######## ram_block_copier ########
**ram_block_copier: routing congestion map**

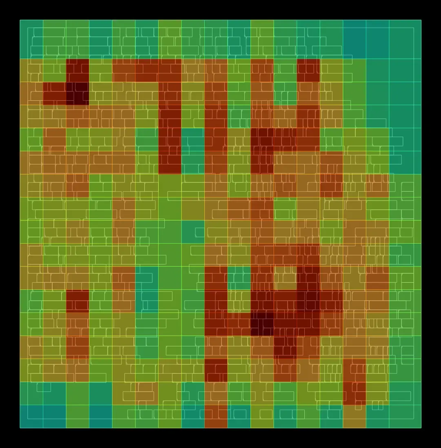

--- src/rtl/ram_block_copier.sv ---
// ram_block_copier
// Bus-responder engine that, once granted the single-port RAM by the controller, either copies
// a block of words between two regions or fills a region with a constant word. It is used to
// scroll and clear text/frame buffers before a redraw.
//
// Ports:
//   CLOCK_50        system clock, rising edge
//   resetIn         asynchronous active-low reset
//   enable          grant from controller, held high for the whole transaction
//   acknowledge     transaction complete, held until enable is seen low
//   mode            0 = copy, 1 = fill (sampled at start)
//   srcBase         first source address (sampled at start)
//   dstBase         first destination address (sampled at start)
//   wordCount       number of words, 0..2^ADDR_W (sampled at start)
//   fillValue       fill word (sampled at start)
//   dataRead        RAM read data, valid READ_LATENCY cycles after the address
//   address         RAM word address
//   dataWrite       RAM write data
//   writeEnableRam  RAM write strobe
module ram_block_copier #(
   parameter int unsigned ADDR_W       = 11,
   parameter int unsigned DATA_W       = 32,
   parameter int unsigned READ_LATENCY = 1
) (
   input  logic              CLOCK_50,
   input  logic              resetIn,
   input  logic              enable,
   output logic              acknowledge,
   input  logic              mode,
   input  logic [ADDR_W-1:0] srcBase,
   input  logic [ADDR_W-1:0] dstBase,
   input  logic [ADDR_W:0]   wordCount,
   input  logic [DATA_W-1:0] fillValue,
   input  logic [DATA_W-1:0] dataRead,
   output logic [ADDR_W-1:0] address,
   output logic [DATA_W-1:0] dataWrite,
   output logic              writeEnableRam
);

   typedef enum logic [1:0] {StIdle, StRead, StWrite, StDone} state_e;

   // READ is held READ_LATENCY+1 cycles; the wait counter runs 0..READ_LATENCY.
   localparam logic [1:0]      WaitLast = 2'(READ_LATENCY);
   localparam logic [ADDR_W:0] IdxOne   = (ADDR_W + 1)'(1);

   state_e            state_q, state_d;
   logic              mode_q, mode_d;
   logic [ADDR_W-1:0] src_q, src_d;
   logic [ADDR_W-1:0] dst_q, dst_d;
   logic [ADDR_W:0]   count_q, count_d;
   logic [DATA_W-1:0] fill_q, fill_d;
   logic [DATA_W-1:0] data_q, data_d;
   logic [ADDR_W:0]   index_q, index_d;
   logic [1:0]        wait_q, wait_d;
   logic [ADDR_W-1:0] last_addr_q, last_addr_d;

   logic [ADDR_W:0]   index_inc;
   logic [ADDR_W-1:0] src_addr;
   logic [ADDR_W-1:0] dst_addr;

   // Address sums are truncated to ADDR_W bits so regions wrap from the top of RAM to 0.
   assign index_inc = index_q + IdxOne;
   assign src_addr  = src_q + index_q[ADDR_W-1:0];
   assign dst_addr  = dst_q + index_q[ADDR_W-1:0];

   always_comb begin
      state_d        = state_q;
      mode_d         = mode_q;
      src_d          = src_q;
      dst_d          = dst_q;
      count_d        = count_q;
      fill_d         = fill_q;
      data_d         = data_q;
      index_d        = index_q;
      wait_d         = wait_q;
      last_addr_d    = last_addr_q;
      acknowledge    = 1'b0;
      address        = '0;
      dataWrite      = '0;
      writeEnableRam = 1'b0;

      unique case (state_q)
         StIdle: begin
            last_addr_d = '0;
            if (enable) begin
               mode_d  = mode;
               src_d   = srcBase;
               dst_d   = dstBase;
               count_d = wordCount;
               fill_d  = fillValue;
               index_d = '0;
               wait_d  = '0;
               if (wordCount == '0) begin
                  state_d = StDone;
               end else if (mode) begin
                  state_d = StWrite;
               end else begin
                  state_d = StRead;
               end
            end
         end
         StRead: begin
            address     = src_addr;
            last_addr_d = src_addr;
            if (!enable) begin
               state_d = StIdle;
            end else if (wait_q == WaitLast) begin
               data_d  = dataRead;
               wait_d  = '0;
               state_d = StWrite;
            end else begin
               wait_d = wait_q + 2'd1;
            end
         end
         StWrite: begin
            address        = dst_addr;
            last_addr_d    = dst_addr;
            dataWrite      = mode_q ? fill_q : data_q;
            // Gated with the grant so an abort cycle never writes.
            writeEnableRam = enable;
            if (!enable) begin
               state_d = StIdle;
            end else begin
               index_d = index_inc;
               if (index_inc == count_q) begin
                  state_d = StDone;
               end else if (!mode_q) begin
                  state_d = StRead;
               end
            end
         end
         StDone: begin
            acknowledge = 1'b1;
            address     = last_addr_q;
            if (!enable) begin
               state_d = StIdle;
            end
         end
         default: state_d = StIdle;
      endcase
   end

   always_ff @(posedge CLOCK_50 or negedge resetIn) begin
      if (!resetIn) begin
         state_q     <= StIdle;
         mode_q      <= 1'b0;
         src_q       <= '0;
         dst_q       <= '0;
         count_q     <= '0;
         fill_q      <= '0;
         data_q      <= '0;
         index_q     <= '0;
         wait_q      <= '0;
         last_addr_q <= '0;
      end else begin
         state_q     <= state_d;
         mode_q      <= mode_d;
         src_q       <= src_d;
         dst_q       <= dst_d;
         count_q     <= count_d;
         fill_q      <= fill_d;
         data_q      <= data_d;
         index_q     <= index_d;
         wait_q      <= wait_d;
         last_addr_q <= last_addr_d;
      end
   end

endmodule

--- config.mk ---
export PLATFORM = sky130hd
export DESIGN_NAME = ram_block_copier
export DESIGN_NICKNAME = d
export VERILOG_FILES = /design/src/rtl/ram_block_copier.sv
export SDC_FILE = /design/constraint.sdc
export NUM_CORES = 1
export LEC_CHECK = 0
export CAP_MARGIN = 40
export CORE_AREA = 2 2 118 120
export DETAILED_ROUTE_END_ITERATION = 12
export DIE_AREA = 0 0 120 122
export PLACE_DENSITY = 0.86
export SETUP_SLACK_MARGIN = 0.4
export SYNTH_ARGS = -nofsm -noshare
export SYNTH_HDL_FRONTEND = slang
export SYNTH_SLANG_ARGS = --single-unit
--- constraint.sdc ---
create_clock -name CLOCK_50 -period 6.28 [get_ports CLOCK_50]
set_input_delay 1.256 -clock CLOCK_50 [delete_from_list [all_inputs] [get_ports CLOCK_50]]
set_output_delay 1.256 -clock CLOCK_50 [all_outputs]
set_load 0.03 [all_outputs]
######## signed_blk_avg ########
`src/rtl/signed_dsp_pkg.sv`:
```
// Shared constants and helpers for the signed sample datapath.
// sat_s is used by any stage that narrows a signed value.
package signed_dsp_pkg;

  localparam int DIN_W_DEF  = 9;
  localparam int DOUT_W_DEF = 8;

  typedef struct packed {
    logic signed [31:0] val;
    logic               ovf;
  } sat_res_t;

  // Clamp value into a signed range of 'width' bits (width 2..31).
  function automatic sat_res_t sat_s(input logic signed [31:0] value,
                                     input int unsigned        width);
    sat_res_t           res;
    logic signed [31:0] hi;
    logic signed [31:0] lo;
    hi = (32'sd1 <<< (width - 1)) - 32'sd1;
    lo = -hi - 32'sd1;
    res.val = value;
    res.ovf = 1'b0;
    if (value > hi) begin
      res.val = hi;
      res.ovf = 1'b1;
    end else if (value < lo) begin
      res.val = lo;
      res.ovf = 1'b1;
    end
    return res;
  endfunction

endpackage

```
`src/rtl/signed_rnd_sat.sv`:
```
// Divides a block sum by 2^LOG2N with round-half-up, then clamps to DOUT_W.
// Purely combinational; the caller registers the outputs.
module signed_rnd_sat
  import signed_dsp_pkg::*;
#(
  parameter int LOG2N  = 3,
  parameter int DOUT_W = DOUT_W_DEF,
  parameter int ACC_W  = DIN_W_DEF + LOG2N
) (
  input  logic signed [ACC_W-1:0]  sum,
  output logic signed [DOUT_W-1:0] dout,
  output logic                     ovf
);

  localparam int BIAS_I = 1 << (LOG2N - 1);

  logic signed [ACC_W-1:0] bias;
  logic signed [ACC_W-1:0] biased;
  logic signed [ACC_W-1:0] rnd;
  logic signed [31:0]      rnd_ext;
  sat_res_t                res;
  logic                    unused_hi;

  // The bias add cannot overflow: a full block of max samples leaves
  // N counts of headroom below the accumulator ceiling.
  assign bias      = ACC_W'(BIAS_I);
  assign biased    = sum + bias;
  assign rnd       = biased >>> LOG2N;
  assign rnd_ext   = {{(32 - ACC_W){rnd[ACC_W-1]}}, rnd};
  assign res       = sat_s(rnd_ext, DOUT_W);
  assign dout      = res.val[DOUT_W-1:0];
  assign ovf       = res.ovf;
  assign unused_hi = ^res.val[31:DOUT_W];

endmodule

```
`src/rtl/signed_blk_avg.sv`:
```
// Block averager: sums 2^LOG2N valid signed samples and emits the rounded,
// saturated mean as a one-cycle pulse; clr flushes the partial block.
module signed_blk_avg
  import signed_dsp_pkg::*;
#(
  parameter int DIN_W  = DIN_W_DEF,
  parameter int DOUT_W = DOUT_W_DEF,
  parameter int LOG2N  = 3
) (
  input  logic                     clk,
  input  logic                     rst_n,
  input  logic signed [DIN_W-1:0]  din,
  input  logic                     din_vld,
  input  logic                     clr,
  output logic signed [DOUT_W-1:0] dout,
  output logic                     dout_vld,
  output logic                     ovf,
  output logic [LOG2N-1:0]         blk_cnt
);

  localparam int ACC_W = DIN_W + LOG2N;

  logic signed [ACC_W-1:0]  acc_q, acc_d;
  logic [LOG2N-1:0]         cnt_q, cnt_d;
  logic signed [DOUT_W-1:0] dout_q, dout_d;
  logic                     dout_vld_q, dout_vld_d;
  logic                     ovf_q, ovf_d;

  logic signed [ACC_W-1:0]  din_ext;
  logic signed [ACC_W-1:0]  sum;
  logic signed [DOUT_W-1:0] rs_dout;
  logic                     rs_ovf;
  logic                     final_smp;

  assign din_ext   = {{LOG2N{din[DIN_W-1]}}, din};
  assign sum       = acc_q + din_ext;
  assign final_smp = &cnt_q;

  signed_rnd_sat #(
    .LOG2N  (LOG2N),
    .DOUT_W (DOUT_W),
    .ACC_W  (ACC_W)
  ) u_rnd_sat (
    .sum  (sum),
    .dout (rs_dout),
    .ovf  (rs_ovf)
  );

  // din only reaches state through the accept branch, so X on an idle
  // cycle never lands in the accumulator.
  always_comb begin
    acc_d      = acc_q;
    cnt_d      = cnt_q;
    dout_d     = dout_q;
    dout_vld_d = 1'b0;
    ovf_d      = 1'b0;
    if (clr) begin
      acc_d = '0;
      cnt_d = '0;
    end else if (din_vld) begin
      if (final_smp) begin
        acc_d      = '0;
        cnt_d      = '0;
        dout_d     = rs_dout;
        ovf_d      = rs_ovf;
        dout_vld_d = 1'b1;
      end else begin
        acc_d = sum;
        cnt_d = cnt_q + LOG2N'(1);
      end
    end
  end

  always_ff @(posedge clk or negedge rst_n) begin
    if (!rst_n) begin
      acc_q      <= '0;
      cnt_q      <= '0;
      dout_q     <= '0;
      dout_vld_q <= 1'b0;
      ovf_q      <= 1'b0;
    end else begin
      acc_q      <= acc_d;
      cnt_q      <= cnt_d;
      dout_q     <= dout_d;
      dout_vld_q <= dout_vld_d;
      ovf_q      <= ovf_d;
    end
  end

  assign dout     = dout_q;
  assign dout_vld = dout_vld_q;
  assign ovf      = ovf_q;
  assign blk_cnt  = cnt_q;

endmodule

```
`config.mk`:
```
export PLATFORM = sky130hd
export DESIGN_NAME = signed_blk_avg
export DESIGN_NICKNAME = d
export VERILOG_FILES = /design/src/rtl/signed_dsp_pkg.sv /design/src/rtl/signed_rnd_sat.sv /design/src/rtl/signed_blk_avg.sv
export SDC_FILE = /design/constraint.sdc
export NUM_CORES = 1
export LEC_CHECK = 0
export ABC_AREA = 0
export ABC_CLOCK_PERIOD_IN_PS = 6250
export CAP_MARGIN = 40
export CORE_AREA = 2 2 80 59
export CTS_BUF_LIST = sky130_fd_sc_hd__clkbuf_4 sky130_fd_sc_hd__clkbuf_8
export DETAILED_ROUTE_END_ITERATION = 12
export DIE_AREA = 0 0 82 61
export PLACE_DENSITY = 0.69
export SLEW_MARGIN = 20
export SYNTH_ARGS = -nofsm -noshare
export SYNTH_HDL_FRONTEND = slang
export SYNTH_HIERARCHICAL = 1
export SYNTH_SLANG_ARGS = --single-unit
```
`constraint.sdc`:
```
create_clock -name clk -period 6.25 [get_ports clk]
set_clock_uncertainty 0.05 [all_clocks]
set_input_delay 1.875 -clock clk [delete_from_list [all_inputs] [get_ports clk]]
set_output_delay 1.875 -clock clk [all_outputs]
set_load 0.005 [all_outputs]
```
######## vsync_timing_receiver ########
===== src/rtl/vsync_timing_receiver.sv =====
// Vertical timing receiver: synchronises active-low hsync/vsync, measures frame timing,
// locks to the expected values and recovers yposition. Optional: VSYNC_RX_LOSS_COUNT_EN.
module vsync_timing_receiver #(
    parameter int unsigned yresolution = 10,
    parameter int unsigned LOCK_FRAMES = 2
) (
    input  logic                   CLK,
    input  logic                   RESET,
    input  logic                   hsync_in,
    input  logic                   vsync_in,
    input  logic [yresolution-1:0] ActiveVideo,
    input  logic [yresolution-1:0] FrontPorch,
    input  logic [yresolution-1:0] SynchPulse,
    input  logic [yresolution-1:0] BackPorch,
    output logic [yresolution-1:0] yposition,
    output logic                   ActiveLine,
    output logic                   FrameStart,
    output logic                   Locked,
    output logic [yresolution-1:0] MeasTotal,
    output logic [yresolution-1:0] MeasSync,
    output logic [7:0]             LockLossCnt
);

    localparam int unsigned YW = yresolution;
    localparam logic [YW-1:0] LcMax = '1;
    localparam logic [YW-1:0] LcOne = YW'(1);
    localparam logic [YW:0] One = (YW + 1)'(1);
    localparam logic [3:0] LockTarget = 4'(LOCK_FRAMES);

    typedef enum logic [1:0] {StSearch, StMeasure, StLocked} state_e;

    state_e        state_q;
    logic          hs_s1_q, hs_s2_q, hs_h_q;
    logic          vs_s1_q, vs_s2_q, vs_h_q;
    logic [YW-1:0] lc_q, lc_d, sc_q, ypos_q, y_d;
    logic [YW-1:0] meas_total_q, meas_sync_q;
    logic          sync_ok_q, locked_q, active_q, frame_start_q;
    logic [3:0]    match_cnt_q;

    logic          line_strobe, v_fall, v_rise, lc_sat, match, lock_evt, locked_nxt;
    logic          active_d, frame_start_d;
    logic [YW:0]   total, exp_sync, meas_val;
    logic [YW+1:0] y_full;

    always_comb begin
        line_strobe = hs_h_q & ~hs_s2_q;
        v_fall      = vs_h_q & ~vs_s2_q;
        v_rise      = ~vs_h_q & vs_s2_q;
        total       = {1'b0, ActiveVideo} + {1'b0, FrontPorch} + {1'b0, SynchPulse}
                    + {1'b0, BackPorch} + One;
        exp_sync    = {1'b0, SynchPulse} + One;
        // A line strobe coinciding with VFall still belongs to the ending frame.
        meas_val    = {1'b0, lc_q} + {{YW{1'b0}}, line_strobe};
        match       = sync_ok_q && (meas_val == total);
        lc_sat      = (lc_q == LcMax);

        lc_d = lc_q;
        if (v_fall) begin
            lc_d = '0;
        end else if (line_strobe && !lc_sat) begin
            lc_d = lc_q + LcOne;
        end

        lock_evt = (state_q == StMeasure) && v_fall && match
                && ((match_cnt_q + 4'd1) >= LockTarget);

        if (lc_sat && !v_fall) begin
            locked_nxt = 1'b0;
        end else if (state_q == StLocked) begin
            locked_nxt = !(v_fall && !match);
        end else begin
            locked_nxt = lock_evt;
        end

        // Line counter restarts at VFall, which the transmitter places at line AV+FP.
        y_full = {2'b0, ActiveVideo} + {2'b0, FrontPorch} + {2'b0, lc_d};
        y_d = '0;
        if (locked_nxt) begin
            y_d = (y_full >= {1'b0, total}) ? YW'(y_full - {1'b0, total}) : YW'(y_full);
        end
        active_d      = locked_nxt && (y_d < ActiveVideo);
        frame_start_d = locked_nxt && (y_d == '0) && ({1'b0, ypos_q} == (total - One));
    end

    always_ff @(posedge CLK or negedge RESET) begin
        if (!RESET) begin
            hs_s1_q       <= 1'b1;
            hs_s2_q       <= 1'b1;
            hs_h_q        <= 1'b1;
            vs_s1_q       <= 1'b1;
            vs_s2_q       <= 1'b1;
            vs_h_q        <= 1'b1;
            state_q       <= StSearch;
            lc_q          <= '0;
            sc_q          <= '0;
            sync_ok_q     <= 1'b0;
            meas_total_q  <= '0;
            meas_sync_q   <= '0;
            match_cnt_q   <= 4'd0;
            locked_q      <= 1'b0;
            ypos_q        <= '0;
            active_q      <= 1'b0;
            frame_start_q <= 1'b0;
        end else begin
            hs_s1_q <= hsync_in;
            hs_s2_q <= hs_s1_q;
            hs_h_q  <= hs_s2_q;
            vs_s1_q <= vsync_in;
            vs_s2_q <= vs_s1_q;
            vs_h_q  <= vs_s2_q;

            lc_q <= lc_d;
            if (v_fall) begin
                sc_q <= '0;
            end else if (line_strobe && !vs_s2_q && (sc_q != LcMax)) begin
                sc_q <= sc_q + LcOne;
            end

            if (v_rise) begin
                meas_sync_q <= sc_q;
                sync_ok_q   <= ({1'b0, sc_q} == exp_sync);
            end else if (v_fall) begin
                sync_ok_q <= 1'b0;
            end
            if (v_fall) begin
                meas_total_q <= YW'(meas_val);
            end

            if (lc_sat && !v_fall) begin
                state_q     <= StSearch;
                match_cnt_q <= 4'd0;
            end else begin
                case (state_q)
                    StSearch: begin
                        if (v_fall) begin
                            state_q     <= StMeasure;
                            match_cnt_q <= 4'd0;
                        end
                    end
                    StMeasure: begin
                        if (v_fall) begin
                            if (match) begin
                                match_cnt_q <= match_cnt_q + 4'd1;
                                if (lock_evt) begin
                                    state_q <= StLocked;
                                end
                            end else begin
                                match_cnt_q <= 4'd0;
                            end
                        end
                    end
                    StLocked: begin
                        if (v_fall && !match) begin
                            state_q     <= StMeasure;
                            match_cnt_q <= 4'd0;
                        end
                    end
                    default: begin
                        state_q     <= StSearch;
                        match_cnt_q <= 4'd0;
                    end
                endcase
            end

            locked_q      <= locked_nxt;
            ypos_q        <= y_d;
            active_q      <= active_d;
            frame_start_q <= frame_start_d;
        end
    end

`ifdef VSYNC_RX_LOSS_COUNT_EN
    logic [7:0] loss_cnt_q;

    always_ff @(posedge CLK or negedge RESET) begin
        if (!RESET) begin
            loss_cnt_q <= 8'd0;
        end else if ((state_q == StLocked) && !locked_nxt && (loss_cnt_q != 8'hFF)) begin
            loss_cnt_q <= loss_cnt_q + 8'd1;
        end
    end

    assign LockLossCnt = loss_cnt_q;
`else
    assign LockLossCnt = 8'd0;
`endif

    assign yposition  = ypos_q;
    assign ActiveLine = active_q;
    assign FrameStart = frame_start_q;
    assign Locked     = locked_q;
    assign MeasTotal  = meas_total_q;
    assign MeasSync   = meas_sync_q;

endmodule

===== config.mk =====
export PLATFORM = sky130hd
export DESIGN_NAME = vsync_timing_receiver
export DESIGN_NICKNAME = d
export VERILOG_FILES = /design/src/rtl/vsync_timing_receiver.sv
export SDC_FILE = /design/constraint.sdc
export NUM_CORES = 1
export LEC_CHECK = 0
export CORE_MARGIN = 2
export CORE_UTILIZATION = 40
export DETAILED_ROUTE_END_ITERATION = 8
export GPL_ROUTABILITY_DRIVEN = 1
export PLACE_DENSITY = 0.66
export SYNTH_ARGS = -nofsm -noshare
export SYNTH_HDL_FRONTEND = slang
export SYNTH_SLANG_ARGS = --single-unit

===== constraint.sdc =====
create_clock -name CLK -period 8.1 [get_ports CLK]
set_input_delay 1.215 -clock CLK [delete_from_list [all_inputs] [get_ports CLK]]
set_output_delay 1.215 -clock CLK [all_outputs]
set_load 0.02 [all_outputs]

**vsync_timing_receiver: logic cells by family**

(2 px per micron)
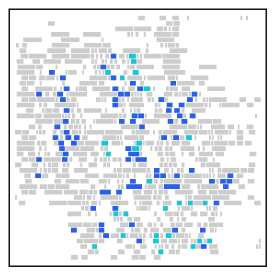
non-inverting ao/oa cells: drawn in cyan, cells 27, most used a21o_1. xor and xnor cells: drawn in blue, cells 80, most used xnor2_1.
non-filler cells, final: 924
multi-input logic portion of the cell area: 55.99%
Commonest Layout Cell: clkdlybuf4s50_1

==> impl_metrics.yaml, vsync_timing_receiver <==
# yosys + openroad results
power_and_ir_drop:
  swShare_pct: 43.45
placement:
  port_buffers: 76
floorplan:
  initial_core_util_pct: 40.61
  nWellTaps: 188
  die_y_microns: 127.8
clocking:
  clk_latency_ps: 340
  postCtsResizedCells: 0
layout:
  seqCellArea_sq_um: 1659
  largest_class: "logic gates"
  nets: 856
  lay_top_cells: "75 x clkdlybuf4s50_1, 62 x inv_1, 60 x dfrtp_1, 59 x nor2_1, 53 x xnor2_1"
  signal_buffers: 80
status:
  outcome: "complete, no violations"
synthesis:
  ff_type: "dfrtp_1"
  most_common_cell: "inv_1"
  common_cells: "62 x inv_1, 60 x dfrtp_1, 59 x nor2_1, 53 x xnor2_1, 49 x ha_1"
  synthMuxAreaShare_pct: 3.880
  async_reset_ff_share_pct: 100.0
  topCellsByArea: "dfrtp_1 25%, fa_1 10%, ha_1 10%"
  syn_inst: 657
  yosys-stat-cells: 657
  yosysSeqAreaShare_pct: 27.08
detailed_routing:
  top_layer: "met4"
  first_pass_iters: 5
  vias: 5050
critical_path:
  rr_worst_depth: 29
  crit_fanout: 14
  r2r-start: "lc_q[3]$_DFF_PN0_"
final_timing:
  relSlewSlack_pct: 40.82
  setup_ws_ps: 652.3
min_path:
  holdPathEnd: "hs_s2_q$_DFF_PN1_"
job:
  drv_cap: 0
global_routing:
  grtUsageMet2_pct: 33.16
-- vsync_timing_receiver: worst max-delay path, delay by kind of cell (launching register included) --
family	cells	cell delay, ps
xor gates and xnor gates	1	190
adders and majority gates	4	1480
muxes	1	200
AOI/OAI and AO/OA	12	2670
buffers and inverters	2	360
DFF	1	490
and+or+nand+nor	9	1980
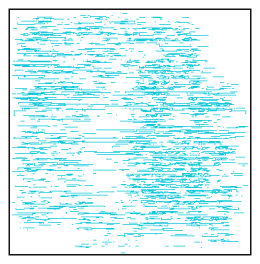
**Above:** ram_block_copier (the metal 1 layer).
(2 px per micron)
The wires run mostly horizontal. The layer holds 38% of the routed length. The longest straight run is 26.2 microns. The layer carries 6,990 microns of wire. 804 nets have wire on it.
total length of routed wires: 18,510 microns
via count: 5,631
met1 usage: 29.38%

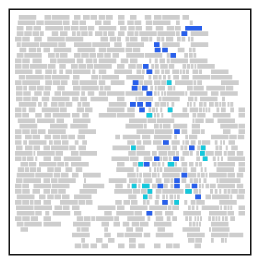
**Above:** ram_block_copier (logic cells by family).
(2 px per micron)
non-inverting ao/oa cells: drawn in cyan, cells 15, most used a21o_1. xor and xnor cells: drawn in blue, cells 30, most used xnor2_1.

Notes on 'routing congestion map' of ram_block_copier above:
GRT Max-Usage Layer: met2
met3 GRT Util: 9.738%
met2 Usage GRT: 44.25%
drt wl/cell: 19.12 microns

==> impl_metrics.yaml, ram_block_copier <==
# yosys + openroad results
global_routing:
  gr-total-overflow: 0
  globalRouteTotalUtil_pct: 26.40
clocking:
  cts_tree: "built"
  clk_latency_ps: 420
power_and_ir_drop:
  maxPowerGroup: "combinational logic"
critical_path:
  worstSetupStartpointType: "flop"
  max_stage_delay_ps: 690
  cp.required_ps: 5020
  crit_path_end: "address[8]"
  rr_worst_depth: 9
  cp_common_cell: "a21o_1"
  crit_path_end_kind: "output pin"
final_timing:
  finalSetupViolCount: 0
layout:
  layout_top_cell: "clkdlybuf4s50_1"
  diodes: 0
  nMultiInputCombCells: 465
  bufAreaShareNonClock_pct: 16.70
synthesis:
  syn_inst: 639
  yosysSeqAreaShare_pct: 44.56
  yosys_area_sq_um: 7076
floorplan:
  die_x_microns: 120
  die_y_microns: 122
  chipArea_sq_um: 14640
status:
  outcome: "complete, no violations"
[ram_block_copier: synth_stat cells, types with 14 or more instances]
| library cell | n | area, sq um |
|---|---|---|
| nand2_1 | 40 | 150.1 |
| mux2_1 | 14 | 157.7 |
| mux2i_1 | 35 | 350.3 |
| mux2_2 | 86 | 968.4 |
| a21oi_1 | 31 | 155.2 |
| nor2b_1 | 33 | 206.5 |
| xnor2_1 | 18 | 157.7 |
| ha_1 | 27 | 337.8 |
| o21ai_0 | 33 | 165.2 |
| clkbuf_1 | 28 | 105.1 |
| dfrtp_1 | 126 | 3153 |
| nor2_1 | 17 | 63.81 |
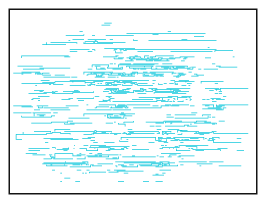
**Above:** signed_blk_avg (the metal 1 layer).
(3 px per micron)
The wires run mostly horizontal. 231 nets have wire on it.

==> impl_metrics.yaml, signed_blk_avg <==
# yosys + openroad results
status:
  outcome: "complete, no violations"
synthesis:
  syn_area_per_cell_sq_um: 9.746
  yosys-stat-cells: 199
  async_reset_ff_share_pct: 100.0
  numSynthFlops: 25
  ff_type: "dfrtp_1"
  fp_nets: 227
power_and_ir_drop:
  seqPwrFrac_pct: 28.2
job:
  warnings: 26
placement:
  dp_slack_ps: 514.4
  port_buffers: 25
  hpwl_microns: 3217
  post-place-cells: 281
critical_path:
  path_cells: "clkdlybuf4s50_1 -> ha_1 -> inv_1 -> fa_1 -> nand2b_1 -> a21oi_1 -> a211oi_2 -> o21ai_1 -> xor2_1 -> nand3_4 -> o31a_1 -> a41o_1 -> o311a_1 -> mux2_2"
  path_delay_family: "AND-OR/OR-AND gates"
  r2r-start: "acc_q[0]$_DFFE_PN0P_"
  crit_path_end_kind: "flop"
floorplan:
  pin_count: 26
detailed_routing:
  drc: 0
  wl_per_cell_microns: 14.81
final_timing:
  tightest_slew_ps: 652.5
layout:
  nFillCells: 401
  utilization_pct: 55.57
  drive_above_1_share_pct: 13.04
min_path:
  worst_hold_path.num_cells: 1
clocking:
  postCtsResizedCells: 0
global_routing:
  gr-usage-met1_pct: 28.93
[signed_blk_avg: area by class of cell]
| type | instances | share of cell area [%] |
|---|---|---|
| multi-input combinational | 161 | 54.04 |
| clock buffer | 3 | 1.768 |
| sequential | 25 | 26.78 |
| timing repair buffer | 32 | 12.96 |
| clock inverter | 1 | 0.2142 |
| inverter | 8 | 1.285 |
| tap | 55 | 2.946 |

######## i2s_frame_tx ########
**i2s_frame_tx: layout detail**

Region (127, 127) to (152, 152) microns. Cells in grey, sequential cells in the stronger grey; small squares are vias.
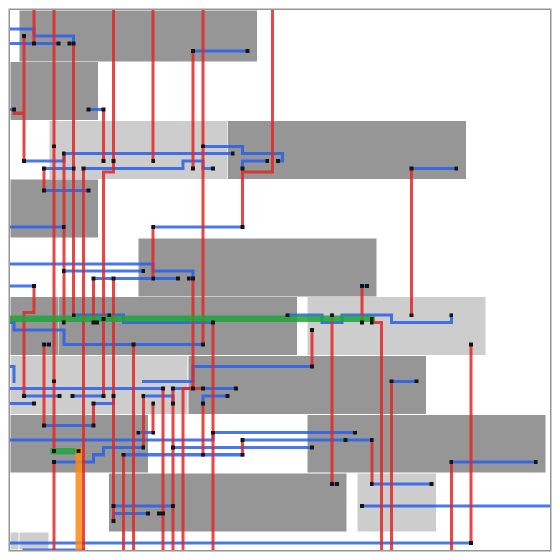

<file path="src/rtl/i2s_pkg.sv">
// Shared definitions for the I2S-family transmitter: mode encodings, FSM state type
// and the parameter legality check used at elaboration.
package i2s_pkg;

  localparam logic [1:0] MODE_I2S = 2'd0;
  localparam logic [1:0] MODE_LJ  = 2'd1;
  localparam logic [1:0] MODE_RJ  = 2'd2;

  typedef enum logic {
    ST_IDLE = 1'b0,
    ST_RUN  = 1'b1
  } i2s_state_e;

  function automatic bit params_ok(input int data_w, input int slot_w,
                                   input int clk_div, input int fifo_depth);
    return (data_w >= 1) && (data_w <= slot_w) &&
           (clk_div >= 2) && ((clk_div % 2) == 0) &&
           (fifo_depth >= 2) && ((fifo_depth & (fifo_depth - 1)) == 0);
  endfunction

endpackage

</file>
<file path="src/rtl/i2s_sample_fifo.sv">
// Synchronous FIFO holding stereo pairs; reset flushes the pointers, storage is not cleared.
module i2s_sample_fifo #(
  parameter int W     = 48,
  parameter int DEPTH = 4
) (
  input  logic         clk,
  input  logic         reset,
  input  logic         push,
  input  logic [W-1:0] wdata,
  input  logic         pop,
  output logic [W-1:0] rdata,
  output logic         full,
  output logic         empty
);

  localparam int AW = $clog2(DEPTH);

  logic [W-1:0] mem_q [DEPTH];
  logic [W-1:0] mem_d [DEPTH];
  logic [AW:0]  wr_ptr_q, wr_ptr_d;
  logic [AW:0]  rd_ptr_q, rd_ptr_d;
  logic         do_push, do_pop;

  // Extra pointer bit distinguishes full from empty when the indices match.
  assign full    = (wr_ptr_q[AW] != rd_ptr_q[AW]) && (wr_ptr_q[AW-1:0] == rd_ptr_q[AW-1:0]);
  assign empty   = (wr_ptr_q == rd_ptr_q);
  assign do_push = push && !full;
  assign do_pop  = pop && !empty;
  assign rdata   = mem_q[rd_ptr_q[AW-1:0]];

  always_comb begin
    mem_d    = mem_q;
    wr_ptr_d = wr_ptr_q;
    rd_ptr_d = rd_ptr_q;
    if (do_push) begin
      mem_d[wr_ptr_q[AW-1:0]] = wdata;
      wr_ptr_d = wr_ptr_q + 1'b1;
    end
    if (do_pop) begin
      rd_ptr_d = rd_ptr_q + 1'b1;
    end
  end

  always_ff @(posedge clk or posedge reset) begin
    if (reset) begin
      wr_ptr_q <= '0;
      rd_ptr_q <= '0;
    end else begin
      wr_ptr_q <= wr_ptr_d;
      rd_ptr_q <= rd_ptr_d;
    end
  end

  always_ff @(posedge clk) begin
    mem_q <= mem_d;
  end

endmodule

</file>
<file path="src/rtl/i2s_frame_tx.sv">
// Stereo I2S / left-justified / right-justified transmitter: buffers sample pairs and
// serialises them MSB-first with a clk-derived SCK, all logic on clk with SCK edge enables.
module i2s_frame_tx
  import i2s_pkg::*;
#(
  parameter int DATA_W     = 24,
  parameter int SLOT_W     = 32,
  parameter int CLK_DIV    = 4,
  parameter int FIFO_DEPTH = 4
) (
  input  logic              clk,
  input  logic              reset,
  input  logic              enable,
  input  logic [1:0]        mode,
  input  logic              s_valid,
  output logic              s_ready,
  input  logic [DATA_W-1:0] s_left,
  input  logic [DATA_W-1:0] s_right,
  output logic              sck,
  output logic              ws,
  output logic              sd,
  output logic              frame_start,
  output logic              underflow,
  output i2s_state_e        dbg_state
);

  localparam int FRAME_W = 2 * SLOT_W;
  localparam int PW      = $clog2(FRAME_W);
  localparam int DW      = (CLK_DIV > 2) ? $clog2(CLK_DIV) : 1;
  localparam logic [DW-1:0] DIV_RISE = DW'(CLK_DIV / 2 - 1);
  localparam logic [DW-1:0] DIV_LAST = DW'(CLK_DIV - 1);
  localparam logic [PW-1:0] POS_LAST = PW'(FRAME_W - 1);

  if (!params_ok(DATA_W, SLOT_W, CLK_DIV, FIFO_DEPTH)) begin : g_bad_params
    $error("i2s_frame_tx: illegal parameter combination");
  end

  // Stream handshake: a pair {s_left, s_right} is taken on a clk edge where
  // s_valid && s_ready; s_ready drops only while the FIFO holds FIFO_DEPTH pairs.
  logic [2*DATA_W-1:0] fifo_rdata;
  logic                fifo_full, fifo_empty, fifo_pop;

  i2s_sample_fifo #(
    .W     (2 * DATA_W),
    .DEPTH (FIFO_DEPTH)
  ) u_fifo (
    .clk   (clk),
    .reset (reset),
    .push  (s_valid),
    .wdata ({s_left, s_right}),
    .pop   (fifo_pop),
    .rdata (fifo_rdata),
    .full  (fifo_full),
    .empty (fifo_empty)
  );

  i2s_state_e          state_q, state_d;
  logic [DW-1:0]       div_q, div_d;
  logic [PW-1:0]       pos_q, pos_d;
  logic [1:0]          mode_q, mode_d;
  logic [2*DATA_W-1:0] pair_q, pair_d;
  logic                sck_q, sck_d;
  logic                ws_q, ws_d;
  logic                sd_q, sd_d;
  logic                frame_start_q, frame_start_d;
  logic                underflow_q, underflow_d;
  logic                bit_ev;
  logic [PW-1:0]       next_pos;

  function automatic logic ws_for(input logic [PW-1:0] p, input logic [1:0] m);
    int pi;
    pi = int'(p);
    if (m == MODE_LJ || m == MODE_RJ) return (pi >= SLOT_W);
    return (pi >= SLOT_W - 1) && (pi < FRAME_W - 1);
  endfunction

  function automatic logic sd_for(input logic [PW-1:0] p, input logic [1:0] m,
                                  input logic [2*DATA_W-1:0] pair);
    int pi;
    int b;
    logic [DATA_W-1:0] word;
    logic [DATA_W-1:0] sh;
    logic bit_v;
    pi    = int'(p);
    b     = (pi >= SLOT_W) ? pi - SLOT_W : pi;
    word  = (pi < SLOT_W) ? pair[2*DATA_W-1:DATA_W] : pair[DATA_W-1:0];
    bit_v = 1'b0;
    sh    = '0;
    // RJ places the LSB in the last slot bit; I2S/LJ (and reserved mode) start at bit 0.
    if (m == MODE_RJ) begin
      if (b >= SLOT_W - DATA_W) begin
        sh    = word >> (SLOT_W - 1 - b);
        bit_v = sh[0];
      end
    end else if (b < DATA_W) begin
      sh    = word >> (DATA_W - 1 - b);
      bit_v = sh[0];
    end
    return bit_v;
  endfunction

  always_comb begin
    state_d       = state_q;
    div_d         = div_q;
    pos_d         = pos_q;
    mode_d        = mode_q;
    pair_d        = pair_q;
    sck_d         = sck_q;
    ws_d          = ws_q;
    sd_d          = sd_q;
    frame_start_d = 1'b0;
    underflow_d   = 1'b0;
    fifo_pop      = 1'b0;
    bit_ev        = 1'b0;
    next_pos      = pos_q;

    case (state_q)
      ST_IDLE: begin
        div_d = '0;
        pos_d = '0;
        sck_d = 1'b0;
        ws_d  = 1'b0;
        sd_d  = 1'b0;
        // The start cycle acts as a virtual SCK falling edge driving bit 0.
        if (enable) begin
          state_d  = ST_RUN;
          bit_ev   = 1'b1;
          next_pos = '0;
        end
      end
      ST_RUN: begin
        if (div_q == DIV_LAST) begin
          div_d = '0;
          sck_d = 1'b0;
          if (pos_q == POS_LAST && !enable) begin
            state_d = ST_IDLE;
            pos_d   = '0;
            ws_d    = 1'b0;
            sd_d    = 1'b0;
          end else begin
            bit_ev   = 1'b1;
            next_pos = (pos_q == POS_LAST) ? '0 : pos_q + 1'b1;
          end
        end else begin
          div_d = div_q + 1'b1;
          if (div_q == DIV_RISE) sck_d = 1'b1;
        end
      end
      default: state_d = ST_IDLE;
    endcase

    if (bit_ev) begin
      pos_d = next_pos;
      if (next_pos == '0) begin
        frame_start_d = 1'b1;
        mode_d        = mode;
        fifo_pop      = !fifo_empty;
        underflow_d   = fifo_empty;
        pair_d        = fifo_empty ? '0 : fifo_rdata;
      end
      ws_d = ws_for(next_pos, mode_d);
      sd_d = sd_for(next_pos, mode_d, pair_d);
    end
  end

  always_ff @(posedge clk or posedge reset) begin
    if (reset) begin
      state_q       <= ST_IDLE;
      div_q         <= '0;
      pos_q         <= '0;
      mode_q        <= MODE_I2S;
      pair_q        <= '0;
      sck_q         <= 1'b0;
      ws_q          <= 1'b0;
      sd_q          <= 1'b0;
      frame_start_q <= 1'b0;
      underflow_q   <= 1'b0;
    end else begin
      state_q       <= state_d;
      div_q         <= div_d;
      pos_q         <= pos_d;
      mode_q        <= mode_d;
      pair_q        <= pair_d;
      sck_q         <= sck_d;
      ws_q          <= ws_d;
      sd_q          <= sd_d;
      frame_start_q <= frame_start_d;
      underflow_q   <= underflow_d;
    end
  end

  assign s_ready     = !fifo_full;
  assign sck         = sck_q;
  assign ws          = ws_q;
  assign sd          = sd_q;
  assign frame_start = frame_start_q;
  assign underflow   = underflow_q;
  assign dbg_state   = state_q;

endmodule
</file>
<file path="config.mk">
export PLATFORM = sky130hd
export DESIGN_NAME = i2s_frame_tx
export DESIGN_NICKNAME = d
export VERILOG_FILES = /design/src/rtl/i2s_pkg.sv /design/src/rtl/i2s_sample_fifo.sv /design/src/rtl/i2s_frame_tx.sv
export SDC_FILE = /design/constraint.sdc
export NUM_CORES = 1
export LEC_CHECK = 0
export ABC_CLOCK_PERIOD_IN_PS = 3450
export CORE_MARGIN = 2
export CORE_UTILIZATION = 33
export DETAILED_ROUTE_END_ITERATION = 12
export SETUP_SLACK_MARGIN = 0.15
export SYNTH_ARGS = -nofsm -noshare
export SYNTH_HDL_FRONTEND = slang
export SYNTH_SLANG_ARGS = --single-unit
</file>
<file path="constraint.sdc">
create_clock -name clk -period 3.45 [get_ports clk]
set_input_delay 0.345 -clock clk [delete_from_list [all_inputs] [get_ports clk]]
set_output_delay 0.345 -clock clk [all_outputs]
set_load 0.005 [all_outputs]
</file>
######## rom_read_bridge ########
--- src/rtl/rom_bridge_pkg.sv ---
// rom_bridge_pkg: shared encodings and constants for the ROM read bridge
package rom_bridge_pkg;
    typedef enum logic [1:0] {IDLE = 2'd0, ISSUE = 2'd1, WAIT = 2'd2, DONE = 2'd3} state_t;
    typedef enum logic [1:0] {SIZE_8 = 2'd0, SIZE_16 = 2'd1, SIZE_32 = 2'd2} size_t;
    localparam logic [1:0] SETTLE_LOW = 2'd2;
    function automatic logic [1:0] last_index(input logic [1:0] size);
        return size == SIZE_16 ? 2'd1 : size == SIZE_32 ? 2'd3 : 2'd0;
    endfunction
endpackage

--- src/rtl/rom_read_bridge.sv ---
// rom_read_bridge: splits 8/16/32-bit reads into settled byte reads against the paged ROM
module rom_read_bridge
    import rom_bridge_pkg::*;
#(
    parameter int TIMEOUT_BITS = 20
) (
    input  logic        clk,
    input  logic        reset,
    input  logic        req_valid,
    output logic        req_ready,
    input  logic [23:0] req_address,
    input  logic [1:0]  req_size,
    output logic        resp_valid,
    output logic [31:0] resp_data,
    output logic        resp_error,
    output logic [23:0] rom_address,
    output logic        rom_enable,
    input  logic        rom_busy,
    input  logic [7:0]  rom_data
);
    state_t                  state, state_nx;
    logic [23:0]             base_addr;
    logic [1:0]              idx, last_idx, low_cnt;
    logic [TIMEOUT_BITS-1:0] tmr;
    logic [31:0]             data_q;
    logic                    err_q, capture, timeout;

    // a byte is taken on its second consecutive busy-low sample; timeout only when no capture
    always_comb begin
        capture     = state == WAIT && !rom_busy && low_cnt == SETTLE_LOW - 2'd1;
        timeout     = state == WAIT && !capture && &tmr;
        state_nx    = state == IDLE  ? (req_valid ? ISSUE : IDLE) :
                      state == ISSUE ? WAIT :
                      state == WAIT  ? (capture ? (idx == last_idx ? DONE : ISSUE) : timeout ? DONE : WAIT) :
                      IDLE;
        req_ready   = state == IDLE;
        rom_enable  = state == ISSUE || state == WAIT;
        resp_valid  = state == DONE;
        rom_address = base_addr + {22'd0, idx};
        resp_data   = data_q;
        resp_error  = err_q;
    end

    // state, request latch, settle/timeout counters and little-endian byte-lane assembly
    always_ff @(posedge clk) begin
        if (reset) begin
            state     <= IDLE;
            base_addr <= '0;
            idx       <= '0;
            last_idx  <= '0;
            low_cnt   <= '0;
            tmr       <= '0;
            data_q    <= '0;
            err_q     <= 1'b0;
        end else begin
            state <= state_nx;
            if (state == IDLE && req_valid) begin
                base_addr <= req_address;
                last_idx  <= last_index(req_size);
                idx       <= '0;
                data_q    <= '0;
                err_q     <= 1'b0;
            end
            if (state == ISSUE) begin
                low_cnt <= '0;
                tmr     <= '0;
            end
            if (state == WAIT) begin
                low_cnt <= rom_busy ? 2'd0 : low_cnt + 2'd1;
                tmr     <= tmr + 1'b1;
            end
            if (capture) begin
                data_q[{idx, 3'b000} +: 8] <= rom_data;
                if (idx != last_idx) idx <= idx + 2'd1;
            end
            if (timeout) err_q <= 1'b1;
        end
    end
endmodule

--- config.mk ---
export PLATFORM = sky130hd
export DESIGN_NAME = rom_read_bridge
export DESIGN_NICKNAME = d
export VERILOG_FILES = /design/src/rtl/rom_bridge_pkg.sv /design/src/rtl/rom_read_bridge.sv
export SDC_FILE = /design/constraint.sdc
export NUM_CORES = 1
export LEC_CHECK = 0
export CAP_MARGIN = 15
export CORE_AREA = 8 8 127 129
export DETAILED_ROUTE_END_ITERATION = 6
export DIE_AREA = 0 0 135 137
export HOLD_SLACK_MARGIN = 0.05
export REMOVE_ABC_BUFFERS = 1
export SLEW_MARGIN = 20
export SYNTH_ARGS = -nofsm -noshare
export SYNTH_HDL_FRONTEND = slang
export SYNTH_SLANG_ARGS = --single-unit
--- constraint.sdc ---
create_clock -name clk -period 3.25 [get_ports clk]
set_clock_uncertainty 0.05 [all_clocks]
set_input_delay 0.65 -clock clk [delete_from_list [all_inputs] [get_ports clk]]
set_output_delay 0.65 -clock clk [all_outputs]
set_load 0.01 [all_outputs]

==> layout pictures side by side <==
Register map, names as in the netlist.
image #1
(2 px per micron) Other sequential cells in the stronger grey, the rest of the logic in the fainter grey.
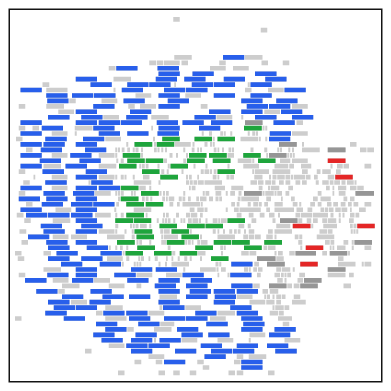
image #2
(3 px per micron) Other sequential cells in the stronger grey, the rest of the logic in the fainter grey.
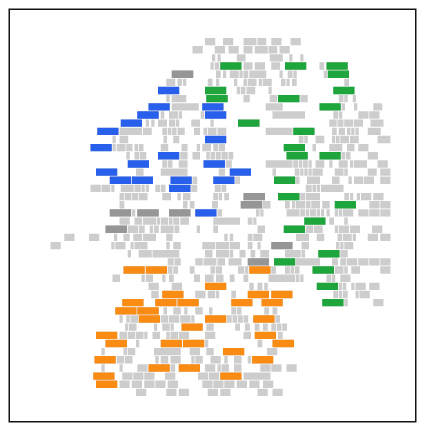
image #2: rom_read_bridge
image #1: i2s_frame_tx
The one with the most cells is image #1.
The one with the most sequential cells is image #1.

Key to image #1:
pair_q: drawn in green, placed flops 48, where middle. u_fifo.mem_q: drawn in blue, placed flops 192. pos_q: drawn in red, placed flops 6, where right middle.
Another 16 sequential cells are not coloured.

**i2s_frame_tx: logic cells by family**

(1.5 px per micron)
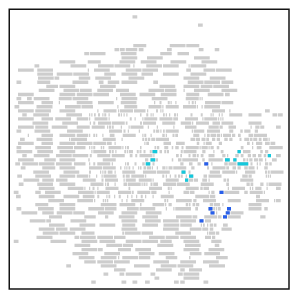
xor and xnor cells: drawn in blue, cells 8, most used xor2_1, where bottom right. non-inverting ao/oa cells: drawn in cyan, cells 11, most used a21o_1.
Commonest Layout Cell: edfxtp_1
non-filler cells, final: 1,283
multi-input logic portion of the cell area: 24.59%

Notes on 'layout detail' of i2s_frame_tx above:
metal 2: drawn in red. metal 4: drawn in orange. metal 1: drawn in blue. metal 3: drawn in green.
Netlist names of flops here include u_fifo.mem_q (8). Most frequent: edfxtp_1 (8), mux4_2 (3), clkdlybuf4s50_1 (1). Sequential cells in the window: 8. 12 logic cells have their middle in the window.

==> impl_metrics.yaml, i2s_frame_tx <==
# yosys + openroad results
critical_path:
  crit_fanout: 6
  crit_path_end: "sd$_DFFE_PP0P_"
  worstSetupStartpointType: "flop"
  critPathKind: "flop to flop"
  crit_path_end_kind: "flop"
  max_stage_delay_ps: 530
  cpMaxStageDelayCell: "or4_1"
layout:
  flop-count: 262
  nClkBuffers: 35
  nets: 886
  drive_above_1_share_pct: 21.40
  seqCellArea_sq_um: 7523
  lay_top_cells: "192 x edfxtp_1, 131 x nand2_1, 67 x dfrtp_1, 60 x clkdlybuf4s50_1, 56 x o21ai_0"
  diodes: 0
placement:
  place_congestion: 0.9015
synthesis:
  async_reset_ff_share_pct: 26.72
  synth.top_cell.area_share_pct: 53.01
  common_cells: "192 x edfxtp_1, 133 x nand2_1, 70 x dfrtp_1, 56 x o21ai_0, 47 x mux4_2"
  xor_share_pct: 0.6443
  ys_warn_count: 0
  yosysSeqAreaShare_pct: 69.12
clocking:
  path_clk_slew_ps: 60
  post_cts_buffers: 6
power_and_ir_drop:
  swShare_pct: 33.99
  p_leak_nw: 4.870
  power.total_mw: 12.11
  maxPowerGroup: "sequential cells"
detailed_routing:
  totalWireLength_microns: 22810
  drc: 0
  viasPerCell: 4.819
final_timing:
  relSlewSlack_pct: 56.14
  finalCritPeriodShare_pct: 92.16
  tightest_slew_ps: 657.0
floorplan:
  initial_core_util_pct: 33.51
  coreArea_sq_um: 32450
global_routing:
  antenna_found_initial: 0
  grtUsageMet2_pct: 23.03
job:
  drv_cap: 0
status:
  outcome: "complete, no violations"
-- i2s_frame_tx: worst register-to-register path, delay by kind of cell (launching register included) --
kind,cells,cell delay (ps)
adder cells (fa/ha/maj),2,370
buffers and inverters,1,130
AND/OR/NAND/NOR,8,1450
multiplexers,2,470
flip-flops,1,410
AND-OR/OR-AND,3,220
-- i2s_frame_tx: cells by family after synthesis --
logic type / after synthesis
flip-flops: 262
AND/OR/NAND/NOR: 214
AND-OR/OR-AND: 107
multiplexers: 66
buffers and inverters: 49
adder cells (fa/ha/maj): 12
XOR/XNOR: 8
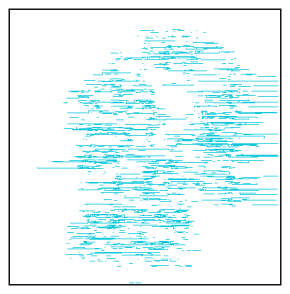
**Above:** rom_read_bridge (the metal 1 layer).
(2 px per micron)
The longest straight run is 33.6 microns. The layer carries 5,010 microns of wire.
total length of routed wires: 11,080 microns
via count: 3,570
met1 usage: 13.84%

==> impl_metrics.yaml, rom_read_bridge <==
# yosys + openroad results
status:
  outcome: "complete, no violations"
placement:
  post-place-cells: 735
clocking:
  numCtsBuffers: 9
  cts.hold.buffers_added: 0
  clk_latency_ps: 340
synthesis:
  most_common_cell: "dfxtp_1"
  xor_share_pct: 7.908
  fa_ha_area_share_pct: 5.036
  ys_warn_count: 0
detailed_routing:
  drt-initial-drc-count: 323
  wl_per_cell_microns: 14.68
layout:
  diodes: 0
power_and_ir_drop:
  intPower_mw: 1.777
  comb_cell_power_mw: 0.199
final_timing:
  tns_ps: 0
  rsz0062_at_grt: "yes"
critical_path:
  worst_ep_arrival_time_ps: 2510
  cp.required_ps: 2550
global_routing:
  grt_max_degree: 38
-- rom_read_bridge: critical path: cells and delay by family (launching register included) --
family                   cells  cell delay, ps
buffers and inverters        2             430
AND/OR/NAND/NOR              2             810
adder cells (fa/ha/maj)      1             290
AND-OR/OR-AND                1             150
XOR/XNOR                     1             160
flip-flops                   1             340
-- rom_read_bridge: layer usage --
| metal | wire, microns | track usage (%) |
|---|---|---|
| met1 | 5012 | 13.84 |
| met2 | 5244 | 19.99 |
| met3 | 523 | 2.643 |
| met4 | 302 | 7.033 |
| met5 | 0 | 0 |

######## ex_muldiv_unit ########
--- src/rtl/ex_muldiv_unit.sv ---
// ex_muldiv_unit: iterative RV32M multiply/divide unit for the EX stage.
// Radix-2 shift-add multiply and radix-2 restoring divide over XLEN iterations.
// Divide-by-zero and signed overflow resolve in one cycle without iterating.
// Optional build macro MULDIV_FAST_MUL_EN: single-cycle combinational multiply.
module ex_muldiv_unit #(
    parameter int unsigned XLEN  = 32,
    parameter int unsigned CNT_W = 6
) (
    input  logic            clk,
    input  logic            rst,
    input  logic            flush,
    input  logic            start,
    input  logic [2:0]      op,
    input  logic [XLEN-1:0] rs1_data,
    input  logic [XLEN-1:0] rs2_data,
    output logic            stall,
    output logic            done,
    output logic [XLEN-1:0] result
);

    localparam int unsigned PW = 2 * XLEN;

    localparam logic [1:0] S_IDLE = 2'd0;
    localparam logic [1:0] S_BUSY = 2'd1;
    localparam logic [1:0] S_DONE = 2'd2;

    localparam logic [2:0] OP_MUL    = 3'd0;
    localparam logic [2:0] OP_MULH   = 3'd1;
    localparam logic [2:0] OP_MULHSU = 3'd2;
    localparam logic [2:0] OP_MULHU  = 3'd3;
    localparam logic [2:0] OP_DIV    = 3'd4;
    localparam logic [2:0] OP_DIVU   = 3'd5;
    localparam logic [2:0] OP_REM    = 3'd6;

    localparam logic [XLEN-1:0] ALL_ONES = {XLEN{1'b1}};
    localparam logic [XLEN-1:0] MIN_NEG  = {1'b1, {(XLEN-1){1'b0}}};

    logic [1:0]       state;
    logic [1:0]       state_next;
    logic [CNT_W-1:0] cnt;
    logic [PW-1:0]    acc;        // multiply: {partial hi, multiplier}; divide: {remainder, dividend/quotient}
    logic [XLEN-1:0]  opnd;       // multiplicand or divisor magnitude
    logic [2:0]       op_q;
    logic             neg_q;      // product/quotient negation
    logic             neg_r;      // remainder takes dividend sign

    logic             load;
    logic             spec_ld;
    logic             step;

    logic             is_div;
    logic             signed_a;
    logic             signed_b;
    logic [XLEN-1:0]  a_mag;
    logic [XLEN-1:0]  b_mag;
    logic             div_zero;
    logic             div_ovf;
    logic             fast_hit;
    logic [XLEN-1:0]  fast_res;
    logic             special;
    logic [XLEN-1:0]  spec_res;

    logic [XLEN:0]    mul_sum;
    logic [PW-1:0]    mul_next;
    logic [XLEN:0]    rem_shift;
    logic [XLEN:0]    div_diff;
    logic [PW-1:0]    div_next;
    logic [PW-1:0]    acc_next;
    logic [PW-1:0]    prod_fix;
    logic [XLEN-1:0]  quot_fix;
    logic [XLEN-1:0]  rem_fix;
    logic [XLEN-1:0]  fin_res;

    // Operand decode, magnitudes and one-cycle special-case detection
    always_comb begin
        is_div   = op[2];
        signed_a = (op == OP_MULH) || (op == OP_MULHSU) || (op == OP_DIV) || (op == OP_REM);
        signed_b = (op == OP_MULH) || (op == OP_DIV) || (op == OP_REM);
        a_mag    = (signed_a && rs1_data[XLEN-1]) ? -rs1_data : rs1_data;
        b_mag    = (signed_b && rs2_data[XLEN-1]) ? -rs2_data : rs2_data;
        div_zero = is_div && (rs2_data == '0);
        div_ovf  = ((op == OP_DIV) || (op == OP_REM)) && (rs1_data == MIN_NEG) && (rs2_data == ALL_ONES);
    end

`ifdef MULDIV_FAST_MUL_EN
    logic [PW-1:0] fast_a;
    logic [PW-1:0] fast_b;
    logic [PW-1:0] fast_prod;

    // Sign-extended operands; the low PW bits of the product are exact for any signedness
    always_comb begin
        fast_a    = {{XLEN{signed_a & rs1_data[XLEN-1]}}, rs1_data};
        fast_b    = {{XLEN{signed_b & rs2_data[XLEN-1]}}, rs2_data};
        fast_prod = fast_a * fast_b;
        fast_hit  = !is_div;
        fast_res  = (op == OP_MUL) ? fast_prod[XLEN-1:0] : fast_prod[PW-1:XLEN];
    end
`else
    // Multiplies always iterate in this build
    always_comb begin
        fast_hit = 1'b0;
        fast_res = '0;
    end
`endif

    // Result for ops that finish straight from IDLE
    always_comb begin
        special  = fast_hit || div_zero || div_ovf;
        spec_res = '0;
        if (fast_hit) begin
            spec_res = fast_res;
        end else begin
            case (op)
                OP_DIV:  spec_res = div_zero ? ALL_ONES : MIN_NEG;
                OP_DIVU: spec_res = ALL_ONES;
                OP_REM:  spec_res = div_zero ? rs1_data : '0;
                default: spec_res = rs1_data;
            endcase
        end
    end

    // One radix-2 iteration plus sign correction of the final value
    always_comb begin
        mul_sum   = {1'b0, acc[PW-1:XLEN]} + (acc[0] ? {1'b0, opnd} : '0);
        mul_next  = {mul_sum, acc[XLEN-1:1]};
        rem_shift = {acc[PW-1:XLEN], acc[XLEN-1]};
        div_diff  = rem_shift - {1'b0, opnd};
        div_next  = div_diff[XLEN] ? {rem_shift[XLEN-1:0], acc[XLEN-2:0], 1'b0}
                                   : {div_diff[XLEN-1:0], acc[XLEN-2:0], 1'b1};
        acc_next  = op_q[2] ? div_next : mul_next;
        prod_fix  = neg_q ? -acc_next : acc_next;
        quot_fix  = neg_q ? -acc_next[XLEN-1:0] : acc_next[XLEN-1:0];
        rem_fix   = neg_r ? -acc_next[PW-1:XLEN] : acc_next[PW-1:XLEN];
        case (op_q)
            OP_MUL:                       fin_res = prod_fix[XLEN-1:0];
            OP_MULH, OP_MULHSU, OP_MULHU: fin_res = prod_fix[PW-1:XLEN];
            OP_DIV, OP_DIVU:              fin_res = quot_fix;
            default:                      fin_res = rem_fix;
        endcase
    end

    // State register
    always_ff @(posedge clk) begin
        if (rst) begin
            state <= S_IDLE;
        end else begin
            state <= state_next;
        end
    end

    // Next-state and datapath control
    always_comb begin
        state_next = state;
        load       = 1'b0;
        spec_ld    = 1'b0;
        step       = 1'b0;
        case (state)
            S_IDLE: begin
                if (start && !flush) begin
                    if (special) begin
                        spec_ld    = 1'b1;
                        state_next = S_DONE;
                    end else begin
                        load       = 1'b1;
                        state_next = S_BUSY;
                    end
                end
            end
            S_BUSY: begin
                if (flush) begin
                    state_next = S_IDLE;
                end else begin
                    step = 1'b1;
                    if (cnt == '0) begin
                        state_next = S_DONE;
                    end
                end
            end
            S_DONE:  state_next = S_IDLE;
            default: state_next = S_IDLE;
        endcase
    end

    // Pipeline pause request; must not depend on the pause path itself
    assign stall = !rst && (((state == S_IDLE) && start && !flush) || (state == S_BUSY));

    // Operand latch, iteration and result registers
    always_ff @(posedge clk) begin
        if (rst) begin
            cnt    <= '0;
            acc    <= '0;
            opnd   <= '0;
            op_q   <= '0;
            neg_q  <= 1'b0;
            neg_r  <= 1'b0;
            result <= '0;
            done   <= 1'b0;
        end else begin
            done <= (state_next == S_DONE);
            if (load) begin
                op_q  <= op;
                cnt   <= CNT_W'(XLEN - 1);
                neg_q <= (signed_a & rs1_data[XLEN-1]) ^ (signed_b & rs2_data[XLEN-1]);
                neg_r <= signed_a & rs1_data[XLEN-1];
                acc   <= {{XLEN{1'b0}}, (is_div ? a_mag : b_mag)};
                opnd  <= is_div ? b_mag : a_mag;
            end
            if (spec_ld) begin
                result <= spec_res;
            end
            if (step) begin
                acc <= acc_next;
                cnt <= cnt - CNT_W'(1);
                if (cnt == '0) begin
                    result <= fin_res;
                end
            end
        end
    end

endmodule

--- config.mk ---
export PLATFORM = sky130hd
export DESIGN_NAME = ex_muldiv_unit
export DESIGN_NICKNAME = d
export VERILOG_FILES = /design/src/rtl/ex_muldiv_unit.sv
export SDC_FILE = /design/constraint.sdc
export NUM_CORES = 1
export LEC_CHECK = 0
export ABC_CLOCK_PERIOD_IN_PS = 7000
export CORE_MARGIN = 1.5
export CORE_UTILIZATION = 44
export DETAILED_ROUTE_END_ITERATION = 7
export GPL_ROUTABILITY_DRIVEN = 0
export PLACE_DENSITY = 0.65
export SYNTH_ARGS = -nofsm -noshare
export SYNTH_HDL_FRONTEND = slang
export SYNTH_SLANG_ARGS = --single-unit
--- constraint.sdc ---
create_clock -name clk -period 7 [get_ports clk]
set_input_delay 1.4 -clock clk [delete_from_list [all_inputs] [get_ports clk]]
set_output_delay 1.4 -clock clk [all_outputs]
set_load 0.01 [all_outputs]
######## fir_tap_sequencer ########
$ cat src/rtl/fir_tap_sequencer.sv
// FIR tap sequencer: walks NUM_TAPS coefficient/sample addresses per input
// sample, drives the MAC datapath enables, flushes the pipeline and captures
// the scaled accumulator result.
// Optional feature: define FIR_SEQ_SATURATE_EN to saturate result_out to
// signed 24 bits instead of plain truncation.
module fir_tap_sequencer #(
  parameter int unsigned NUM_TAPS     = 64,
  parameter int unsigned ADDR_W       = 6,
  parameter int unsigned PIPE_LAT     = 7,
  parameter int unsigned RESULT_SHIFT = 16
) (
  input  logic              clk,
  input  logic              reset,
  input  logic              seq_en,
  input  logic              data_valid_stb,
  input  logic              overrun_clr,
  input  logic [47:0]       accum_in,
  output logic              sample_we,
  output logic              rd_en,
  output logic [ADDR_W-1:0] coef_addr,
  output logic [ADDR_W-1:0] sample_addr,
  output logic              coef_zero,
  output logic              fir_en,
  output logic              fir_clr,
  output logic              busy,
  output logic              result_valid,
  output logic [23:0]       result_out,
  output logic              overrun
);

  localparam int unsigned CNT_W = (PIPE_LAT < 1) ? 1 : $clog2(PIPE_LAT + 1);
  localparam logic [ADDR_W-1:0] LAST_TAP   = ADDR_W'(NUM_TAPS - 1);
  localparam logic [CNT_W-1:0]  DRAIN_LAST = CNT_W'(PIPE_LAT);

  typedef enum logic [2:0] {IDLE, LOAD, RUN, DRAIN, DONE} state_t;

  state_t            state;
  logic [ADDR_W-1:0] wr_ptr;
  logic [ADDR_W-1:0] k;
  logic [ADDR_W-1:0] k_next;
  logic [CNT_W-1:0]  drain_cnt;
  logic              strobe;

  assign k_next = k + 1'b1;
  assign strobe = data_valid_stb & seq_en;

`ifdef FIR_SEQ_SATURATE_EN
  // Arithmetic shift, clamped when the discarded bits are not a sign extension
  function automatic logic [23:0] shape(input logic [47:0] a);
    logic [47:0] sh;
    sh = $unsigned($signed(a) >>> RESULT_SHIFT);
    if ((&sh[47:23]) || !(|sh[47:23])) return sh[23:0];
    return sh[47] ? 24'h800000 : 24'h7FFFFF;
  endfunction
`else
  // Plain slice; bits outside it wrap away
  function automatic logic [23:0] shape(input logic [47:0] a);
    return a[RESULT_SHIFT +: 24];
  endfunction

  logic unused_accum;
  assign unused_accum = ^accum_in;
`endif

  // Sequencer FSM with registered datapath controls (outputs set for the next state)
  always_ff @(posedge clk or posedge reset) begin
    if (reset) begin
      state        <= IDLE;
      wr_ptr       <= '0;
      k            <= '0;
      drain_cnt    <= '0;
      sample_we    <= 1'b0;
      rd_en        <= 1'b0;
      coef_addr    <= '0;
      sample_addr  <= '0;
      coef_zero    <= 1'b0;
      fir_en       <= 1'b0;
      fir_clr      <= 1'b0;
      busy         <= 1'b0;
      result_valid <= 1'b0;
      result_out   <= '0;
    end else begin
      sample_we    <= 1'b0;
      rd_en        <= 1'b0;
      fir_en       <= 1'b0;
      fir_clr      <= 1'b0;
      coef_zero    <= 1'b0;
      result_valid <= 1'b0;
      case (state)
        IDLE: begin
          if (strobe) begin
            state       <= LOAD;
            busy        <= 1'b1;
            sample_we   <= 1'b1;
            fir_clr     <= 1'b1;
            sample_addr <= wr_ptr;
            k           <= '0;
          end
        end
        LOAD: begin
          state       <= RUN;
          rd_en       <= 1'b1;
          coef_addr   <= '0;
          sample_addr <= wr_ptr;
        end
        RUN: begin
          // fir_en follows rd_en one cycle late to cover the memory read latency
          fir_en <= 1'b1;
          if (k == LAST_TAP) begin
            state     <= DRAIN;
            coef_zero <= 1'b1;
            drain_cnt <= '0;
          end else begin
            rd_en       <= 1'b1;
            k           <= k_next;
            coef_addr   <= k_next;
            sample_addr <= wr_ptr - k_next;
          end
        end
        DRAIN: begin
          if (drain_cnt == DRAIN_LAST) begin
            state        <= DONE;
            result_valid <= 1'b1;
            result_out   <= shape(accum_in);
            wr_ptr       <= wr_ptr + 1'b1;
          end else begin
            drain_cnt <= drain_cnt + 1'b1;
            fir_en    <= 1'b1;
            coef_zero <= 1'b1;
          end
        end
        DONE: begin
          state <= IDLE;
          busy  <= 1'b0;
        end
        default: begin
          state <= IDLE;
          busy  <= 1'b0;
        end
      endcase
    end
  end

  // Sticky overrun: a strobe outside IDLE is dropped and flagged; set beats clear
  always_ff @(posedge clk or posedge reset) begin
    if (reset) begin
      overrun <= 1'b0;
    end else if (strobe && (state != IDLE)) begin
      overrun <= 1'b1;
    end else if (overrun_clr) begin
      overrun <= 1'b0;
    end
  end

endmodule

$ cat config.mk
export PLATFORM = sky130hd
export DESIGN_NAME = fir_tap_sequencer
export DESIGN_NICKNAME = d
export VERILOG_FILES = /design/src/rtl/fir_tap_sequencer.sv
export SDC_FILE = /design/constraint.sdc
export NUM_CORES = 1
export LEC_CHECK = 0
export CAP_MARGIN = 20
export CORE_MARGIN = 5
export CORE_UTILIZATION = 40
export CTS_CLUSTER_SIZE = 16
export DETAILED_ROUTE_END_ITERATION = 10
export GPL_ROUTABILITY_DRIVEN = 0
export PLACE_DENSITY = 0.72
export SLEW_MARGIN = 15
export SYNTH_ARGS = -nofsm -noshare
export SYNTH_HDL_FRONTEND = slang
export SYNTH_SLANG_ARGS = --single-unit
$ cat constraint.sdc
create_clock -name clk -period 3.4 [get_ports clk]
set_clock_uncertainty 0.2 [all_clocks]
set_input_delay 0.34 -clock clk [delete_from_list [all_inputs] [get_ports clk]]
set_output_delay 0.34 -clock clk [all_outputs]
set_load 0.01 [all_outputs]
######## section_decision ########
===== config.mk =====
export PLATFORM = sky130hd
export DESIGN_NAME = section_decision
export DESIGN_NICKNAME = d
export VERILOG_FILES = /design/src/rtl/section_decision.sv
export SDC_FILE = /design/constraint.sdc
export NUM_CORES = 1
export LEC_CHECK = 0
export ABC_AREA = 0
export CAP_MARGIN = 0
export CORE_MARGIN = 1
export CORE_UTILIZATION = 48
export CTS_BUF_LIST = sky130_fd_sc_hd__clkbuf_2 sky130_fd_sc_hd__clkbuf_4 sky130_fd_sc_hd__clkbuf_8
export DETAILED_ROUTE_END_ITERATION = 7
export HOLD_SLACK_MARGIN = 0.12
export PLACE_DENSITY_LB_ADDON = 0.05
export REMOVE_ABC_BUFFERS = 1
export SYNTH_ARGS = -nofsm -noshare
export SYNTH_HDL_FRONTEND = slang
export SYNTH_SLANG_ARGS = --single-unit

===== constraint.sdc =====
create_clock -name Clock -period 2 [get_ports Clock]
set_input_delay 0.4 -clock Clock [delete_from_list [all_inputs] [get_ports Clock]]
set_output_delay 0.4 -clock Clock [all_outputs]
set_load 0.02 [all_outputs]

===== src/rtl/section_decision.sv =====
// Razor-protected a-posteriori decision section: replays errored cycles, forces acceptance
// after MAX_RETRY consecutive errors, and hands one llr_post/hard_bit result to the consumer.
module section_decision #(
    parameter int unsigned N         = 6,
    parameter int unsigned M         = 6,
    parameter int unsigned ITER      = 8,
    parameter int unsigned MAX_RETRY = 3
) (
    input  logic                Clock,
    input  logic                nReset,
    input  logic                Start,
    input  logic signed [M-1:0] be1_DFF,
    input  logic                Error_current_Section,
    input  logic signed [N-1:0] ba1,
    input  logic signed [N-1:0] ba2,
    input  logic                Ack,
    output logic signed [M+1:0] llr_post,
    output logic                hard_bit,
    output logic                Valid,
    output logic                Busy,
    output logic                Degraded,
    output logic [7:0]          error_count
);

    typedef enum logic [1:0] {StIdle, StRun, StDone} state_e;

    state_e              r_state;
    logic [7:0]          r_iter;
    logic [3:0]          r_retry;
    logic signed [M-1:0] r_be1_hold;
    logic signed [M+1:0] r_llr_post;
    logic                r_hard_bit;
    logic                r_valid;
    logic                r_degraded;
    logic [7:0]          r_error_count;

    logic                w_forced;
    logic                w_last_iter;
    logic [7:0]          w_err_inc;
    logic signed [M+1:0] w_sum;

    // The final accepted be1_DFF is the value entering be1_hold on the completing edge.
    assign w_sum = {{(M+2-N){ba1[N-1]}}, ba1} + {{(M+2-N){ba2[N-1]}}, ba2}
                 + {{2{be1_DFF[M-1]}}, be1_DFF};

    assign w_forced    = (r_retry == 4'(MAX_RETRY - 1));
    assign w_last_iter = (r_iter == 8'(ITER - 1));
    assign w_err_inc   = (r_error_count == 8'hFF) ? r_error_count : r_error_count + 8'd1;

    always_ff @(posedge Clock or negedge nReset) begin
        if (!nReset) begin
            r_state       <= StIdle;
            r_iter        <= '0;
            r_retry       <= '0;
            r_be1_hold    <= '0;
            r_llr_post    <= '0;
            r_hard_bit    <= 1'b0;
            r_valid       <= 1'b0;
            r_degraded    <= 1'b0;
            r_error_count <= '0;
        end else begin
            case (r_state)
                StIdle: begin
                    if (Start) begin
                        r_state       <= StRun;
                        r_iter        <= '0;
                        r_retry       <= '0;
                        r_be1_hold    <= '0;
                        r_degraded    <= 1'b0;
                        r_error_count <= '0;
                    end
                end
                StRun: begin
                    if (Error_current_Section && !w_forced) begin
                        r_retry       <= r_retry + 4'd1;
                        r_error_count <= w_err_inc;
                    end else begin
                        if (Error_current_Section) begin
                            r_degraded    <= 1'b1;
                            r_error_count <= w_err_inc;
                        end
                        r_be1_hold <= be1_DFF;
                        r_retry    <= '0;
                        r_iter     <= r_iter + 8'd1;
                        if (w_last_iter) begin
                            r_state    <= StDone;
                            r_valid    <= 1'b1;
                            r_llr_post <= w_sum;
                            r_hard_bit <= w_sum[M+1];
                        end
                    end
                end
                StDone: begin
                    if (Ack) begin
                        r_state <= StIdle;
                        r_valid <= 1'b0;
                    end
                end
                default: r_state <= StIdle;
            endcase
        end
    end

    assign llr_post    = r_llr_post;
    assign hard_bit    = r_hard_bit;
    assign Valid       = r_valid;
    assign Busy        = (r_state == StRun);
    assign Degraded    = r_degraded;
    assign error_count = r_error_count;

endmodule


######## solve_sequencer ########
$ cat config.mk
export PLATFORM = sky130hd
export DESIGN_NAME = solve_sequencer
export DESIGN_NICKNAME = d
export VERILOG_FILES = /design/src/rtl/grid_pkg.sv /design/src/rtl/solve_sequencer_sat_counter.sv /design/src/rtl/solve_sequencer.sv
export SDC_FILE = /design/constraint.sdc
export NUM_CORES = 1
export LEC_CHECK = 0
export CAP_MARGIN = 20
export CORE_ASPECT_RATIO = 1.5
export CORE_MARGIN = 1
export CORE_UTILIZATION = 30
export CTS_BUF_LIST = sky130_fd_sc_hd__clkbuf_8
export DETAILED_ROUTE_END_ITERATION = 10
export GPL_ROUTABILITY_DRIVEN = 0
export SLEW_MARGIN = 30
export SYNTH_ARGS = -nofsm -noshare
export SYNTH_HDL_FRONTEND = slang
export SYNTH_SLANG_ARGS = --single-unit
$ cat constraint.sdc
create_clock -name clock -period 2.57 [get_ports clock]
set_input_delay 0.257 -clock clock [delete_from_list [all_inputs] [get_ports clock]]
set_output_delay 0.257 -clock clock [all_outputs]
set_load 0.1 [all_outputs]
$ cat src/rtl/grid_pkg.sv
// Shared grid constants plus the solve status and sequencer state encodings.
package grid_pkg;

  localparam int GRID_ORD  = 3;
  localparam int GRID_LEN  = GRID_ORD * GRID_ORD;
  localparam int GRID_AREA = GRID_LEN * GRID_LEN;

  typedef enum logic [1:0] {
    ST_SOLVED     = 2'd0,
    ST_UNSOLVABLE = 2'd1,
    ST_TIMEOUT    = 2'd2,
    ST_ABORTED    = 2'd3
  } status_e;

  typedef enum logic [4:0] {
    SEQ_IDLE   = 5'b00001,
    SEQ_CLEAR  = 5'b00010,
    SEQ_KICK   = 5'b00100,
    SEQ_RUN    = 5'b01000,
    SEQ_REPORT = 5'b10000
  } seq_state_e;

endpackage

$ cat src/rtl/solve_sequencer_sat_counter.sv
// Saturating up-counter; value_inc is the value the next increment would produce.
module sat_counter #(
  parameter int W = 32
) (
  input  logic         clock,
  input  logic         reset,
  input  logic         clear,
  input  logic         inc,
  output logic [W-1:0] value,
  output logic [W-1:0] value_inc
);

  assign value_inc = (&value) ? value : value + 1'b1;

  always_ff @(posedge clock or posedge reset) begin
    if (reset) begin
      value <= '0;
    end else if (clear) begin
      value <= '0;
    end else if (inc) begin
      value <= value_inc;
    end
  end

endmodule

$ cat src/rtl/solve_sequencer.sv
// Run controller for one sudoku grid solver: request, clear, kick, run, report.
// Optional RUN-cycle budget enabled by defining SOLVE_TIMEOUT_EN.
module solve_sequencer
  import grid_pkg::*;
#(
  parameter int CYCLE_W        = 32,
  parameter int CLEAR_CYCLES   = 2,
  parameter int TIMEOUT_CYCLES = 1 << 24
) (
  input  logic               clock,
  input  logic               reset,
  input  logic               req_valid,
  output logic               req_ready,
  input  logic               abort,
  output logic               grid_reset,
  output logic               grid_start,
  input  logic               grid_done_success,
  input  logic               grid_done_failure,
  output logic               rsp_valid,
  input  logic               rsp_ready,
  output logic [1:0]         rsp_status,
  output logic [CYCLE_W-1:0] rsp_cycles,
  output logic               busy
);

  localparam int CLR_W = (CLEAR_CYCLES > 1) ? $clog2(CLEAR_CYCLES) : 1;
  localparam logic [CLR_W-1:0] CLR_LOAD = CLR_W'(CLEAR_CYCLES - 1);

  if (CLEAR_CYCLES < 1 || TIMEOUT_CYCLES < 1) begin : g_param_check
    $error("solve_sequencer: CLEAR_CYCLES and TIMEOUT_CYCLES must be >= 1");
  end

  seq_state_e         state_q, state_d;
  logic [CLR_W-1:0]   clr_q;
  status_e            status_q;
  logic [CYCLE_W-1:0] cycles_q;

  logic               cnt_clear, cnt_inc;
  logic [CYCLE_W-1:0] cnt_val, cnt_next;
  logic               timeout_hit;
  logic               clr_load, clr_dec;
  logic               lat_en;
  status_e            lat_status;
  logic [CYCLE_W-1:0] lat_cycles;

  sat_counter #(.W(CYCLE_W)) u_cycle_cnt (
    .clock     (clock),
    .reset     (reset),
    .clear     (cnt_clear),
    .inc       (cnt_inc),
    .value     (cnt_val),
    .value_inc (cnt_next)
  );

`ifdef SOLVE_TIMEOUT_EN
  localparam logic [CYCLE_W-1:0] TIMEOUT_LAST = CYCLE_W'(TIMEOUT_CYCLES - 1);
  assign timeout_hit = (cnt_val == TIMEOUT_LAST);
`else
  assign timeout_hit = 1'b0;
`endif

  always_ff @(posedge clock or posedge reset) begin
    if (reset) begin
      state_q  <= SEQ_IDLE;
      clr_q    <= '0;
      status_q <= ST_SOLVED;
      cycles_q <= '0;
    end else begin
      state_q <= state_d;
      if (clr_load) begin
        clr_q <= CLR_LOAD;
      end else if (clr_dec) begin
        clr_q <= clr_q - 1'b1;
      end
      if (lat_en) begin
        status_q <= lat_status;
        cycles_q <= lat_cycles;
      end
    end
  end

  // Next state, latch strobes and output decode.
  always_comb begin
    state_d    = state_q;
    clr_load   = 1'b0;
    clr_dec    = 1'b0;
    cnt_clear  = 1'b0;
    cnt_inc    = 1'b0;
    lat_en     = 1'b0;
    lat_status = ST_SOLVED;
    lat_cycles = '0;
    req_ready  = 1'b0;
    grid_reset = 1'b1;
    grid_start = 1'b0;
    rsp_valid  = 1'b0;
    busy       = 1'b1;

    unique case (state_q)
      SEQ_IDLE: begin
        req_ready = 1'b1;
        busy      = 1'b0;
        if (req_valid) begin
          clr_load = 1'b1;
          state_d  = SEQ_CLEAR;
        end
      end
      SEQ_CLEAR: begin
        if (abort) begin
          lat_en     = 1'b1;
          lat_status = ST_ABORTED;
          state_d    = SEQ_REPORT;
        end else if (clr_q == '0) begin
          state_d = SEQ_KICK;
        end else begin
          clr_dec = 1'b1;
        end
      end
      SEQ_KICK: begin
        grid_reset = 1'b0;
        grid_start = 1'b1;
        cnt_clear  = 1'b1;
        if (abort) begin
          lat_en     = 1'b1;
          lat_status = ST_ABORTED;
          state_d    = SEQ_REPORT;
        end else begin
          state_d = SEQ_RUN;
        end
      end
      SEQ_RUN: begin
        // The latched count includes the exit cycle itself.
        grid_reset = 1'b0;
        cnt_inc    = 1'b1;
        lat_cycles = cnt_next;
        if (grid_done_success) begin
          lat_en     = 1'b1;
          lat_status = ST_SOLVED;
        end else if (grid_done_failure) begin
          lat_en     = 1'b1;
          lat_status = ST_UNSOLVABLE;
        end else if (timeout_hit) begin
          lat_en     = 1'b1;
          lat_status = ST_TIMEOUT;
        end else if (abort) begin
          lat_en     = 1'b1;
          lat_status = ST_ABORTED;
        end
        if (lat_en) begin
          state_d = SEQ_REPORT;
        end
      end
      SEQ_REPORT: begin
        rsp_valid = 1'b1;
        if (rsp_ready) begin
          state_d = SEQ_IDLE;
        end
      end
      default: begin
        state_d = SEQ_IDLE;
      end
    endcase
  end

  assign rsp_status = status_q;
  assign rsp_cycles = cycles_q;

endmodule

**ex_muldiv_unit: register map, names as in the netlist**

(2 px per micron) Other sequential cells in the stronger grey, the rest of the logic in the fainter grey.
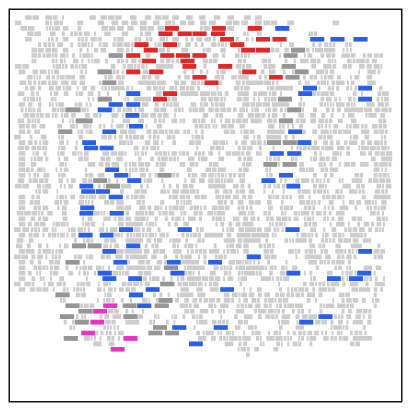
cnt: drawn in magenta, placed flops 6, where bottom left. acc: drawn in blue, placed flops 64. result: drawn in red, placed flops 32, where top middle.

==> impl_metrics.yaml, ex_muldiv_unit <==
# yosys + openroad results
final_timing:
  tns_ps: 0
  relSlewSlack_pct: 19.13
  max_freq_ghz: 0.1708
  hold_viol_final: 0
  layout_min_cycle_time_ps: 5856
synthesis:
  synth-edff-count: 0
  xor_share_pct: 9.563
  synth.top_cell.area_share_pct: 17.44
  synth.largest_area_cell: "dfxtp_1"
  synthMuxAreaShare_pct: 2.740
  ys_types: 106
  fa_ha_area_share_pct: 5.618
layout:
  comb_area_share_pct: 69.39
  nFillCells: 3659
  fin_cells: 2755
  utilization_pct: 49.52
  signal_buffers: 133
  syn2layout_area_growth_pct: 10.94
  drive_above_1_share_pct: 7.739
  nets: 2417
  layout_top_cell: "nand2_1"
job:
  warnings: 27
power_and_ir_drop:
  clkPwrFrac_pct: 31.7
  power_frac_comb_pct: 37.2
  clock_power_mw: 0.915
min_path:
  min_from: "opnd[2]$_SDFFE_PP0P_"
  worst_hold_path.num_cells: 2
placement:
  place_area_sq_um: 17510
clocking:
  cts_tree: "built"
  cts.hold.buffers_added: 0
  post_cts_buffers: 0
critical_path:
  r2r_end: "result[10]$_SDFF_PP0_"
  path_cells: "inv_1 -> ha_1 -> a21oi_1 -> o21ai_1 -> a211oi_2 -> o21a_1 -> a21oi_4 -> nor2_2 -> a21oi_1 -> ha_1 -> nand3_2 -> nand2b_1 -> nor2_1 -> nand3_1 -> o21ai_0 -> xor2_1 -> o221ai_1 -> a21oi_1 -> a2111oi_0"
  critPathKind: "flop to flop"
  worst_ep_arrival_time_ps: 6160
  worstSetupStartpointType: "flop"
  cp_num_buf_inv: 1
  crit_path_end: "result[10]$_SDFF_PP0_"
status:
  outcome: "complete, no violations"
floorplan:
  die_x_microns: 195.5
global_routing:
  globalRouteTotalUtil_pct: 32.71
  antenna_found_initial: 0
detailed_routing:
  ant_nets: 0
-- ex_muldiv_unit: flip-flops by register name, indices dropped and copies added, names as in the netlist --
name and cells:
acc 64, cnt 6, done 1, neg_q 1
neg_r 1, op_q 3, opnd 32, result 32
state 2
-- ex_muldiv_unit: metal layers --
layer	routed length (microns)	GRT usage, %	vias up
met5	0	0	-
met4	3676	17.51	0
met3	5898	5.406	187
met2	27880	50.87	986
met1	26480	43.23	8583
li1	-	-	8464
-- ex_muldiv_unit: cell families after synthesis --
logic type | count (synthesis)
buf+inv | 226
xor+xnor | 178
fa+ha+maj | 72
compound gates | 812
simple gates | 809
flops | 142
mux | 42
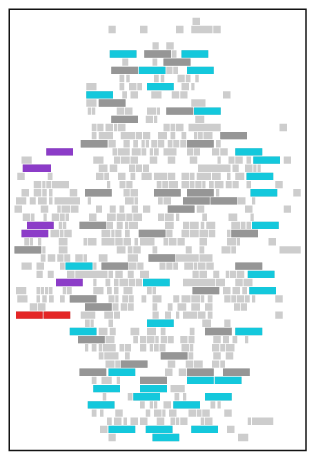
**Above:** solve_sequencer (register map, names as in the netlist).
(3 px per micron) Other sequential cells in the stronger grey, the rest of the logic in the fainter grey.
rsp_status: drawn in red, placed flops 2. state_q: drawn in purple, placed flops 5, where left middle. rsp_cycles: drawn in cyan, placed flops 32.
Another 33 sequential cells are not coloured.
fin util: 38.03%
register area: 1803 sq um
sequential cell area share: 35.04%
Seq. pwr: 1.25 mW

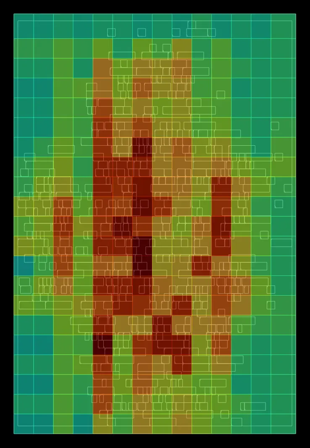
**Above:** solve_sequencer (routing congestion map).
met3 GRT Util: 3.207%
met2 Usage GRT: 33.73%

==> impl_metrics.yaml, solve_sequencer <==
# yosys + openroad results
clocking:
  clk_latency_ps: 360
  post_cts_buffers: 0
  cts_tree: "built"
  cts.path.max_buffers: 2
critical_path:
  crit_fanout: 8
  max_stage_delay_ps: 490
  cp_common_cell: "nand2_1"
  rr_worst_depth: 6
  cp.required_ps: 2310
final_timing:
  setup_ws_ps: 191.7
  max_freq_ghz: 0.4205
  fin_hold_ws_ps: 272.6
  finalClockSkew_ps: 11.55
  hold_viol_final: 0
  final_max_slew_viol_count: 0
synthesis:
  syn-cell-area_sq_um: 4182
  xor_share_pct: 4.608
  fa_ha_area_share_pct: 0.2992
  yosysSeqAreaShare_pct: 43.12
  yosys.area_share.aoi_pct: 20.20
  yosys_area_sq_um: 4182
  ff_type: "dfrtp_1"
  yosys-stat-cells: 469
global_routing:
  globalRouteTotalUtil_pct: 18.91
  top_usage_layer: "met2"
  grt_max_degree: 73
  antenna_found_initial: 0
status:
  outcome: "complete, no violations"
layout:
  clkCellAreaFrac_pct: 5.203
  diodes: 0
  comb_area_share_pct: 42.55
  lay_top_cells: "71 x dfrtp_1, 68 x buf_4, 50 x nand2_1, 30 x o21ai_0, 29 x nand3_1"
  inv_count: 13
  fin_area_sq_um: 5146
  nFillCells: 1382
  fin_cells: 688
power_and_ir_drop:
  p_leak_nw: 2.176
detailed_routing:
  top_layer: "met4"
  totalWireLength_microns: 12890
  vias: 4054
  drt-initial-drc-count: 306
  wl_met3_microns: 467
## solve_sequencer: worst max path at each step
| stage | slack [ps] | end |
|---|---|---|
| floorplan | -50 | req_ready |
| global placement | 280 | rsp_cycles[20]$_DFFE_PP0P_ |
| detailed placement | 240 | rsp_cycles[20]$_DFFE_PP0P_ |
| CTS | 190 | grid_reset |
| global route | 30 | grid_reset |
| finish | 190 | grid_reset |
## solve_sequencer: where the power goes
part / switching [mW] / internal, mW / total (mW)
logic: 0.514 / 0.165 / 0.679
clock network: 0.466 / 0.744 / 1.21
registers: 0.0663 / 1.19 / 1.25
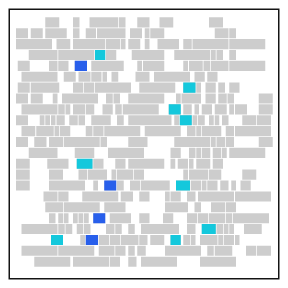
**Above:** section_decision (logic cells by family).
(4 px per micron)
non-inverting ao/oa cells: drawn in cyan, cells 9, most used a31o_2. xor and xnor cells: drawn in blue, cells 4, most used xnor2_1.

==> impl_metrics.yaml, section_decision <==
# yosys + openroad results
status:
  outcome: "complete, no violations"
detailed_routing:
  wl_per_cell_microns: 15.56
  drt-initial-drc-count: 179
  wl_met3_microns: 204
  first_pass_iters: 5
final_timing:
  tightest_slew_ps: 413.8
layout:
  lay_top_cells: "31 x dfrtp_1, 23 x clkdlybuf4s50_1, 22 x buf_4, 19 x nand2_1, 16 x o21ai_0"
  clkCellAreaFrac_pct: 4.451
  utilization_pct: 70.47
  syn2layout_area_growth_pct: 39.98
  diodes: 0
  drive_above_1_share_pct: 26.87
clocking:
  clk_latency_ps: 280
  root_buffer: "clkbuf_8"
power_and_ir_drop:
  p_switching_mw: 1.337
critical_path:
  cp.depth: 6
  worst_ep_arrival_time_ps: 2140
  path_delay_family: "adder cells"
synthesis:
  yosys-stat-cells: 203
  synth.largest_area_cell: "dfrtp_1"
  ys_types: 49
  async_reset_ff_share_pct: 100.0
placement:
  post-place-cells: 306
  hpwl_microns: 3609
min_path:
  worst_hold_path.num_cells: 1
section_decision: logic make-up (layout without fill, tap and decap cells):
logic type | after synthesis | in the layout | share of synthesized area (%)
adders and majority gates | 17 | 17 | 13.08
xor gates and xnor gates | 4 | 4 | 1.728
AOI/OAI and AO/OA | 61 | 61 | 21.10
DFF | 32 | 32 | 39.48
buffers and inverters | 17 | 82 | 3.701
and+or+nand+nor | 67 | 67 | 17.46
muxes | 5 | 5 | 3.455
section_decision: flip-flops by register name (all words and copies together), names as in the netlist:
register / cells
Degraded: 1
Valid: 1
r_retry: 4
llr_post: 7
r_iter: 8
r_state: 2
error_count: 8
hard_bit: 1
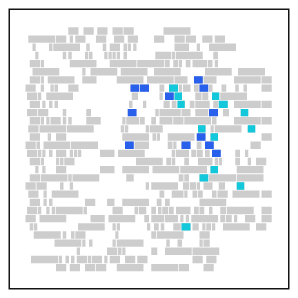
**Above:** fir_tap_sequencer (logic cells by family).
(3 px per micron)
xor and xnor cells: drawn in blue, cells 12. non-inverting ao/oa cells: drawn in cyan, cells 13, most used a21o_1, where right middle.
Commonest Layout Cell: nand2_1
multi-input logic portion of the cell area: 29.92%
non-filler cells, final: 441

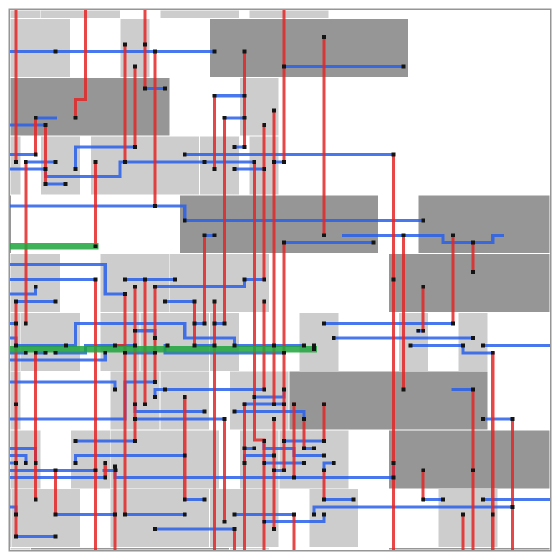
**Above:** fir_tap_sequencer (layout detail).
Region (57, 57) to (82, 82) microns. Cells in grey, sequential cells in the stronger grey; small squares are vias.
metal 3: drawn in green. metal 2: drawn in red. metal 1: drawn in blue.
37 logic cells have their middle in the window. Most frequent: dfrtp_1 (7). Netlist names of flops here include sample_addr (3), coef_addr (2). Sequential cells in the window: 7.

==> impl_metrics.yaml, fir_tap_sequencer <==
# yosys + openroad results
synthesis:
  simple_gate_area_share_pct: 21.10
  fp_nets: 348
  syn_area_per_cell_sq_um: 9.593
  yosys-stat-cells: 285
  yosys.area_share.aoi_pct: 9.108
  synth.top_cell.area_share_pct: 55.84
layout:
  syn2layout_area_growth_pct: 34.28
  seqCellArea_sq_um: 1526
  nFillCells: 616
  inv_count: 10
  largest_class: "flip-flops and latches"
  clkCellAreaFrac_pct: 4.499
detailed_routing:
  wl_met3_microns: 352
  drt-initial-drc-count: 60
  first_pass_iters: 5
  met2_wirelength_microns: 2724
clocking:
  root_buffer: "clkbuf_8"
  postCtsResizedCells: 0
status:
  outcome: "complete, no violations"
floorplan:
  nWellTaps: 80
critical_path:
  max_stage_delay_ps: 440
  crit_path_end: "sample_addr[5]$_DFFE_PP0P_"
  worstSetupStartpointType: "flop"
  path_cells: "ha_1 -> xnor2_1 -> ha_1 -> o21a_1 -> o31a_1 -> o22ai_1 -> xor2_1 -> o21a_1 -> o31a_1"
power_and_ir_drop:
  power_frac_comb_pct: 3.9
  seq-power_mw: 0.727
  swShare_pct: 21.02
  clock_power_mw: 0.553
  p_switching_mw: 0.2802
  p_leak_nw: 1.655
job:
  drv_cap: 0
final_timing:
  layout_min_cycle_time_ps: 2662
  tightest_slew_ps: 547.5
global_routing:
  grt_max_degree: 40
[fir_tap_sequencer: through the flow]
stage,area [sq um],hold slack [ps]
finish,3671,149.0
global route,3671,189.3
CTS,3671,154.9
detailed placement,3506,261.8
global placement,3506,257.7
floorplan,2734,239.0
[fir_tap_sequencer: cells by family (layout without fill, tap and decap cells)]
kind of cell             after synthesis  after routing
AND-OR/OR-AND                         41             41
adder cells (fa/ha/maj)               10             10
multiplexers                           3              3
AND/OR/NAND/NOR                      135            135
buffers and inverters                 23             99
XOR/XNOR                              12             12
flip-flops                            61             61


## Gallery

Routing congestion map.
panel A
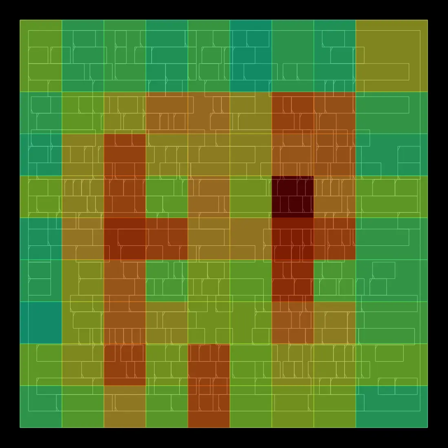
panel B
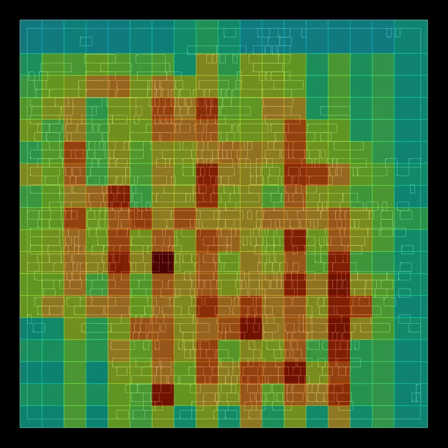
panel C
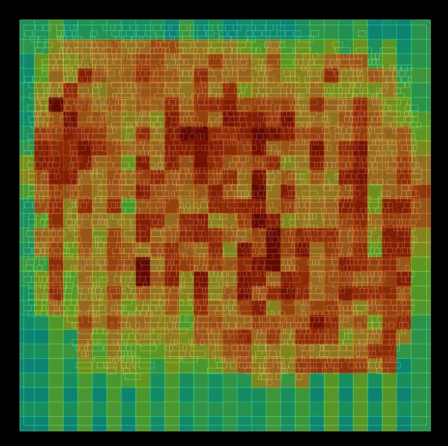
panel D
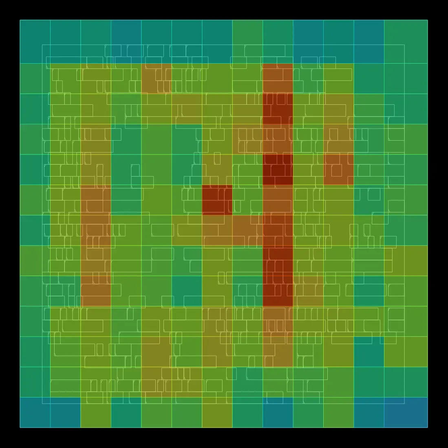
panel E
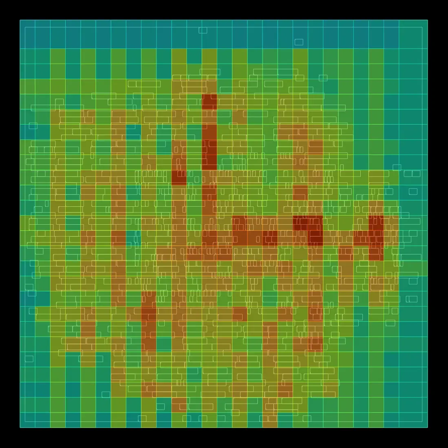
panel F
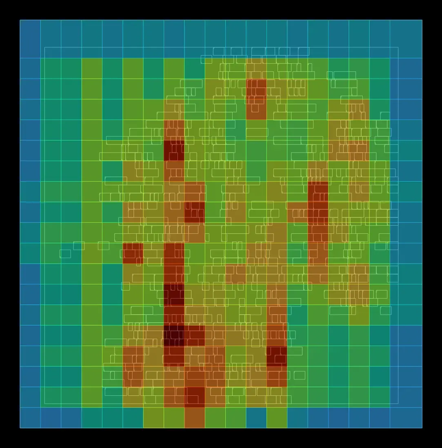
For vsync_timing_receiver, see panel B.
For section_decision, see panel A.
For rom_read_bridge, see panel F.
For i2s_frame_tx, see panel E.
For ex_muldiv_unit, see panel C.
For fir_tap_sequencer, see panel D.
- highest track usage: panel C
- lowest track usage: panel F


==> screenshots <==
Logic cells by family.
shot_01.png
(2 px per micron)
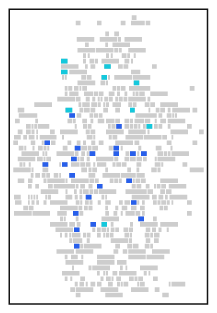
shot_02.png
(3 px per micron)
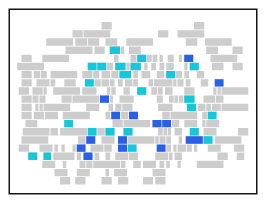
shot_03.png
(2 px per micron)
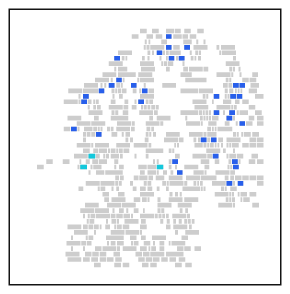
shot_04.png
(1.5 px per micron)
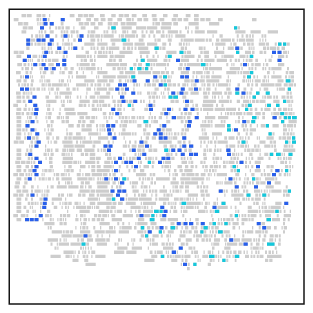
- most cells: shot_04.png
- smallest die: shot_02.png
shot_03.png comes from rom_read_bridge.
shot_02.png comes from signed_blk_avg.
shot_01.png comes from solve_sequencer.
shot_04.png comes from ex_muldiv_unit.

Key to shot_02.png:
non-inverting ao/oa cells: drawn in cyan, cells 23, most used a22o_1. xor and xnor cells: drawn in blue, cells 14, most used xor2_1.

Power figures rest on the tool's default switching activity, not on a simulated workload.
